==================== uart_loader
File: config.mk
export PLATFORM = sky130hd
export DESIGN_NAME = uart_loader
export DESIGN_NICKNAME = d
export VERILOG_FILES = /design/src/rtl/uart_loader.sv
export SDC_FILE = /design/constraint.sdc
export NUM_CORES = 1
export LEC_CHECK = 0
export CORE_ASPECT_RATIO = 1.1
export CORE_MARGIN = 2
export CORE_UTILIZATION = 30
export DETAILED_ROUTE_END_ITERATION = 8
export GPL_ROUTABILITY_DRIVEN = 0
export HOLD_SLACK_MARGIN = 0.08
export PLACE_DENSITY = 0.5
export SYNTH_ARGS = -nofsm -noshare
export SYNTH_HDL_FRONTEND = slang
export SYNTH_SLANG_ARGS = --single-unit
File: constraint.sdc
create_clock -name clk -period 4.8 [get_ports clk]
set_input_delay 0.96 -clock clk [delete_from_list [all_inputs] [get_ports clk]]
set_output_delay 0.96 -clock clk [all_outputs]
set_load 0.05 [all_outputs]
File: src/rtl/uart_loader.sv
// uart_loader: serial command loader that halts a 6809 and performs single-byte memory reads/writes.
module uart_loader #(
    parameter int CLOCK_DIVISOR = 4618,
    parameter int TIMEOUT_BITS  = 20
) (
    input  logic        clk,
    input  logic        reset,
    input  logic        i_UART_TX,
    output logic        o_UART_RX,
    output logic        o_HALT,
    input  logic        i_BA,
    output logic [15:0] o_address,
    output logic [7:0]  o_data,
    input  logic [7:0]  i_data,
    output logic        o_RW,
    output logic        o_mem_ce,
    output logic        o_error
);
    localparam int CW = $clog2(CLOCK_DIVISOR);
    localparam int TW = $clog2(TIMEOUT_BITS * CLOCK_DIVISOR);
    localparam logic [CW-1:0] BIT_END  = CW'(CLOCK_DIVISOR - 1);
    localparam logic [CW-1:0] HALF_END = CW'(CLOCK_DIVISOR / 2 - 1);
    localparam logic [TW-1:0] TMO_END  = TW'(TIMEOUT_BITS * CLOCK_DIVISOR - 1);

    localparam logic [1:0] RX_IDLE  = 2'd0;
    localparam logic [1:0] RX_START = 2'd1;
    localparam logic [1:0] RX_DATA  = 2'd2;
    localparam logic [1:0] RX_STOP  = 2'd3;

    localparam logic [3:0] CMD_IDLE    = 4'd0;
    localparam logic [3:0] GET_AH      = 4'd1;
    localparam logic [3:0] GET_AL      = 4'd2;
    localparam logic [3:0] GET_DATA    = 4'd3;
    localparam logic [3:0] BUS_REQ     = 4'd4;
    localparam logic [3:0] BUS_STROBE  = 4'd5;
    localparam logic [3:0] BUS_CAPTURE = 4'd6;
    localparam logic [3:0] SEND_REPLY  = 4'd7;
    localparam logic [3:0] WAIT_TX     = 4'd8;

    logic          rx_s1, rx_s2, rx_s3;
    logic [1:0]    rx_state;
    logic [CW-1:0] rx_cnt;
    logic [2:0]    rx_bit;
    logic [7:0]    rx_shift;
    logic          rx_done, rx_ferr;

    logic          tx_busy;
    logic [CW-1:0] tx_cnt;
    logic [3:0]    tx_bits;
    logic [9:0]    tx_shift;
    logic          tx_start;

    logic [3:0]    state;
    logic          op_write;
    logic [15:0]   address;
    logic [7:0]    data;
    logic [7:0]    reply;
    logic [TW-1:0] tmo;
    logic          bus;

    assign bus       = state == BUS_REQ || state == BUS_STROBE || state == BUS_CAPTURE;
    assign tx_start  = state == SEND_REPLY;
    assign o_HALT    = !bus;
    assign o_mem_ce  = state == BUS_STROBE;
    assign o_RW      = !(bus && op_write);
    assign o_address = address;
    assign o_data    = data;
    // Line is forced idle while reset is held, without waiting for a clock edge.
    assign o_UART_RX = !reset || tx_shift[0];

    // Receiver: synchronise, centre on the start bit, shift in 8N1 and flag good/bad stop bit.
    always_ff @(posedge clk) begin
        if (!reset) begin
            rx_s1    <= 1'b1;
            rx_s2    <= 1'b1;
            rx_s3    <= 1'b1;
            rx_state <= RX_IDLE;
            rx_cnt   <= '0;
            rx_bit   <= '0;
            rx_shift <= '0;
            rx_done  <= 1'b0;
            rx_ferr  <= 1'b0;
        end else begin
            rx_s1   <= i_UART_TX;
            rx_s2   <= rx_s1;
            rx_s3   <= rx_s2;
            rx_done <= 1'b0;
            rx_ferr <= 1'b0;
            if (rx_state == RX_IDLE) begin
                if (rx_s3 && !rx_s2) begin
                    rx_state <= RX_START;
                    rx_cnt   <= HALF_END;
                end
            end else if (rx_cnt != '0) begin
                rx_cnt <= rx_cnt - 1'b1;
            end else begin
                rx_cnt <= BIT_END;
                case (rx_state)
                    RX_START: begin
                        rx_state <= rx_s2 ? RX_IDLE : RX_DATA;
                        rx_bit   <= '0;
                    end
                    RX_DATA: begin
                        rx_shift <= {rx_s2, rx_shift[7:1]};
                        if (rx_bit == 3'd7) rx_state <= RX_STOP;
                        else rx_bit <= rx_bit + 1'b1;
                    end
                    default: begin
                        rx_state <= RX_IDLE;
                        rx_done  <= rx_s2;
                        rx_ferr  <= !rx_s2;
                    end
                endcase
            end
        end
    end

    // Transmitter: shift out start, 8 data bits LSB first and stop, refilling with idle-high.
    always_ff @(posedge clk) begin
        if (!reset) begin
            tx_busy  <= 1'b0;
            tx_cnt   <= '0;
            tx_bits  <= '0;
            tx_shift <= '1;
        end else if (tx_start) begin
            tx_busy  <= 1'b1;
            tx_shift <= {1'b1, reply, 1'b0};
            tx_cnt   <= BIT_END;
            tx_bits  <= 4'd9;
        end else if (tx_busy) begin
            if (tx_cnt != '0) begin
                tx_cnt <= tx_cnt - 1'b1;
            end else if (tx_bits == '0) begin
                tx_busy <= 1'b0;
            end else begin
                tx_shift <= {1'b1, tx_shift[9:1]};
                tx_bits  <= tx_bits - 1'b1;
                tx_cnt   <= BIT_END;
            end
        end
    end

    // Command parser: collect command bytes, run the halted bus access, then send the reply.
    always_ff @(posedge clk) begin
        if (!reset) begin
            state    <= CMD_IDLE;
            op_write <= 1'b0;
            address  <= '0;
            data     <= '0;
            reply    <= '0;
            tmo      <= '0;
            o_error  <= 1'b0;
        end else begin
            o_error <= rx_ferr;
            case (state)
                CMD_IDLE: begin
                    tmo <= '0;
                    if (rx_done) begin
                        op_write <= rx_byte_is(8'h57);
                        if (rx_byte_is(8'h57) || rx_byte_is(8'h52)) begin
                            state <= GET_AH;
                        end else begin
                            reply   <= 8'h3F;
                            o_error <= 1'b1;
                            state   <= SEND_REPLY;
                        end
                    end
                end
                GET_AH, GET_AL, GET_DATA: begin
                    if (rx_ferr) begin
                        state <= CMD_IDLE;
                    end else if (rx_done) begin
                        tmo <= '0;
                        if (state == GET_AH) begin
                            address[15:8] <= rx_shift;
                            state         <= GET_AL;
                        end else if (state == GET_AL) begin
                            address[7:0] <= rx_shift;
                            state        <= op_write ? GET_DATA : BUS_REQ;
                        end else begin
                            data  <= rx_shift;
                            state <= BUS_REQ;
                        end
                    end else if (tmo == TMO_END) begin
                        state   <= CMD_IDLE;
                        o_error <= 1'b1;
                    end else begin
                        tmo <= tmo + 1'b1;
                    end
                end
                BUS_REQ:     if (i_BA) state <= BUS_STROBE;
                BUS_STROBE:  state <= BUS_CAPTURE;
                BUS_CAPTURE: begin
                    reply <= op_write ? 8'h2E : i_data;
                    state <= SEND_REPLY;
                end
                SEND_REPLY:  state <= WAIT_TX;
                WAIT_TX:     if (!tx_busy) state <= CMD_IDLE;
                default:     state <= CMD_IDLE;
            endcase
        end
    end

    function automatic logic rx_byte_is(input logic [7:0] b);
        return rx_shift == b;
    endfunction
endmodule

==================== regfile_wb_arbiter
File: src/rtl/regfile_pkg.sv
// Register file constants and types shared by the write-back arbiter.
package regfile_pkg;

  localparam int unsigned ADDR_W   = 4;
  localparam int unsigned DATA_W   = 32;
  localparam int unsigned NUM_REGS = 16;

  typedef logic [ADDR_W-1:0] reg_addr_t;
  typedef logic [DATA_W-1:0] reg_data_t;

  // One-hot mask selecting a single scoreboard bit.
  function automatic logic [NUM_REGS-1:0] reg_mask(input reg_addr_t addr);
    return NUM_REGS'(1) << addr;
  endfunction

endpackage

File: src/rtl/rr_arbiter.sv
// One-hot arbiter over NREQ requests. WB_RR_EN selects round robin with a rotating pointer;
// otherwise fixed priority with request 0 highest.
module rr_arbiter #(
  parameter int unsigned NREQ = 2
) (
`ifdef WB_RR_EN
  input  logic            clk,
  input  logic            rst,
  input  logic            advance,
`endif
  input  logic [NREQ-1:0] req,
  output logic [NREQ-1:0] grant
);

`ifdef WB_RR_EN
  localparam int unsigned PTR_W = (NREQ > 1) ? $clog2(NREQ) : 1;

  logic [PTR_W-1:0] ptr_q, ptr_d;
  logic             found;
  int               idx;

  // Search starts at the pointer; the pointer moves to one past the winner.
  always_comb begin
    grant = '0;
    ptr_d = ptr_q;
    found = 1'b0;
    idx   = 0;
    for (int k = 0; k < int'(NREQ); k++) begin
      idx = (int'(ptr_q) + k) % int'(NREQ);
      if (!found && req[idx]) begin
        grant[idx] = 1'b1;
        found      = 1'b1;
        ptr_d      = (idx == int'(NREQ) - 1) ? '0 : PTR_W'(idx + 1);
      end
    end
  end

  always_ff @(posedge clk) begin
    if (rst) begin
      ptr_q <= '0;
    end else if (advance) begin
      ptr_q <= ptr_d;
    end
  end
`else
  logic found;

  always_comb begin
    grant = '0;
    found = 1'b0;
    for (int k = 0; k < int'(NREQ); k++) begin
      if (!found && req[k]) begin
        grant[k] = 1'b1;
        found    = 1'b1;
      end
    end
  end
`endif

endmodule

File: src/rtl/regfile_wb_arbiter.sv
// Shares the register-file write port among NREQ requesters via 1-entry buffers and keeps a
// pending-write scoreboard with issue hazards. WB_RR_EN selects round-robin arbitration.
module regfile_wb_arbiter #(
  parameter int unsigned NREQ   = 2,
  parameter int unsigned DATA_W = regfile_pkg::DATA_W,
  parameter int unsigned ADDR_W = regfile_pkg::ADDR_W
) (
  input  logic                             clk,
  input  logic                             rst,
  input  logic [NREQ-1:0]                  req_valid,
  output logic [NREQ-1:0]                  req_ready,
  input  logic [NREQ*ADDR_W-1:0]           req_rd,
  input  logic [NREQ*DATA_W-1:0]           req_data,
  output logic                             wr_en,
  output logic [ADDR_W-1:0]                wr_rd,
  output logic [DATA_W-1:0]                wr_data,
  output logic [NREQ-1:0]                  wr_grant,
  input  logic                             sb_set,
  input  logic [ADDR_W-1:0]                sb_set_rd,
  input  logic [ADDR_W-1:0]                iss_rs1,
  input  logic [ADDR_W-1:0]                iss_rs2,
  input  logic [ADDR_W-1:0]                iss_rd,
  output logic                             hazard,
  output logic [regfile_pkg::NUM_REGS-1:0] busy
);
  import regfile_pkg::*;

  logic [NREQ-1:0]   buf_v_q;
  logic [ADDR_W-1:0] buf_rd_q   [NREQ];
  logic [DATA_W-1:0] buf_data_q [NREQ];
  logic [NREQ-1:0]   load;
  logic [NUM_REGS-1:0] busy_q, busy_d;

  rr_arbiter #(
    .NREQ(NREQ)
  ) u_arb (
`ifdef WB_RR_EN
    .clk     (clk),
    .rst     (rst),
    .advance (wr_en),
`endif
    .req     (buf_v_q),
    .grant   (wr_grant)
  );

  // A buffer being drained this cycle can take a new entry at the same edge.
  assign req_ready = ~buf_v_q | wr_grant;
  assign load      = req_valid & req_ready;
  assign wr_en     = |buf_v_q;

  always_ff @(posedge clk) begin
    if (rst) begin
      buf_v_q <= '0;
      for (int i = 0; i < int'(NREQ); i++) begin
        buf_rd_q[i]   <= '0;
        buf_data_q[i] <= '0;
      end
    end else begin
      for (int i = 0; i < int'(NREQ); i++) begin
        if (load[i]) begin
          buf_v_q[i]    <= 1'b1;
          buf_rd_q[i]   <= req_rd[i*ADDR_W +: ADDR_W];
          buf_data_q[i] <= req_data[i*DATA_W +: DATA_W];
        end else if (wr_grant[i]) begin
          buf_v_q[i] <= 1'b0;
        end
      end
    end
  end

  always_comb begin
    wr_rd   = '0;
    wr_data = '0;
    for (int i = 0; i < int'(NREQ); i++) begin
      if (wr_grant[i]) begin
        wr_rd   |= buf_rd_q[i];
        wr_data |= buf_data_q[i];
      end
    end
  end

  // Set is applied after clear so an allocation wins over a retiring write to the same reg.
  always_comb begin
    busy_d = busy_q;
    if (wr_en) begin
      busy_d &= ~reg_mask(wr_rd);
    end
    if (sb_set) begin
      busy_d |= reg_mask(sb_set_rd);
    end
  end

  always_ff @(posedge clk) begin
    if (rst) begin
      busy_q <= '0;
    end else begin
      busy_q <= busy_d;
    end
  end

  assign busy   = busy_q;
  assign hazard = busy_q[iss_rs1] | busy_q[iss_rs2] | busy_q[iss_rd];

endmodule
File: config.mk
export PLATFORM = sky130hd
export DESIGN_NAME = regfile_wb_arbiter
export DESIGN_NICKNAME = d
export VERILOG_FILES = /design/src/rtl/regfile_pkg.sv /design/src/rtl/rr_arbiter.sv /design/src/rtl/regfile_wb_arbiter.sv
export SDC_FILE = /design/constraint.sdc
export NUM_CORES = 1
export LEC_CHECK = 0
export CORE_UTILIZATION = 45
export CTS_CLUSTER_SIZE = 16
export DETAILED_ROUTE_END_ITERATION = 8
export PLACE_DENSITY_LB_ADDON = 0.05
export SYNTH_ARGS = -nofsm -noshare
export SYNTH_HDL_FRONTEND = slang
export SYNTH_SLANG_ARGS = --single-unit
File: constraint.sdc
create_clock -name clk -period 5.02 [get_ports clk]
set_input_delay 1.255 -clock clk [delete_from_list [all_inputs] [get_ports clk]]
set_output_delay 1.255 -clock clk [all_outputs]
set_load 0.01 [all_outputs]

==> gallery <==
Cell outlines without signal wires.
shot_01.png
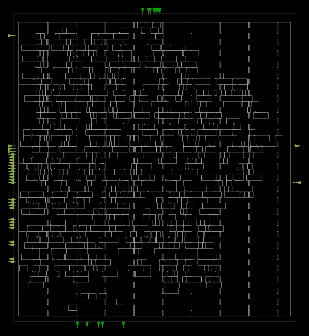
shot_02.png
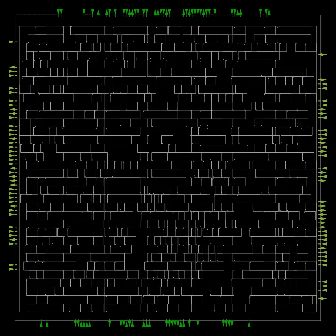
shot_02.png is regfile_wb_arbiter.
shot_01.png is uart_loader.
The one with the most sequential cells is shot_01.png.

### Nets reached from selected ports, regfile_wb_arbiter

Drawn at 4 px/um.
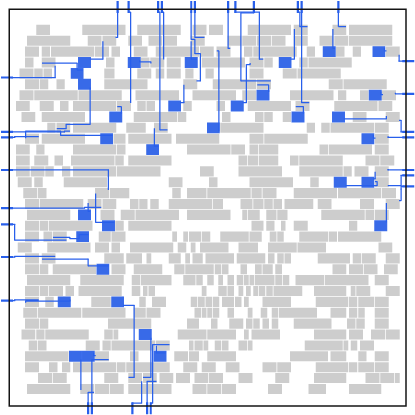
- `wr_data`: blue (direction output; edge 12 north, 8 west, 7 east, 5 south; end cells 32; buffers 32; wire 673 um)
IO Pins: 151
IO buf count: 149

### Register map, names as in the netlist, regfile_wb_arbiter

Drawn at 6 px/um.
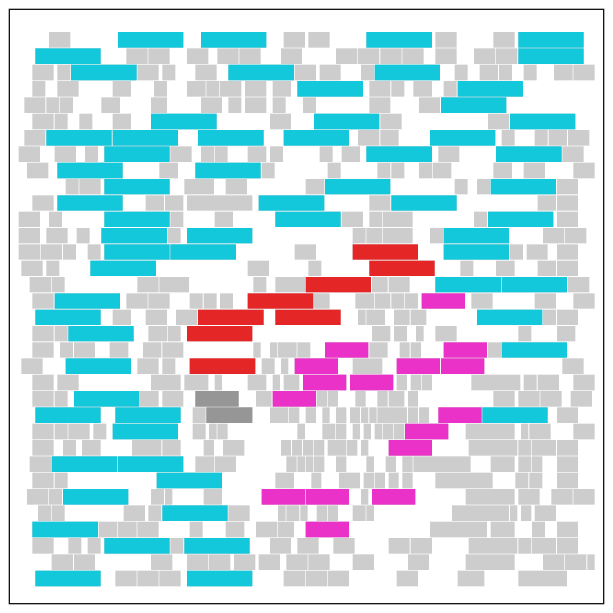
- `busy`: magenta (flops 16)
- `buf_rd_q`: red (flops 8; where center)
- `buf_data_q`: cyan (flops 64; where all over the die)
- not colored: 2
Layout Utilization: 67.4%
flop share of the area: 42.1%

==> flow_summary.ini, regfile_wb_arbiter <==
; flow metrics
[synthesis]
most_common_cell = and2_1
aoi_share_pct = 13.1
ys_area_um2 = 4220
ys_dominant_reg_cell = edfxtp_1
top_cells_by_count = and2_1, edfxtp_1, a22o_1, nand2_1
synth_area_um2 = 4220
synth_top_area_share_pct = 51.3
ys_cells = 334
topCellsByArea = edfxtp_1, and2_1, dfxtp_1
logic_family = simple AND/OR/NAND/NOR gates
syn-num-nets = 427
ys_seq_share_pct = 59.8
ys_seq_elements = 90
async_reset_ff_share_pct = 0

[cts]
numCtsBuffers = 9
clock_sinks = 90
postCtsSetupRepairBufs = 0
clock_path_buffers = 2
worstSkewPairLatency_ns = 0.36

[sta]
fmax_mhz = 211
fin_crit_sh_pct = 94.3
maxSlewViolCount = 0
relSlewSlack_pct = 37.8
setup_viol = 0
fin_ws_ns = 0.285

[route]
dr_wl_met2_mm = 5.12
firstDrtPassIters = 4
drt-total-wl_mm = 10.3
antenna_left = 0

[setup_path]
arrival_ns = 3.48
critical-path-max-stage-delay_ns = 0.61
startpoint_type = input pin
worstPathBufferInverterCount = 2

[outcome]
run_status = completed

[global_route]
antenna_found_initial = 0
grt_pass1_wl_mm = 16.3
use_met1_pct = 26.5

[flow_run]
drv_cap = 0
warning_count = 26

[die]
die_width_um = 98.8

[power_and_ir_drop]
power-top-group = sequential cells
leakage_nw = 2.23
p_clk_share_pct = 30.8
pwr-share-seq_pct = 54.3

[layout]
stdcell_area_um2 = 5990

[placement]
place_area_um2 = 5790
pre_cts_slack_ns = 0.0270
## regfile_wb_arbiter: registers in the layout, indices dropped and copies added (netlist names)
register    count
buf_v_q         2
buf_data_q     64
buf_rd_q        8
busy           16
## regfile_wb_arbiter: logic make-up (layout without fill, tap and decap cells)
| logic type | count (synthesis) | after routing |
|---|---|---|
| AND/OR/NAND/NOR | 125 | 125 |
| flip-flops | 90 | 90 |
| AND-OR/OR-AND | 80 | 80 |
| buffers and inverters | 21 | 167 |
| multiplexers | 17 | 17 |
| other | 1 | 1 |
## regfile_wb_arbiter: path summary, 6_finish.rpt
check | end | depth (start not counted) | slack, ns | from
setup / recovery | hazard | 6 | 0.28 | iss_rd[1]
hold / removal | busy[4] | 2 | 0.56 | busy[4]
setup reg to reg | buf_rd_q[0][1] | 5 | 2.66 | buf_v_q[0]
hold reg to reg | busy[4] | 2 | 0.56 | busy[4]
## regfile_wb_arbiter: area by class of cell
type	instances	area share, %
flip-flops and latches	90	42.1
well taps	108	2.26
clock buffers	9	2.07
clock inverters	7	1.27
multi-input cells	223	27.1
repair buffers	151	25.2
## regfile_wb_arbiter: timing repair
action                                  in CTS  in global routing
endpoints found under the hold margin        0                  0
resized                                      0                  1
endpoints found under the setup margin       0                  1
### Nets reached from selected ports, uart_loader

Drawn at 3 px/um.
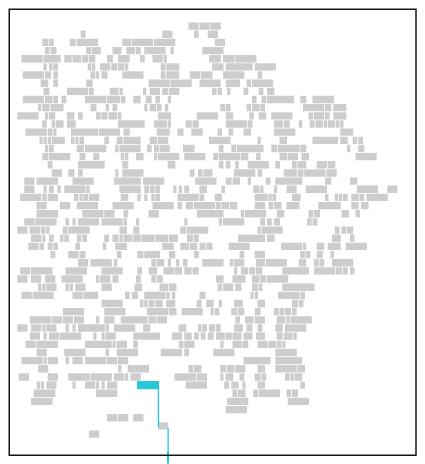
- `o_error`: cyan (direction output; edge south; end cells 1; buffers 1; wire 21.2 um)

==> flow_summary.ini, uart_loader <==
; flow metrics
[outcome]
run_status = completed

[sta]
worstMarginPinSlew_ns = 1.20
skew_ns = 0.00806
relSlewSlack_pct = 19.8
maxSlewViolCount = 0

[hold_path]
min_to = rx_s2

[layout]
stdcell_count = 935
inverters_excl_clock = 21
layout-drive-gt1-share_pct = 8.96
clock_buffers = 22
sh_seq_area_pct = 33.4
largestClassByArea = combinational gates
layout.nonclk_buf_share_pct = 6.27
areaGrowthSynthToFinish_pct = 19.6

[synthesis]
synth.distinct_cells = 68
xor_area_share_pct = 0.618
ys_warn_count = 0
synthMuxAreaShare_pct = 6.00
ys_dominant_reg_cell = dfxtp_1
async_reset_ff_share_pct = 0
top_cells_by_count = dfxtp_1, a21oi_1, nand2_1, nor2_1, nand3_1

[route]
dr.first_iter.drc_count = 274
dr_wl_met3_um = 410
drt-total-wl_mm = 14.4
antenna_left = 0
wl_met1_mm = 7.16
firstDrtPassIters = 4
dr_wl_met2_mm = 6.67

[setup_path]
crit_chain = nor2b_1, and2_1, clkdlybuf4s50_1
critPathLaunch = state[0]
reg2reg_depth = 5

[die]
die_h_um = 148
fp_util_pct = 30.7
ios = 41

[global_route]
top_usage_layer = met2
antenna_found_initial = 0

[placement]
dpl.hpwl_mm = 9.62
dpl.cell_count = 903

[cts]
clock_sinks = 113
cts_tree = built

[power_and_ir_drop]
cellInternalPower_mw = 2.06
combPwrFrac_pct = 26.4
[uart_loader: state kept, by name, summed over array words and instances (netlist names)]
register,cells
o_error,1
tx_shift,9
tmo,17
rx_ferr,1
rx_cnt,13
rx_s3,1
rx_bit,3
rx_s1,1
tx_bits,4
o_address,16
o_data,8
rx_state,2
rx_shift,8
op_write,1
tx_cnt,13
state,4
rx_done,1
tx_busy,1
reply,8
rx_s2,1
[uart_loader: per-stage QoR]
step | power [mW] | util (%) | setup slack [ns] | hold slack [ns] | instance area (um^2)
after floorplan | 1.77 | - | 1.99 | 0.386 | 5670
after global placement | 1.94 | 33.7 | 1.49 | 0.391 | 6230
after detailed placement | 1.96 | 33.7 | 1.43 | 0.411 | 6230
after CTS | 3.14 | 36.7 | 1.21 | 0.449 | 6780
after global routing | 3.31 | 36.7 | 1.03 | 0.467 | 6780
final | 3.12 | 36.7 | 1.21 | 0.434 | 6780
[uart_loader: power by group through the flow]
stage          clock [mW]  sequential [mW]  combinational [mW]
6_report             1.17             1.13               0.823
5_1_grt              1.24             1.14               0.929
4_1_cts              1.20             1.12               0.824
3_5_place_dp            0             1.14               0.818
3_3_place_gp            0             1.14               0.806
2_1_floorplan           0             1.10               0.664

==================== simplerisc_of_decode_latch
### Routed metal, one color a layer, simplerisc_of_decode_latch

Drawn at 2 px/um. Only two layers are drawn.
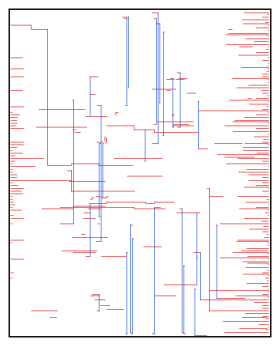

[src/rtl/simplerisc_pkg.sv]
// Shared encodings for the SimpleRISC operand-fetch/decode stage:
// opcodes, one-hot ALU bit positions, control-flag positions and immediate modifiers.
package simplerisc_pkg;

    localparam logic [4:0] OP_ADD  = 5'd0;
    localparam logic [4:0] OP_SUB  = 5'd1;
    localparam logic [4:0] OP_MUL  = 5'd2;
    localparam logic [4:0] OP_DIV  = 5'd3;
    localparam logic [4:0] OP_MOD  = 5'd4;
    localparam logic [4:0] OP_CMP  = 5'd5;
    localparam logic [4:0] OP_AND  = 5'd6;
    localparam logic [4:0] OP_OR   = 5'd7;
    localparam logic [4:0] OP_NOT  = 5'd8;
    localparam logic [4:0] OP_MOV  = 5'd9;
    localparam logic [4:0] OP_LSL  = 5'd10;
    localparam logic [4:0] OP_LSR  = 5'd11;
    localparam logic [4:0] OP_ASR  = 5'd12;
    localparam logic [4:0] OP_NOP  = 5'd13;
    localparam logic [4:0] OP_LD   = 5'd14;
    localparam logic [4:0] OP_ST   = 5'd15;
    localparam logic [4:0] OP_BEQ  = 5'd16;
    localparam logic [4:0] OP_BGT  = 5'd17;
    localparam logic [4:0] OP_B    = 5'd18;
    localparam logic [4:0] OP_CALL = 5'd19;
    localparam logic [4:0] OP_RET  = 5'd20;

    localparam int ALU_ADD = 0;
    localparam int ALU_SUB = 1;
    localparam int ALU_CMP = 2;
    localparam int ALU_MUL = 3;
    localparam int ALU_DIV = 4;
    localparam int ALU_MOD = 5;
    localparam int ALU_LSL = 6;
    localparam int ALU_LSR = 7;
    localparam int ALU_ASR = 8;
    localparam int ALU_OR  = 9;
    localparam int ALU_AND = 10;
    localparam int ALU_NOT = 11;
    localparam int ALU_MOV = 12;

    localparam int CTRL_ST      = 0;
    localparam int CTRL_LD      = 1;
    localparam int CTRL_WB      = 2;
    localparam int CTRL_BEQ     = 3;
    localparam int CTRL_BGT     = 4;
    localparam int CTRL_UBRANCH = 5;
    localparam int CTRL_RET     = 6;
    localparam int CTRL_CALL    = 7;

    localparam logic [1:0] MOD_SEXT = 2'b00;
    localparam logic [1:0] MOD_ZEXT = 2'b01;
    localparam logic [1:0] MOD_HIGH = 2'b10;

endpackage

[src/rtl/simplerisc_ctrl_decode.sv]
// Combinational decode of opcode/immediate fields into the ALU control word,
// control flags, isImmediate and the extended immediate.
module simplerisc_ctrl_decode
    import simplerisc_pkg::*;
#(
    parameter int WIDTH = 32,
    parameter int NSIG  = 13
) (
    input  logic [4:0]       opcode,
    input  logic             imm_flag,
    input  logic [1:0]       modifier,
    input  logic [15:0]      imm,
    output logic [NSIG-1:0]  alu_signals,
    output logic [7:0]       ctrl,
    output logic             is_immediate,
    output logic [WIDTH-1:0] immx,
    output logic             illegal
);

    logic alu_op;
    logic mem_op;

    assign alu_op = (opcode <= OP_ASR);
    assign mem_op = (opcode == OP_LD) || (opcode == OP_ST);

    always_comb begin
        alu_signals = '0;
        illegal     = 1'b0;
        case (opcode)
            OP_ADD:  alu_signals[ALU_ADD] = 1'b1;
            OP_SUB:  alu_signals[ALU_SUB] = 1'b1;
            OP_MUL:  alu_signals[ALU_MUL] = 1'b1;
            OP_DIV:  alu_signals[ALU_DIV] = 1'b1;
            OP_MOD:  alu_signals[ALU_MOD] = 1'b1;
            OP_CMP:  alu_signals[ALU_CMP] = 1'b1;
            OP_AND:  alu_signals[ALU_AND] = 1'b1;
            OP_OR:   alu_signals[ALU_OR]  = 1'b1;
            OP_NOT:  alu_signals[ALU_NOT] = 1'b1;
            OP_MOV:  alu_signals[ALU_MOV] = 1'b1;
            OP_LSL:  alu_signals[ALU_LSL] = 1'b1;
            OP_LSR:  alu_signals[ALU_LSR] = 1'b1;
            OP_ASR:  alu_signals[ALU_ASR] = 1'b1;
            // address generation for memory ops reuses the adder
            OP_LD, OP_ST: alu_signals[ALU_ADD] = 1'b1;
            OP_NOP, OP_BEQ, OP_BGT, OP_B, OP_CALL, OP_RET: alu_signals = '0;
            default: illegal = 1'b1;
        endcase
    end

    always_comb begin
        ctrl               = '0;
        ctrl[CTRL_ST]      = (opcode == OP_ST);
        ctrl[CTRL_LD]      = (opcode == OP_LD);
        ctrl[CTRL_WB]      = (alu_op && (opcode != OP_CMP)) || (opcode == OP_LD) || (opcode == OP_CALL);
        ctrl[CTRL_BEQ]     = (opcode == OP_BEQ);
        ctrl[CTRL_BGT]     = (opcode == OP_BGT);
        ctrl[CTRL_UBRANCH] = (opcode == OP_B) || (opcode == OP_CALL) || (opcode == OP_RET);
        ctrl[CTRL_RET]     = (opcode == OP_RET);
        ctrl[CTRL_CALL]    = (opcode == OP_CALL);
    end

    assign is_immediate = (alu_op || mem_op) && imm_flag;

    always_comb begin
        case (modifier)
            MOD_ZEXT: immx = WIDTH'(imm);
            MOD_HIGH: immx = WIDTH'({imm, 16'h0000});
            default:  immx = {{(WIDTH-16){imm[15]}}, imm};
        endcase
    end

endmodule

[src/rtl/simplerisc_of_decode_latch.sv]
// OF stage: decodes the fetched instruction and holds the result in the OF/EX
// latch with valid/ready backpressure and branch-flush handling.
module simplerisc_of_decode_latch
    import simplerisc_pkg::*;
#(
    parameter int WIDTH   = 32,
    parameter int NSIG    = 13,
    parameter int RET_REG = 15
) (
    input  logic             clk,
    input  logic             reset,
    input  logic             in_valid,
    output logic             in_ready,
    input  logic [31:0]      instruction,
    input  logic [WIDTH-1:0] pc,
    input  logic [WIDTH-1:0] rf_a,
    input  logic [WIDTH-1:0] rf_b,
    input  logic             ex_ready,
    input  logic             flush,
    output logic             out_valid,
    output logic [WIDTH-1:0] op1,
    output logic [WIDTH-1:0] op2,
    output logic [WIDTH-1:0] immx,
    output logic             isImmediate,
    output logic [NSIG-1:0]  aluSignals,
    output logic [7:0]       ctrl,
    output logic [3:0]       rd,
    output logic [WIDTH-1:0] branchTarget,
    output logic [WIDTH-1:0] pc_out,
    output logic             illegal
);

    logic [NSIG-1:0]  dec_alu;
    logic [7:0]       dec_ctrl;
    logic             dec_isimm;
    logic [WIDTH-1:0] dec_immx;
    logic             dec_illegal;
    logic [3:0]       dec_rd;
    logic [WIDTH-1:0] br_off;
    logic [WIDTH-1:0] br_target;

    simplerisc_ctrl_decode #(
        .WIDTH (WIDTH),
        .NSIG  (NSIG)
    ) u_decode (
        .opcode       (instruction[31:27]),
        .imm_flag     (instruction[26]),
        .modifier     (instruction[17:16]),
        .imm          (instruction[15:0]),
        .alu_signals  (dec_alu),
        .ctrl         (dec_ctrl),
        .is_immediate (dec_isimm),
        .immx         (dec_immx),
        .illegal      (dec_illegal)
    );

    // call links into ra, so its destination is fixed regardless of the rd field
    assign dec_rd    = dec_ctrl[CTRL_CALL] ? 4'(RET_REG) : instruction[25:22];
    assign br_off    = {{(WIDTH-27){instruction[26]}}, instruction[26:0]};
    assign br_target = pc + (br_off << 2);

    logic             valid_q;
    logic [NSIG-1:0]  alu_q;
    logic [7:0]       ctrl_q;
    logic             isimm_q;
    logic [WIDTH-1:0] immx_q;
    logic [WIDTH-1:0] op1_q;
    logic [WIDTH-1:0] op2_q;
    logic [3:0]       rd_q;
    logic [WIDTH-1:0] bt_q;
    logic [WIDTH-1:0] pc_q;
    logic             ill_q;
    logic             take;

    assign in_ready = ex_ready | ~valid_q;
    assign take     = in_valid & in_ready;

    always_ff @(posedge clk or posedge reset) begin
        if (reset) begin
            valid_q <= 1'b0;
            alu_q   <= '0;
            ctrl_q  <= '0;
            isimm_q <= 1'b0;
            immx_q  <= '0;
            op1_q   <= '0;
            op2_q   <= '0;
            rd_q    <= '0;
            bt_q    <= '0;
            pc_q    <= '0;
            ill_q   <= 1'b0;
        end else if (flush) begin
            valid_q <= 1'b0;
        end else if (take) begin
            valid_q <= 1'b1;
            alu_q   <= dec_alu;
            ctrl_q  <= dec_ctrl;
            isimm_q <= dec_isimm;
            immx_q  <= dec_immx;
            op1_q   <= rf_a;
            op2_q   <= rf_b;
            rd_q    <= dec_rd;
            bt_q    <= br_target;
            pc_q    <= pc;
            ill_q   <= dec_illegal;
        end else if (ex_ready) begin
            valid_q <= 1'b0;
        end
    end

    // a bubble must never carry live control into EX even if stale data remains
    assign out_valid    = valid_q;
    assign aluSignals   = valid_q ? alu_q  : '0;
    assign ctrl         = valid_q ? ctrl_q : '0;
    assign illegal      = valid_q & ill_q;
    assign isImmediate  = isimm_q;
    assign immx         = immx_q;
    assign op1          = op1_q;
    assign op2          = op2_q;
    assign rd           = rd_q;
    assign branchTarget = bt_q;
    assign pc_out       = pc_q;

endmodule

[config.mk]
export PLATFORM = sky130hd
export DESIGN_NAME = simplerisc_of_decode_latch
export DESIGN_NICKNAME = d
export VERILOG_FILES = /design/src/rtl/simplerisc_pkg.sv /design/src/rtl/simplerisc_ctrl_decode.sv /design/src/rtl/simplerisc_of_decode_latch.sv
export SDC_FILE = /design/constraint.sdc
export NUM_CORES = 1
export LEC_CHECK = 0
export ABC_AREA = 1
export CORE_AREA = 2 2 128 161
export DETAILED_ROUTE_END_ITERATION = 10
export DIE_AREA = 0 0 130 163
export MAX_ROUTING_LAYER = met4
export PLACE_DENSITY_LB_ADDON = 0.05
export RECOVER_POWER = 25
export SYNTH_ARGS = -nofsm -noshare
export SYNTH_HDL_FRONTEND = slang
export SYNTH_HIERARCHICAL = 1
export SYNTH_SLANG_ARGS = --single-unit
export TNS_END_PERCENT = 10
[constraint.sdc]
create_clock -name clk -period 12.6 [get_ports clk]
set_input_delay 1.26 -clock clk [delete_from_list [all_inputs] [get_ports clk]]
set_output_delay 1.26 -clock clk [all_outputs]
set_load 0.01 [all_outputs]
==================== pb_fb_rr_mbus_arbiter
$ cat src/rtl/pb_fb_rr_mbus_arbiter.sv
// pb_fb_rr_mbus_arbiter
// Shares one frontend memory bus between the CPU instruction bus (ibus) and
// data bus (dbus). Commands (A channel) are granted round-robin; the id of
// every accepted command is queued so responses (B channel) are steered back
// to the issuing master strictly in command order.
//
// Handshake: on every channel a beat transfers in the cycle where VALID and
// READY are both high. A VALID, once raised, is held with stable payload
// until READY is seen. READY may depend on VALID only through the arbitration
// select, and no READY here depends on a same-cycle response pop.
module pb_fb_rr_mbus_arbiter #(
  parameter int AW          = 32,
  parameter int DW          = 32,
  parameter int OUTSTANDING = 2,
  parameter int OW          = (OUTSTANDING > 1) ? $clog2(OUTSTANDING) : 1
) (
  input  logic            clk,
  input  logic            rst_n,
  // ibus (read-only master)
  input  logic            fb_ibus_AVALID,
  output logic            fb_ibus_AREADY,
  input  logic [AW-1:0]   fb_ibus_AADDR,
  input  logic [1:0]      fb_ibus_AEXC,
  output logic            fb_ibus_BVALID,
  input  logic            fb_ibus_BREADY,
  output logic [DW-1:0]   fb_ibus_BDATA,
  output logic [1:0]      fb_ibus_BEXC,
  // dbus (read/write master)
  input  logic            fb_dbus_AVALID,
  output logic            fb_dbus_AREADY,
  input  logic [AW-1:0]   fb_dbus_AADDR,
  input  logic [DW-1:0]   fb_dbus_ADATA,
  input  logic [DW/8-1:0] fb_dbus_AWMSK,
  input  logic [1:0]      fb_dbus_AEXC,
  output logic            fb_dbus_BVALID,
  input  logic            fb_dbus_BREADY,
  output logic [DW-1:0]   fb_dbus_BDATA,
  output logic [1:0]      fb_dbus_BEXC,
  // shared memory bus (slave side)
  output logic            fb_mbus_AVALID,
  input  logic            fb_mbus_AREADY,
  output logic [AW-1:0]   fb_mbus_AADDR,
  output logic [DW-1:0]   fb_mbus_ADATA,
  output logic [DW/8-1:0] fb_mbus_AWMSK,
  output logic [1:0]      fb_mbus_AEXC,
  input  logic            fb_mbus_BVALID,
  output logic            fb_mbus_BREADY,
  input  logic [DW-1:0]   fb_mbus_BDATA,
  input  logic [1:0]      fb_mbus_BEXC
);

  localparam int              CW       = OW + 1;
  localparam logic [CW-1:0]   CNT_FULL = CW'(OUTSTANDING);
  localparam logic [OW-1:0]   PTR_LAST = OW'(OUTSTANDING - 1);

  // Master ids: 0 = ibus, 1 = dbus.
  logic          lock_vld;
  logic          lock_id;
  logic          last_id;
  logic [CW-1:0] cnt;
  logic [OW-1:0] wr_ptr;
  logic [OW-1:0] rd_ptr;
  logic          id_fifo [OUTSTANDING];

  logic full;
  logic a_en;
  logic b_en;
  logic sel;
  logic head;
  logic a_hs;
  logic b_hs;

  function automatic logic [OW-1:0] ptr_next(input logic [OW-1:0] p);
    ptr_next = (p == PTR_LAST) ? '0 : p + OW'(1);
  endfunction

  // Grants stop while the id queue is full. Reset also masks both channels so
  // nothing is offered or accepted while rst_n is low, whatever the state.
  assign full = (cnt == CNT_FULL);
  assign a_en = rst_n & ~full;
  assign b_en = rst_n & (cnt != '0);
  assign head = id_fifo[rd_ptr];

  // Arbitration select: a stalled command keeps its master, otherwise round-robin.
  always_comb begin
    sel = fb_dbus_AVALID;
    if (lock_vld) begin
      sel = lock_id;
    end else if (fb_ibus_AVALID && fb_dbus_AVALID) begin
      sel = ~last_id;
    end
  end

  // A channel mux; ibus never writes, so its data and mask are forced to zero.
  assign fb_mbus_AVALID = (sel ? fb_dbus_AVALID : fb_ibus_AVALID) & a_en;
  assign fb_mbus_AADDR  = sel ? fb_dbus_AADDR : fb_ibus_AADDR;
  assign fb_mbus_ADATA  = sel ? fb_dbus_ADATA : '0;
  assign fb_mbus_AWMSK  = sel ? fb_dbus_AWMSK : '0;
  assign fb_mbus_AEXC   = sel ? fb_dbus_AEXC  : fb_ibus_AEXC;
  assign fb_ibus_AREADY = ~sel & fb_mbus_AREADY & a_en;
  assign fb_dbus_AREADY =  sel & fb_mbus_AREADY & a_en;
  assign a_hs           = fb_mbus_AVALID & fb_mbus_AREADY;

  // B channel routing to the master at the head of the id queue. A response
  // arriving with nothing outstanding is left unacknowledged.
  assign fb_ibus_BVALID = b_en & ~head & fb_mbus_BVALID;
  assign fb_dbus_BVALID = b_en &  head & fb_mbus_BVALID;
  assign fb_mbus_BREADY = b_en & (head ? fb_dbus_BREADY : fb_ibus_BREADY);
  assign fb_ibus_BDATA  = fb_mbus_BDATA;
  assign fb_ibus_BEXC   = fb_mbus_BEXC;
  assign fb_dbus_BDATA  = fb_mbus_BDATA;
  assign fb_dbus_BEXC   = fb_mbus_BEXC;
  assign b_hs           = fb_mbus_BVALID & fb_mbus_BREADY;

  // Control state: stall lock, round-robin history, queue pointers and count.
  always_ff @(posedge clk) begin
    if (!rst_n) begin
      lock_vld <= 1'b0;
      lock_id  <= 1'b0;
      last_id  <= 1'b1;
      cnt      <= '0;
      wr_ptr   <= '0;
      rd_ptr   <= '0;
    end else begin
      if (a_hs) begin
        lock_vld <= 1'b0;
        last_id  <= sel;
        wr_ptr   <= ptr_next(wr_ptr);
      end else if (fb_mbus_AVALID) begin
        lock_vld <= 1'b1;
        lock_id  <= sel;
      end
      if (b_hs) begin
        rd_ptr <= ptr_next(rd_ptr);
      end
      case ({a_hs, b_hs})
        2'b10:   cnt <= cnt + CW'(1);
        2'b01:   cnt <= cnt - CW'(1);
        default: cnt <= cnt;
      endcase
    end
  end

  // Id queue storage; contents are only meaningful below cnt, so no reset.
  always_ff @(posedge clk) begin
    if (a_hs) begin
      id_fifo[wr_ptr] <= sel;
    end
  end

endmodule

$ cat config.mk
export PLATFORM = sky130hd
export DESIGN_NAME = pb_fb_rr_mbus_arbiter
export DESIGN_NICKNAME = d
export VERILOG_FILES = /design/src/rtl/pb_fb_rr_mbus_arbiter.sv
export SDC_FILE = /design/constraint.sdc
export NUM_CORES = 1
export LEC_CHECK = 0
export CAP_MARGIN = 15
export CORE_AREA = 4 4 111 113
export CTS_BUF_LIST = sky130_fd_sc_hd__clkbuf_8
export CTS_CLUSTER_SIZE = 24
export DETAILED_ROUTE_END_ITERATION = 10
export DIE_AREA = 0 0 115 117
export GPL_TIMING_DRIVEN = 0
export HOLD_SLACK_MARGIN = 0.06
export PLACE_DENSITY = 0.65
export REMOVE_ABC_BUFFERS = 1
export SYNTH_ARGS = -nofsm -noshare
export SYNTH_HDL_FRONTEND = slang
export SYNTH_SLANG_ARGS = --single-unit
$ cat constraint.sdc
create_clock -name clk -period 2.2 [get_ports clk]
set_clock_uncertainty 0.2 [all_clocks]
set_input_delay 0.44 -clock clk [delete_from_list [all_inputs] [get_ports clk]]
set_output_delay 0.44 -clock clk [all_outputs]
set_load 0.005 [all_outputs]
==================== alu_share_arbiter
[src/rtl/alu_share_arbiter.sv]
// Round-robin arbiter time-sharing one ALU between two requesters, with a
// per-port response register and valid/ready handshake on each side.
module alu_share_arbiter #(
  parameter int unsigned XLEN  = 32,
  parameter int unsigned TAG_W = 4
) (
  input  logic             clk,
  input  logic             rstn,
  // port 0 request
  input  logic             req0_valid,
  output logic             req0_ready,
  input  logic [2:0]       req0_alu_op,
  input  logic [2:0]       req0_func3,
  input  logic             req0_func7,
  input  logic [XLEN-1:0]  req0_op_a,
  input  logic [XLEN-1:0]  req0_op_b,
  input  logic [TAG_W-1:0] req0_tag,
  // port 1 request
  input  logic             req1_valid,
  output logic             req1_ready,
  input  logic [2:0]       req1_alu_op,
  input  logic [2:0]       req1_func3,
  input  logic             req1_func7,
  input  logic [XLEN-1:0]  req1_op_a,
  input  logic [XLEN-1:0]  req1_op_b,
  input  logic [TAG_W-1:0] req1_tag,
  // port 0 response
  output logic             rsp0_valid,
  input  logic             rsp0_ready,
  output logic [XLEN-1:0]  rsp0_data,
  output logic             rsp0_zero,
  output logic [TAG_W-1:0] rsp0_tag,
  // port 1 response
  output logic             rsp1_valid,
  input  logic             rsp1_ready,
  output logic [XLEN-1:0]  rsp1_data,
  output logic             rsp1_zero,
  output logic [TAG_W-1:0] rsp1_tag,
  // shared ALU
  output logic [2:0]       alu_op_o,
  output logic [2:0]       alu_func3_o,
  output logic             alu_func7_o,
  output logic [XLEN-1:0]  alu_a_o,
  output logic [XLEN-1:0]  alu_b_o,
  input  logic [XLEN-1:0]  alu_result_i,
  input  logic             alu_zero_i
);

  logic             r_rsp0_valid;
  logic [XLEN-1:0]  r_rsp0_data;
  logic             r_rsp0_zero;
  logic [TAG_W-1:0] r_rsp0_tag;
  logic             r_rsp1_valid;
  logic [XLEN-1:0]  r_rsp1_data;
  logic             r_rsp1_zero;
  logic [TAG_W-1:0] r_rsp1_tag;
  logic             r_last_grant;

  logic w_elig0;
  logic w_elig1;
  logic w_grant0;
  logic w_grant1;

  // A port may be granted only if its response slot is empty or draining now.
  assign w_elig0 = req0_valid & (~r_rsp0_valid | rsp0_ready);
  assign w_elig1 = req1_valid & (~r_rsp1_valid | rsp1_ready);

  // On contention the port that did not win last time takes the grant.
  assign w_grant0 = w_elig0 & (~w_elig1 | r_last_grant);
  assign w_grant1 = w_elig1 & (~w_elig0 | ~r_last_grant);

  assign req0_ready = w_grant0;
  assign req1_ready = w_grant1;

  always_comb begin
    alu_op_o    = 3'b000;
    alu_func3_o = 3'b000;
    alu_func7_o = 1'b0;
    alu_a_o     = '0;
    alu_b_o     = '0;
    if (w_grant0) begin
      alu_op_o    = req0_alu_op;
      alu_func3_o = req0_func3;
      alu_func7_o = req0_func7;
      alu_a_o     = req0_op_a;
      alu_b_o     = req0_op_b;
    end else if (w_grant1) begin
      alu_op_o    = req1_alu_op;
      alu_func3_o = req1_func3;
      alu_func7_o = req1_func7;
      alu_a_o     = req1_op_a;
      alu_b_o     = req1_op_b;
    end
  end

  always_ff @(posedge clk) begin
    if (!rstn) begin
      r_rsp0_valid <= 1'b0;
      r_rsp0_data  <= '0;
      r_rsp0_zero  <= 1'b0;
      r_rsp0_tag   <= '0;
      r_rsp1_valid <= 1'b0;
      r_rsp1_data  <= '0;
      r_rsp1_zero  <= 1'b0;
      r_rsp1_tag   <= '0;
      r_last_grant <= 1'b1;
    end else begin
      // A grant reloads the slot even when it drains in the same cycle.
      if (w_grant0) begin
        r_rsp0_valid <= 1'b1;
        r_rsp0_data  <= alu_result_i;
        r_rsp0_zero  <= alu_zero_i;
        r_rsp0_tag   <= req0_tag;
      end else if (rsp0_ready) begin
        r_rsp0_valid <= 1'b0;
      end
      if (w_grant1) begin
        r_rsp1_valid <= 1'b1;
        r_rsp1_data  <= alu_result_i;
        r_rsp1_zero  <= alu_zero_i;
        r_rsp1_tag   <= req1_tag;
      end else if (rsp1_ready) begin
        r_rsp1_valid <= 1'b0;
      end
      if (w_grant0) begin
        r_last_grant <= 1'b0;
      end else if (w_grant1) begin
        r_last_grant <= 1'b1;
      end
    end
  end

  assign rsp0_valid = r_rsp0_valid;
  assign rsp0_data  = r_rsp0_data;
  assign rsp0_zero  = r_rsp0_zero;
  assign rsp0_tag   = r_rsp0_tag;
  assign rsp1_valid = r_rsp1_valid;
  assign rsp1_data  = r_rsp1_data;
  assign rsp1_zero  = r_rsp1_zero;
  assign rsp1_tag   = r_rsp1_tag;

endmodule

[config.mk]
export PLATFORM = sky130hd
export DESIGN_NAME = alu_share_arbiter
export DESIGN_NICKNAME = d
export VERILOG_FILES = /design/src/rtl/alu_share_arbiter.sv
export SDC_FILE = /design/constraint.sdc
export NUM_CORES = 1
export LEC_CHECK = 0
export CORE_AREA = 2 2 133 135
export DETAILED_ROUTE_END_ITERATION = 8
export DIE_AREA = 0 0 135 137
export MAX_ROUTING_LAYER = met4
export REMOVE_ABC_BUFFERS = 1
export SETUP_SLACK_MARGIN = 0.05
export SLEW_MARGIN = 20
export SYNTH_ARGS = -nofsm -noshare
export SYNTH_HDL_FRONTEND = slang
export SYNTH_SLANG_ARGS = --single-unit
export TNS_END_PERCENT = 50
[constraint.sdc]
create_clock -name clk -period 5.28 [get_ports clk]
set_input_delay 1.584 -clock clk [delete_from_list [all_inputs] [get_ports clk]]
set_output_delay 1.584 -clock clk [all_outputs]
set_load 0.05 [all_outputs]
### Routed metal per tile, simplerisc_of_decode_latch

Drawn at 2 px/um. The die is cut into 26 by 33 equal tiles; dark blue is low, red is high, scaled to the fullest tile. Values are wire area over tile area, all layers added.
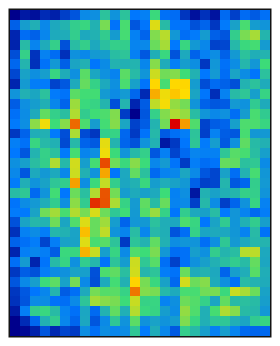
- nearly empty tiles: 0.60%
- tiles over half the peak: 20%
- fullest tile: 0.62
wire per inst: 14.9 um
Vias: 9,551
final wirelength: 29.5 mm
GRT Total Usage: 28.8%

Notes on 'Routed metal, one color a layer' of simplerisc_of_decode_latch above:
- metal 4: blue (wire length 1,190 um)
- metal 3: red (wire length 2,090 um)

==> flow_summary.ini, simplerisc_of_decode_latch <==
; flow metrics
[outcome]
run_status = complete, but fails checks
failed_checks = capacitance limit, slew limit

[hold_path]
worstHoldStart = op2[21]

[global_route]
globalRoute.totalOverflow = 0
grt_pass1_vias = 9071

[sta]
maxSlewViolCount = 108
rsz0062_at_grt = no

[cts]
cts_hold_buffers = 0
numCtsBuffers = 17
clock_sinks = 186

[layout]
stdcell_count = 1980
clock_buffers = 17

[setup_path]
cp-end-kind = async pin
startpoint_type = input pin

[die]
fp_util_pct = 50.0
row_count = 58

[flow_run]
drv_cap = 1
warning_count = 31

[route]
antenna_left = 0
route.detailed.drc = 0

[synthesis]
aoi_share_pct = 3.34
edf_count = 0
syn_avg_cell_area_um2 = 7.06

[power_and_ir_drop]
pg_comb_uw = 509
pwr-share-seq_pct = 41.2
powerClk_uw = 540
leakage_nw = 7.57
pg_seq_uw = 735
p_clk_share_pct = 30.3
[simplerisc_of_decode_latch: worst max path at each step]
stage	end	slack, ns	from	depth (start not counted)
floorplan	alu_q[0]	6.28	reset	1
global route	pc_out[19]	6.47	reset	3
global placement	branchTarget[4]	8.45	in_valid	8
detailed placement	pc_out[3]	8.46	ex_ready	7
finish	pc_out[19]	7.42	reset	3
CTS	immx[15]	8.90	ex_ready	8
[simplerisc_of_decode_latch: metrics by stage]
step,total power [mW],cell area [um^2]
2_1_floorplan,0.975,9900
3_3_place_gp,1.26,13200
3_5_place_dp,1.26,13200
4_1_cts,1.81,13800
5_1_grt,1.88,13800
6_report,1.78,13800
[simplerisc_of_decode_latch: layer usage]
| metal | vias up | share of wire (%) | track usage (%) |
|---|---|---|---|
| met2 | 335 | 49 | 47.8 |
| met3 | 66 | 7.1 | 5.91 |
| met4 | 0 | 4.0 | 12.3 |
| met1 | 4331 | 40 | 33.8 |
| li1 | 4819 | - | - |
| met5 | - | 0 | - |
[simplerisc_of_decode_latch: tightest hold or removal path: stages (launching register included)]
cell and delay (ns):
dfrtp_1 0.34, nand2_1 0.05, nand2_1 0.05
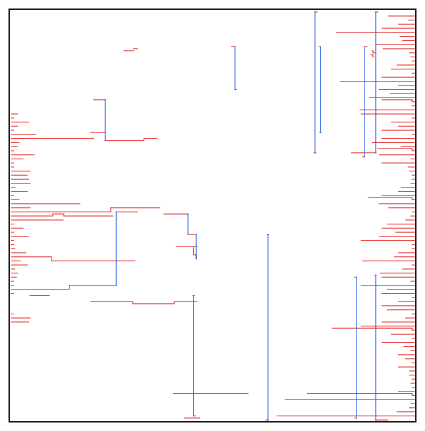
*Routed metal, one color a layer, alu_share_arbiter*
Drawn at 3 px/um. Only two layers are drawn.
- metal 4: blue (wire length 424 um)
- metal 3: red (wire length 1,320 um)

==> flow_summary.ini, alu_share_arbiter <==
; flow metrics
[synthesis]
syn_avg_cell_area_um2 = 9.37
logic_family = multiplexers
ys_warn_count = 0
ys_seq_share_pct = 42.3

[cts]
cts_root_buf = clkbuf_16
worstSkewPairLatency_ns = 0.33
numCtsBuffers = 9

[die]
fp_util_pct = 21.4

[layout]
non_clock_buffer_count = 353
stdcell_count = 951
inverters_excl_clock = 1
layout-drive-gt1-share_pct = 15.3

[sta]
setup_viol = 0
fin_ws_ns = 0.246

[power_and_ir_drop]
pwr-share-seq_pct = 27.6
p_clk_share_pct = 27.6

[setup_path]
cpMostUsedCell = buf_12
required_ns = 3.70
cpLargestDelayFamily = buffers and inverters

[global_route]
met3_usage_pct = 5.37

[route]
antenna_left = 0

[placement]
pre_cts_slack_ns = 0.253

[outcome]
run_status = completed
==> alu_share_arbiter: registers in the layout, indices dropped and copies added, names as in the netlist <==
signal and cells:
rsp0_valid 1, rsp1_data 32, rsp1_zero 1, rsp0_tag 4
rsp0_data 32, rsp1_valid 1, rsp1_tag 4, r_last_grant 1
rsp0_zero 1
==> alu_share_arbiter: worst reg2reg max path, delay by kind of cell (launching register included) <==
kind / cells / cell delay [ns]
AOI/OAI and AO/OA: 1 / 0.40
buffers and inverters: 2 / 0.63
DFF: 1 / 0.35
muxes: 1 / 0.27
and+or+nand+nor: 1 / 0.35
==> alu_share_arbiter: Yosys cell counts (all sizes together) <==
library cell | number | area, um^2
nand2 | 116 | 435
o21ai | 2 | 10.0
buf | 25 | 163
a311oi | 1 | 8.76
nor2 | 1 | 3.75
dfxtp | 77 | 1540
mux2i | 74 | 741
nor2b | 2 | 12.5
inv | 1 | 3.75
nand2b | 2 | 20.0
a21boi | 2 | 15.0
o31ai | 1 | 7.51
o311a | 1 | 10.0
clkbuf | 12 | 45.0
a22o | 71 | 622
a21oi | 1 | 5.00
### Routed metal per tile, pb_fb_rr_mbus_arbiter

Drawn at 3 px/um. The die is cut into 23 by 23 equal tiles; dark blue is low, red is high, scaled to the fullest tile. Values are wire area over tile area, all layers added.
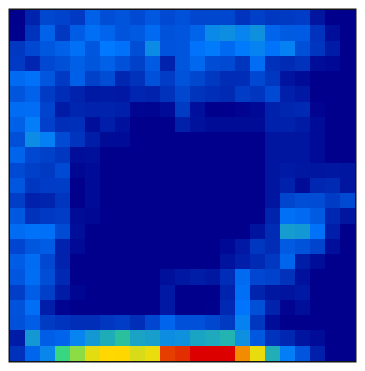
- fullest tile: 1.2
- emptiest ninth of the die: center
- nearly empty tiles: 34%
Vias: 1,980
final wirelength: 10.3 mm
GRT Total Usage: 14.1%

### Cell outlines without signal wires, pb_fb_rr_mbus_arbiter

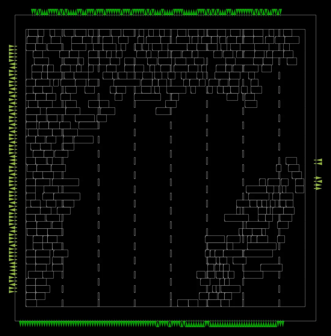
Non-Filler Instances: 489
n_taps: 143

==> flow_summary.ini, pb_fb_rr_mbus_arbiter <==
; flow metrics
[outcome]
run_status = complete, but fails checks
failed_checks = setup timing

[sta]
fin_ws_ns = -0.276
worst_hold_slack_ns = 0.290
period_minus_slack_ns = 2.48
setup_viol = 40
maxSlewViolCount = 0

[route]
route.detailed.drc = 0
antenna_left = 0

[layout]
final_util_pct = 33.3
seq_area_um2 = 226
nets = 494

[cts]
worstSkewPairLatency_ns = 0.23

[synthesis]
ys_cells = 201
synth.distinct_cells = 28
synth_top_area_share_pct = 32.4

[power_and_ir_drop]
power-top-group = combinational cells

[global_route]
grt_pass1_vias = 2175

[setup_path]
arrival_ns = 1.84
startpoint_type = register

[placement]
gp_congestion = 0.685
[pb_fb_rr_mbus_arbiter: cell type report]
cell class | count | share of cell area, %
clock buffer | 3 | 1.10
clock inverter | 1 | 0.0996
inverter | 3 | 0.299
multi-input combinational | 112 | 29.8
sequential | 10 | 6.01
tap | 143 | 4.75
timing repair buffer | 217 | 58.0
[pb_fb_rr_mbus_arbiter: registers in the layout (all words and copies together) (netlist names), named ones only]
name / count
cnt: 2
lock_vld: 1
id_fifo: 2
wr_ptr: 1
lock_id: 1
last_id: 1
rd_ptr: 1
[pb_fb_rr_mbus_arbiter: worst paths after layout]
kind / startpoint / endpoint / slack [ns] / depth (start not counted)
max: lock_vld / fb_mbus_AADDR[19] / -0.28 / 9
min reg2reg: wr_ptr / wr_ptr / 0.29 / 1
max reg2reg: lock_vld / cnt[1] / -0.01 / 7
min: wr_ptr / wr_ptr / 0.29 / 1
[pb_fb_rr_mbus_arbiter: timing repair]
action,CTS,global route
gates cloned,6,0
buffers inserted,20,7
pin swaps,3,3
gates resized,347,30
setup endpoints to repair,80,67

==================== load_store_unit
### Nets reached from selected ports, load_store_unit

Drawn at 4 px/um.
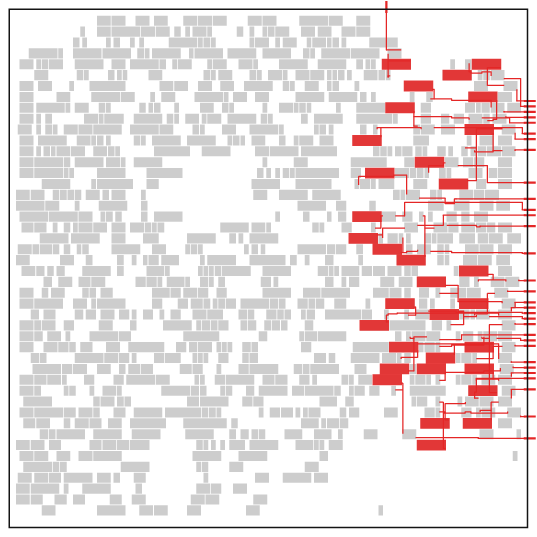

==> config.mk <==
export PLATFORM = sky130hd
export DESIGN_NAME = load_store_unit
export DESIGN_NICKNAME = d
export VERILOG_FILES = /design/src/rtl/lsu_pkg.sv /design/src/rtl/load_align.sv /design/src/rtl/load_store_unit.sv
export SDC_FILE = /design/constraint.sdc
export NUM_CORES = 1
export LEC_CHECK = 0
export ABC_AREA = 0
export CORE_UTILIZATION = 35
export CTS_CLUSTER_SIZE = 28
export DETAILED_ROUTE_END_ITERATION = 8
export PLACE_DENSITY = 0.67
export SYNTH_ARGS = -nofsm -noshare
export SYNTH_HDL_FRONTEND = slang
export SYNTH_SLANG_ARGS = --single-unit
==> constraint.sdc <==
create_clock -name clk_i -period 3.12 [get_ports clk_i]
set_input_delay 0.624 -clock clk_i [delete_from_list [all_inputs] [get_ports clk_i]]
set_output_delay 0.624 -clock clk_i [all_outputs]
set_load 0.01 [all_outputs]
==> src/rtl/lsu_pkg.sv <==
// ============================================================================
// Module : lsu_pkg
// Brief  : Shared constants, state encoding and request helpers for the LSU.
// Rev    : 1.0
// ============================================================================
`default_nettype none

package lsu_pkg;

    localparam int unsigned LSU_XLEN = 32;

    localparam logic [2:0] F3_B  = 3'b000;
    localparam logic [2:0] F3_H  = 3'b001;
    localparam logic [2:0] F3_W  = 3'b010;
    localparam logic [2:0] F3_BU = 3'b100;
    localparam logic [2:0] F3_HU = 3'b101;

    localparam logic [1:0] ERR_NONE     = 2'b00;
    localparam logic [1:0] ERR_MISALIGN = 2'b01;
    localparam logic [1:0] ERR_TIMEOUT  = 2'b10;
    localparam logic [1:0] ERR_ILLEGAL  = 2'b11;

    localparam logic [1:0] WB_SEL_MEM = 2'b01;

    typedef enum logic [1:0] {
        ST_IDLE  = 2'd0,
        ST_ISSUE = 2'd1,
        ST_WAIT  = 2'd2,
        ST_RESP  = 2'd3
    } lsu_state_e;

    function automatic logic f3_illegal(input logic we, input logic [2:0] f3);
        if (we) begin
            return (f3 > F3_W);
        end
        return !(f3 inside {F3_B, F3_H, F3_W, F3_BU, F3_HU});
    endfunction

    // Size lives in funct3[1:0] for both loads and stores.
    function automatic logic addr_misaligned(input logic [2:0] f3, input logic [1:0] off);
        case (f3[1:0])
            2'b01:   return off[0];
            2'b10:   return (off != 2'b00);
            default: return 1'b0;
        endcase
    endfunction

    function automatic logic [3:0] store_be(input logic [2:0] f3, input logic [1:0] off);
        case (f3[1:0])
            2'b00:   return 4'b0001 << off;
            2'b01:   return off[1] ? 4'b1100 : 4'b0011;
            default: return 4'b1111;
        endcase
    endfunction

    function automatic logic [31:0] store_lanes(input logic [2:0] f3, input logic [31:0] wdata);
        case (f3[1:0])
            2'b00:   return {4{wdata[7:0]}};
            2'b01:   return {2{wdata[15:0]}};
            default: return wdata;
        endcase
    endfunction

endpackage

`default_nettype wire

==> src/rtl/load_align.sv <==
// ============================================================================
// Module : load_align
// Brief  : Selects the addressed byte/half of a read word and extends it.
// Rev    : 1.0
// ============================================================================
`default_nettype none

module load_align
    import lsu_pkg::*;
(
    input  logic [31:0] rdata_i,
    input  logic [1:0]  off_i,
    input  logic [2:0]  funct3_i,
    output logic [31:0] data_o
);

    logic [31:0] w_shifted;

    assign w_shifted = rdata_i >> {off_i, 3'b000};

    always_comb begin
        data_o = w_shifted;
        case (funct3_i)
            F3_B:    data_o = {{24{w_shifted[7]}}, w_shifted[7:0]};
            F3_H:    data_o = {{16{w_shifted[15]}}, w_shifted[15:0]};
            F3_BU:   data_o = {24'h0, w_shifted[7:0]};
            F3_HU:   data_o = {16'h0, w_shifted[15:0]};
            default: data_o = w_shifted;
        endcase
    end

endmodule

`default_nettype wire

==> src/rtl/load_store_unit.sv <==
// ============================================================================
// Module : load_store_unit
// Brief  : Memory-access stage: one outstanding load/store on a valid/ready bus.
// Rev    : 1.0
// ============================================================================
`default_nettype none

module load_store_unit
    import lsu_pkg::*;
#(
    parameter int unsigned XLEN      = 32,
    parameter int unsigned TO_CYCLES = 64
) (
    input  logic            clk_i,
    input  logic            rst_i,
    input  logic            req_valid_i,
    output logic            req_ready_o,
    input  logic            req_we_i,
    input  logic [2:0]      req_funct3_i,
    input  logic [XLEN-1:0] req_addr_i,
    input  logic [XLEN-1:0] req_wdata_i,
    input  logic [4:0]      req_rd_i,
    output logic            bus_valid_o,
    input  logic            bus_ready_i,
    output logic            bus_we_o,
    output logic [XLEN-1:0] bus_addr_o,
    output logic [3:0]      bus_be_o,
    output logic [XLEN-1:0] bus_wdata_o,
    input  logic            bus_rvalid_i,
    input  logic [XLEN-1:0] bus_rdata_i,
    output logic            wb_valid_o,
    output logic [XLEN-1:0] wb_data_o,
    output logic [4:0]      wb_rd_o,
    output logic [1:0]      wb_sel_o,
    output logic            err_valid_o,
    output logic [1:0]      err_code_o
);

    localparam logic [7:0] C_TO_LAST = 8'(TO_CYCLES - 1);

    lsu_state_e      state_q, state_d;
    logic            we_q, we_d;
    logic [2:0]      funct3_q, funct3_d;
    logic [1:0]      off_q, off_d;
    logic [4:0]      rd_q, rd_d;
    logic [XLEN-1:0] addr_q, addr_d;
    logic [3:0]      be_q, be_d;
    logic [XLEN-1:0] wdata_q, wdata_d;
    logic [7:0]      cnt_q, cnt_d;
    logic            wb_valid_q, wb_valid_d;
    logic [XLEN-1:0] wb_data_q, wb_data_d;
    logic [4:0]      wb_rd_q, wb_rd_d;
    logic            err_valid_q, err_valid_d;
    logic [1:0]      err_code_q, err_code_d;
    logic [XLEN-1:0] w_load_word;

    load_align u_load_align (
        .rdata_i  (bus_rdata_i),
        .off_i    (off_q),
        .funct3_i (funct3_q),
        .data_o   (w_load_word)
    );

    always_ff @(posedge clk_i) begin
        if (rst_i) begin
            state_q     <= ST_IDLE;
            we_q        <= 1'b0;
            funct3_q    <= 3'b000;
            off_q       <= 2'b00;
            rd_q        <= 5'd0;
            addr_q      <= '0;
            be_q        <= 4'b0000;
            wdata_q     <= '0;
            cnt_q       <= 8'd0;
            wb_valid_q  <= 1'b0;
            wb_data_q   <= '0;
            wb_rd_q     <= 5'd0;
            err_valid_q <= 1'b0;
            err_code_q  <= ERR_NONE;
        end else begin
            state_q     <= state_d;
            we_q        <= we_d;
            funct3_q    <= funct3_d;
            off_q       <= off_d;
            rd_q        <= rd_d;
            addr_q      <= addr_d;
            be_q        <= be_d;
            wdata_q     <= wdata_d;
            cnt_q       <= cnt_d;
            wb_valid_q  <= wb_valid_d;
            wb_data_q   <= wb_data_d;
            wb_rd_q     <= wb_rd_d;
            err_valid_q <= err_valid_d;
            err_code_q  <= err_code_d;
        end
    end

    always_comb begin
        state_d     = state_q;
        we_d        = we_q;
        funct3_d    = funct3_q;
        off_d       = off_q;
        rd_d        = rd_q;
        addr_d      = addr_q;
        be_d        = be_q;
        wdata_d     = wdata_q;
        cnt_d       = cnt_q;
        wb_valid_d  = 1'b0;
        wb_data_d   = wb_data_q;
        wb_rd_d     = wb_rd_q;
        err_valid_d = 1'b0;
        err_code_d  = err_code_q;

        unique case (state_q)
            ST_IDLE: begin
                if (req_valid_i) begin
                    // Illegal encoding takes priority over an alignment fault.
                    if (f3_illegal(req_we_i, req_funct3_i)) begin
                        err_valid_d = 1'b1;
                        err_code_d  = ERR_ILLEGAL;
                    end else if (addr_misaligned(req_funct3_i, req_addr_i[1:0])) begin
                        err_valid_d = 1'b1;
                        err_code_d  = ERR_MISALIGN;
                    end else begin
                        state_d  = ST_ISSUE;
                        we_d     = req_we_i;
                        funct3_d = req_funct3_i;
                        off_d    = req_addr_i[1:0];
                        rd_d     = req_rd_i;
                        addr_d   = {req_addr_i[XLEN-1:2], 2'b00};
                        be_d     = req_we_i ? store_be(req_funct3_i, req_addr_i[1:0]) : 4'b1111;
                        wdata_d  = req_we_i ? store_lanes(req_funct3_i, req_wdata_i) : '0;
                        cnt_d    = 8'd0;
                    end
                end
            end
            ST_ISSUE: begin
                cnt_d = cnt_q + 8'd1;
                if (bus_ready_i) begin
                    state_d = we_q ? ST_IDLE : ST_WAIT;
                end else if (cnt_q == C_TO_LAST) begin
                    state_d     = ST_IDLE;
                    err_valid_d = 1'b1;
                    err_code_d  = ERR_TIMEOUT;
                end
            end
            ST_WAIT: begin
                cnt_d = cnt_q + 8'd1;
                if (bus_rvalid_i) begin
                    state_d    = ST_RESP;
                    wb_valid_d = 1'b1;
                    wb_data_d  = w_load_word;
                    wb_rd_d    = rd_q;
                end else if (cnt_q == C_TO_LAST) begin
                    state_d     = ST_IDLE;
                    err_valid_d = 1'b1;
                    err_code_d  = ERR_TIMEOUT;
                end
            end
            ST_RESP: begin
                state_d = ST_IDLE;
            end
        endcase
    end

    assign req_ready_o = (state_q == ST_IDLE);
    assign bus_valid_o = (state_q == ST_ISSUE);
    assign bus_we_o    = we_q;
    assign bus_addr_o  = addr_q;
    assign bus_be_o    = be_q;
    assign bus_wdata_o = wdata_q;
    assign wb_valid_o  = wb_valid_q;
    assign wb_data_o   = wb_data_q;
    assign wb_rd_o     = wb_rd_q;
    assign wb_sel_o    = wb_valid_q ? WB_SEL_MEM : 2'b00;
    assign err_valid_o = err_valid_q;
    assign err_code_o  = err_code_q;

endmodule

`default_nettype wire

==================== alarm_scheduler
$ cat src/rtl/alarm_scheduler.sv
// Multi-slot alarm controller: compares programmable 24-hour alarm slots against the
// running clock on each minute tick and sequences ring / snooze / dismiss / timeout.
module alarm_scheduler #(
  parameter int NUM_SLOTS      = 4,
  parameter int SLOT_W         = 2,
  parameter int RING_MINUTES   = 1,
  parameter int SNOOZE_MINUTES = 10,
  parameter int MAX_SNOOZE     = 3
) (
  input  logic              clk,
  input  logic              rst,
  input  logic              min_tick,
  input  logic [4:0]        cur_hrs,
  input  logic [5:0]        cur_min,
  input  logic              wr_en,
  input  logic [SLOT_W-1:0] wr_slot,
  input  logic [4:0]        wr_hrs,
  input  logic [5:0]        wr_min,
  input  logic              wr_enable,
  input  logic              snooze,
  input  logic              dismiss,
  output logic              alarm,
  output logic [SLOT_W-1:0] active_slot,
  output logic [2:0]        snoozes_left,
  output logic              missed,
  output logic              wr_err
);

  typedef enum logic [1:0] {
    ST_IDLE    = 2'd0,
    ST_RINGING = 2'd1,
    ST_SNOOZED = 2'd2
  } state_e;

  localparam logic [3:0] RING_LOAD = 4'(RING_MINUTES);
  localparam logic [5:0] SNZ_LOAD  = 6'(SNOOZE_MINUTES);
  localparam logic [2:0] SNZ_MAX   = 3'(MAX_SNOOZE);

  logic [NUM_SLOTS-1:0] en_q, en_d;
  logic [4:0]           hrs_q [NUM_SLOTS];
  logic [4:0]           hrs_d [NUM_SLOTS];
  logic [5:0]           min_q [NUM_SLOTS];
  logic [5:0]           min_d [NUM_SLOTS];

  state_e              state_q, state_d;
  logic [3:0]          ring_cnt_q, ring_cnt_d;
  logic [5:0]          snz_cnt_q, snz_cnt_d;
  logic [SLOT_W-1:0]   active_slot_q, active_slot_d;
  logic [2:0]          snoozes_left_q, snoozes_left_d;
  logic                alarm_q, alarm_d;
  logic                missed_q, missed_d;
  logic                wr_err_q, wr_err_d;

  logic                wr_valid_s;
  logic                match_s;
  logic [SLOT_W-1:0]   winner_s;
  logic                kill_s;

  assign wr_valid_s = wr_en && (wr_hrs <= 5'd23) && (wr_min <= 6'd59);
  // Disabling the slot that owns the event cancels it outright (never counts as missed).
  assign kill_s     = wr_valid_s && !wr_enable && (wr_slot == active_slot_q) &&
                      (state_q != ST_IDLE);

  // Lowest-index match against the pre-write slot contents.
  always_comb begin
    match_s  = 1'b0;
    winner_s = '0;
    for (int i = NUM_SLOTS - 1; i >= 0; i--) begin
      if (min_tick && en_q[i] && (hrs_q[i] == cur_hrs) && (min_q[i] == cur_min)) begin
        match_s  = 1'b1;
        winner_s = SLOT_W'(i);
      end else begin
        match_s  = match_s;
      end
    end
  end

  // Slot register file update.
  always_comb begin
    en_d     = en_q;
    hrs_d    = hrs_q;
    min_d    = min_q;
    wr_err_d = wr_en && !wr_valid_s;
    if (wr_valid_s) begin
      en_d[wr_slot]  = wr_enable;
      hrs_d[wr_slot] = wr_hrs;
      min_d[wr_slot] = wr_min;
    end else begin
      en_d = en_q;
    end
  end

  // Event sequencing: ring, snooze, dismiss, timeout, preemption.
  always_comb begin
    state_d        = state_q;
    ring_cnt_d     = ring_cnt_q;
    snz_cnt_d      = snz_cnt_q;
    active_slot_d  = active_slot_q;
    snoozes_left_d = snoozes_left_q;
    missed_d       = 1'b0;
    case (state_q)
      ST_IDLE: begin
        if (match_s) begin
          state_d        = ST_RINGING;
          active_slot_d  = winner_s;
          ring_cnt_d     = RING_LOAD;
          snoozes_left_d = SNZ_MAX;
        end else begin
          state_d = ST_IDLE;
        end
      end
      ST_RINGING: begin
        if (kill_s || dismiss) begin
          state_d = ST_IDLE;
        end else if (snooze && (snoozes_left_q != 3'd0)) begin
          state_d        = ST_SNOOZED;
          snz_cnt_d      = SNZ_LOAD;
          snoozes_left_d = snoozes_left_q - 3'd1;
        end else if (min_tick) begin
          if (ring_cnt_q <= 4'd1) begin
            state_d    = ST_IDLE;
            ring_cnt_d = 4'd0;
            missed_d   = 1'b1;
          end else begin
            ring_cnt_d = ring_cnt_q - 4'd1;
          end
        end else begin
          state_d = ST_RINGING;
        end
      end
      ST_SNOOZED: begin
        if (kill_s || dismiss) begin
          state_d = ST_IDLE;
        end else if (match_s) begin
          state_d        = ST_RINGING;
          active_slot_d  = winner_s;
          ring_cnt_d     = RING_LOAD;
          snoozes_left_d = SNZ_MAX;
        end else if (min_tick) begin
          if (snz_cnt_q <= 6'd1) begin
            state_d    = ST_RINGING;
            snz_cnt_d  = 6'd0;
            ring_cnt_d = RING_LOAD;
          end else begin
            snz_cnt_d = snz_cnt_q - 6'd1;
          end
        end else begin
          state_d = ST_SNOOZED;
        end
      end
      default: begin
        state_d = ST_IDLE;
      end
    endcase
    alarm_d = (state_d == ST_RINGING);
  end

  // State, slot and output registers.
  always_ff @(posedge clk) begin
    if (rst) begin
      en_q           <= '0;
      for (int i = 0; i < NUM_SLOTS; i++) begin
        hrs_q[i] <= 5'd0;
        min_q[i] <= 6'd0;
      end
      state_q        <= ST_IDLE;
      ring_cnt_q     <= 4'd0;
      snz_cnt_q      <= 6'd0;
      active_slot_q  <= '0;
      snoozes_left_q <= 3'd0;
      alarm_q        <= 1'b0;
      missed_q       <= 1'b0;
      wr_err_q       <= 1'b0;
    end else begin
      en_q           <= en_d;
      hrs_q          <= hrs_d;
      min_q          <= min_d;
      state_q        <= state_d;
      ring_cnt_q     <= ring_cnt_d;
      snz_cnt_q      <= snz_cnt_d;
      active_slot_q  <= active_slot_d;
      snoozes_left_q <= snoozes_left_d;
      alarm_q        <= alarm_d;
      missed_q       <= missed_d;
      wr_err_q       <= wr_err_d;
    end
  end

  assign alarm        = alarm_q;
  assign active_slot  = active_slot_q;
  assign snoozes_left = snoozes_left_q;
  assign missed       = missed_q;
  assign wr_err       = wr_err_q;

endmodule
$ cat config.mk
export PLATFORM = sky130hd
export DESIGN_NAME = alarm_scheduler
export DESIGN_NICKNAME = d
export VERILOG_FILES = /design/src/rtl/alarm_scheduler.sv
export SDC_FILE = /design/constraint.sdc
export NUM_CORES = 1
export LEC_CHECK = 0
export CAP_MARGIN = 20
export CORE_MARGIN = 3
export CORE_UTILIZATION = 44
export CTS_CLUSTER_SIZE = 25
export DETAILED_ROUTE_END_ITERATION = 12
export PLACE_DENSITY = 0.73
export SYNTH_ARGS = -nofsm -noshare
export SYNTH_HDL_FRONTEND = slang
export SYNTH_SLANG_ARGS = --single-unit
$ cat constraint.sdc
create_clock -name clk -period 2 [get_ports clk]
set_input_delay 0.4 -clock clk [delete_from_list [all_inputs] [get_ports clk]]
set_output_delay 0.4 -clock clk [all_outputs]
set_load 0.1 [all_outputs]
### Nets reached from selected ports, alarm_scheduler

Drawn at 4 px/um.
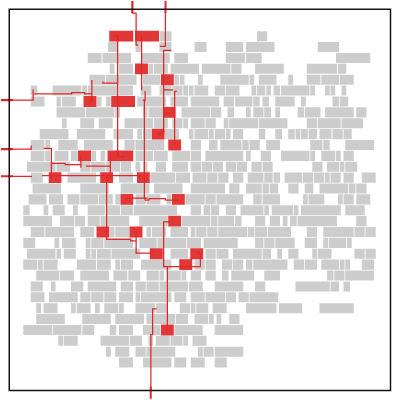
- `cur_min`: red (direction input; edge 3 west, 2 north, 1 south; end cells 24; buffers 10; wire 348 um)
IO Pins: 39
IO buf count: 38

### Register map, names as in the netlist, alarm_scheduler

Drawn at 6 px/um.
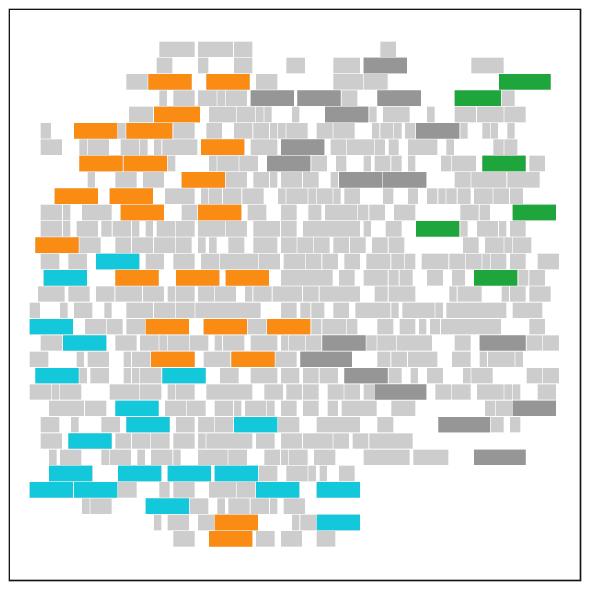
- `snz_cnt_q`: green (flops 6)
- `hrs_q`: cyan (flops 20)
- `min_q`: orange (flops 24)
- not colored: 18
total sequential power: 1.40 mW
register area: 1390 um^2
flop share of the area: 28.8%
Layout Utilization: 64.7%

==> flow_summary.ini, alarm_scheduler <==
; flow metrics
[route]
dr_wl_met3_um = 424
dr_wl_met2_mm = 4.54
detail_route.vias_per_cell = 5.36

[power_and_ir_drop]
power_density_nw_per_um2 = 598
sw_frac_of_total_pct = 26.6

[cts]
postCtsSetupRepairBufs = 1
clock_sinks = 68
numCtsBuffers = 9
cts_root_buf = clkbuf_8

[layout]
top_register = min_q
ff_count = 68
largestClassByArea = combinational gates
comb_area_share_pct = 47.1
n_antenna_cell = 0

[sta]
fmax_mhz = 511
setup_viol = 0

[global_route]
grt_pass1_wl_mm = 14.7

[synthesis]
ys_area_um2 = 3480
synth_area_um2 = 3480
synthMuxAreaShare_pct = 15.1

[placement]
dpl.hpwl_mm = 6.40
dpl.cell_count = 542

[setup_path]
arrival_ns = 2.24

[outcome]
run_status = completed
alarm_scheduler: worst paths after layout:
check                from            to  slack [ns]
min reg2reg  snz_cnt_q[1]  snz_cnt_q[1]        0.47
max reg2reg     min_q[11]  snz_cnt_q[0]        0.08
min                   rst    state_q[1]        0.45
max            cur_hrs[2]  snz_cnt_q[0]        0.04
alarm_scheduler: cells in the mapped netlist (all sizes together) (4+ instances only):
master | instances | area, um^2
nor3 | 4 | 20.0
nor4 | 13 | 96.3
dfxtp | 68 | 1360
o211ai | 4 | 30.0
buf | 6 | 30.0
clkbuf | 9 | 33.8
nand2 | 15 | 56.3
nand3b | 4 | 30.0
nand2b | 6 | 37.5
mux2i | 51 | 510
nor2 | 59 | 224
o2111ai | 4 | 35.0
xor2 | 46 | 403
inv | 11 | 41.3
o21ai | 9 | 45.0
a21oi | 8 | 43.8
nand3 | 7 | 35.0
ha | 6 | 75.1
alarm_scheduler: cells by family (layout without fill, tap and decap cells):
family                   count (synthesis)  after routing
AND/OR/NAND/NOR                        126            126
flip-flops                              68             68
multiplexers                            52             52
XOR/XNOR                                46             46
AND-OR/OR-AND                           44             44
buffers and inverters                   26            124
adder cells (fa/ha/maj)                  6              6
### Register map, names as in the netlist, load_store_unit

Drawn at 4 px/um.
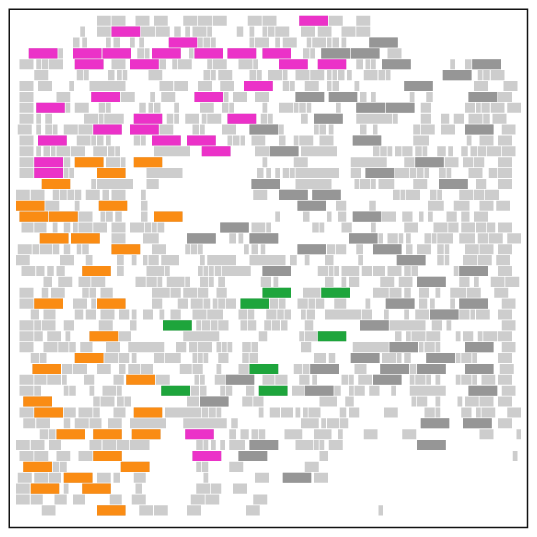
- `bus_wdata_o`: orange (flops 32)
- `cnt_q`: green (flops 8)
- `bus_addr_o`: magenta (flops 30)
- not colored: 58

About 'Nets reached from selected ports' of load_store_unit:
- `wb_data_o`: red (direction output; edge 31 east, 1 north; end cells 32; buffers 32; wire 862 um)

==> flow_summary.ini, load_store_unit <==
; flow metrics
[outcome]
run_status = completed

[sta]
fmax_mhz = 373
hold_viol_final = 0

[layout]
stdcell_area_um2 = 8660
n_antenna_cell = 0
final_util_pct = 54.7

[synthesis]
ys_seq_elements = 128
top_cells_by_count = nand2_1, dfxtp_1, a21oi_1, nor2_1, clkbuf_1
syn_avg_cell_area_um2 = 8.06
ys_cells = 702
ys_area_um2 = 5660
aoi_share_pct = 22.4

[cts]
cts_resized = 0
numCtsBuffers = 17
htree_levels = 4

[route]
route.detailed.drc = 0
num_vias = 5714

[global_route]
top_usage_layer = met2
antenna_found_initial = 0

[hold_path]
min_to = bus_addr_o[4]

[die]
row_count = 46
die_area_um2 = 16700
die_width_um = 129

[power_and_ir_drop]
cellInternalPower_mw = 3.42
finalPower_mw = 4.70
combPwrFrac_pct = 20.2

[setup_path]
cp_slowest_cell = or4_1
critical-path-max-stage-delay_ns = 0.50
worstSetupPathType = input pin to register
arrival_ns = 3.01
-- load_store_unit: power groups by stage --
stage,clock network (mW),logic [mW],registers (mW)
after floorplan,0,0.432,1.86
after global placement,0,0.942,1.83
after detailed placement,0,0.945,1.83
after CTS,2.00,0.951,1.80
after global routing,2.07,1.04,1.81
final,1.96,0.947,1.80
-- load_store_unit: flip-flops by register name, indices dropped and copies added, names as in the netlist --
signal	cells
state_q	2
bus_we_o	1
rd_q	5
wb_valid_o	1
cnt_q	8
err_code_o	2
wb_rd_o	5
off_q	2
bus_addr_o	30
bus_wdata_o	32
funct3_q	3
wb_data_o	32
err_valid_o	1
bus_be_o	4
-- load_store_unit: cell type report --
| cell class | instances | area (um^2) | share of cell area (%) |
|---|---|---|---|
| clock inverter | 12 | 135 | 1.56 |
| timing repair buffer | 240 | 2370 | 27.4 |
| sequential | 128 | 2560 | 29.6 |
| multi-input combinational | 508 | 2830 | 32.7 |
| tap | 216 | 270 | 3.12 |
| inverter | 9 | 33.8 | 0.390 |
| clock buffer | 20 | 457 | 5.27 |

==> layout pictures side by side <==
Routed metal, one color a layer.
panel A
Drawn at 3 px/um. Only two layers are drawn.
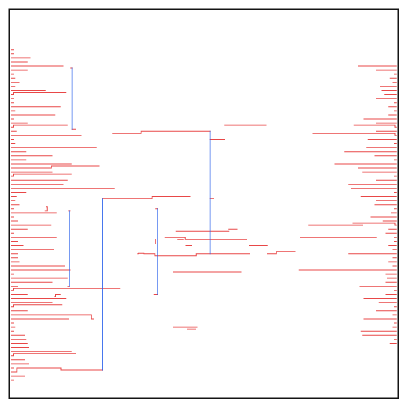
panel B
Drawn at 4 px/um. Only two layers are drawn.
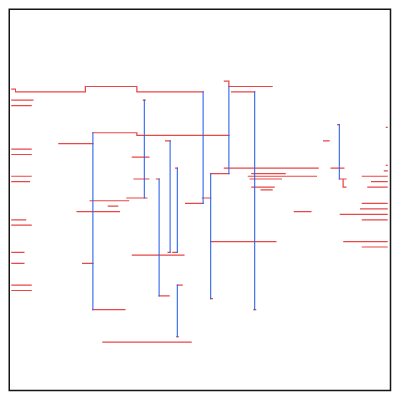
The one with the most wire is panel A.
load_store_unit is panel A.
alarm_scheduler is panel B.



==> layout pictures side by side <==
Nets reached from selected ports.
image #1
Drawn at 3 px/um.
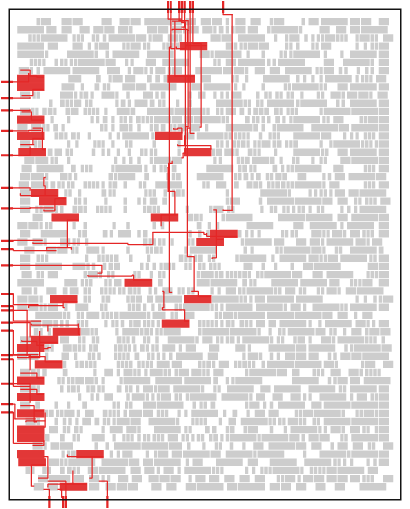
image #2
Drawn at 4 px/um.
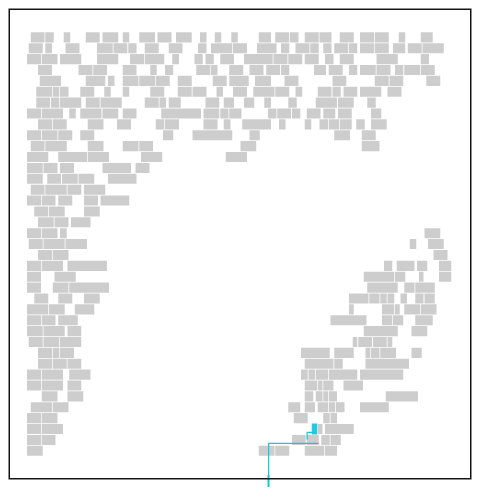
image #3
Drawn at 3 px/um.
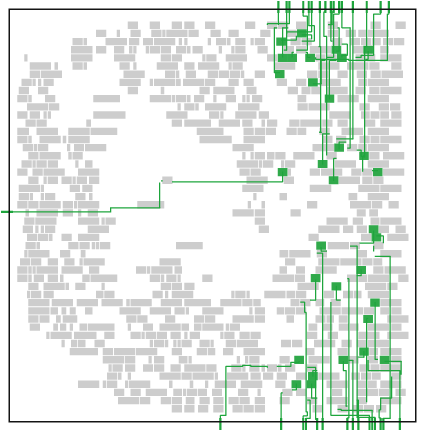
simplerisc_of_decode_latch is image #1.
pb_fb_rr_mbus_arbiter is image #2.
alu_share_arbiter is image #3.

Key to image #3:
- `req0_op_b`: green (direction input; edge 16 north, 15 south, 1 west; end cells 32; buffers 32; wire 1,290 um)


==> gallery <==
Cell outlines without signal wires.
Plate I
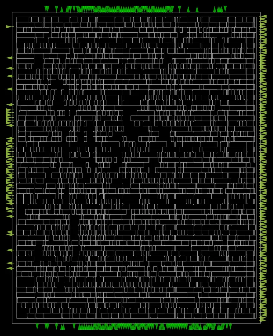
Plate II
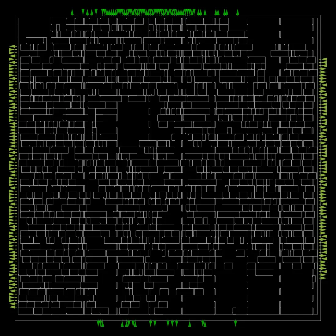
Plate III
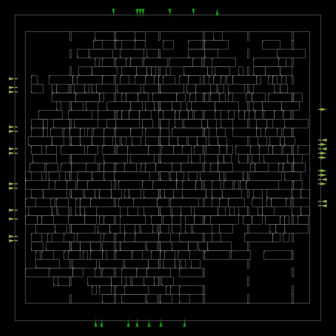
Plate IV
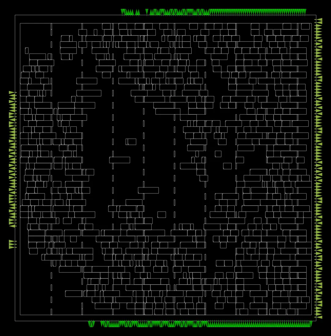
Of these, fewest cells: Plate III
Of these, most cells: Plate I
Plate III comes from alarm_scheduler.
Plate IV comes from alu_share_arbiter.
Plate II comes from load_store_unit.
Plate I comes from simplerisc_of_decode_latch.

Power is estimated from default activity; no workload was simulated.
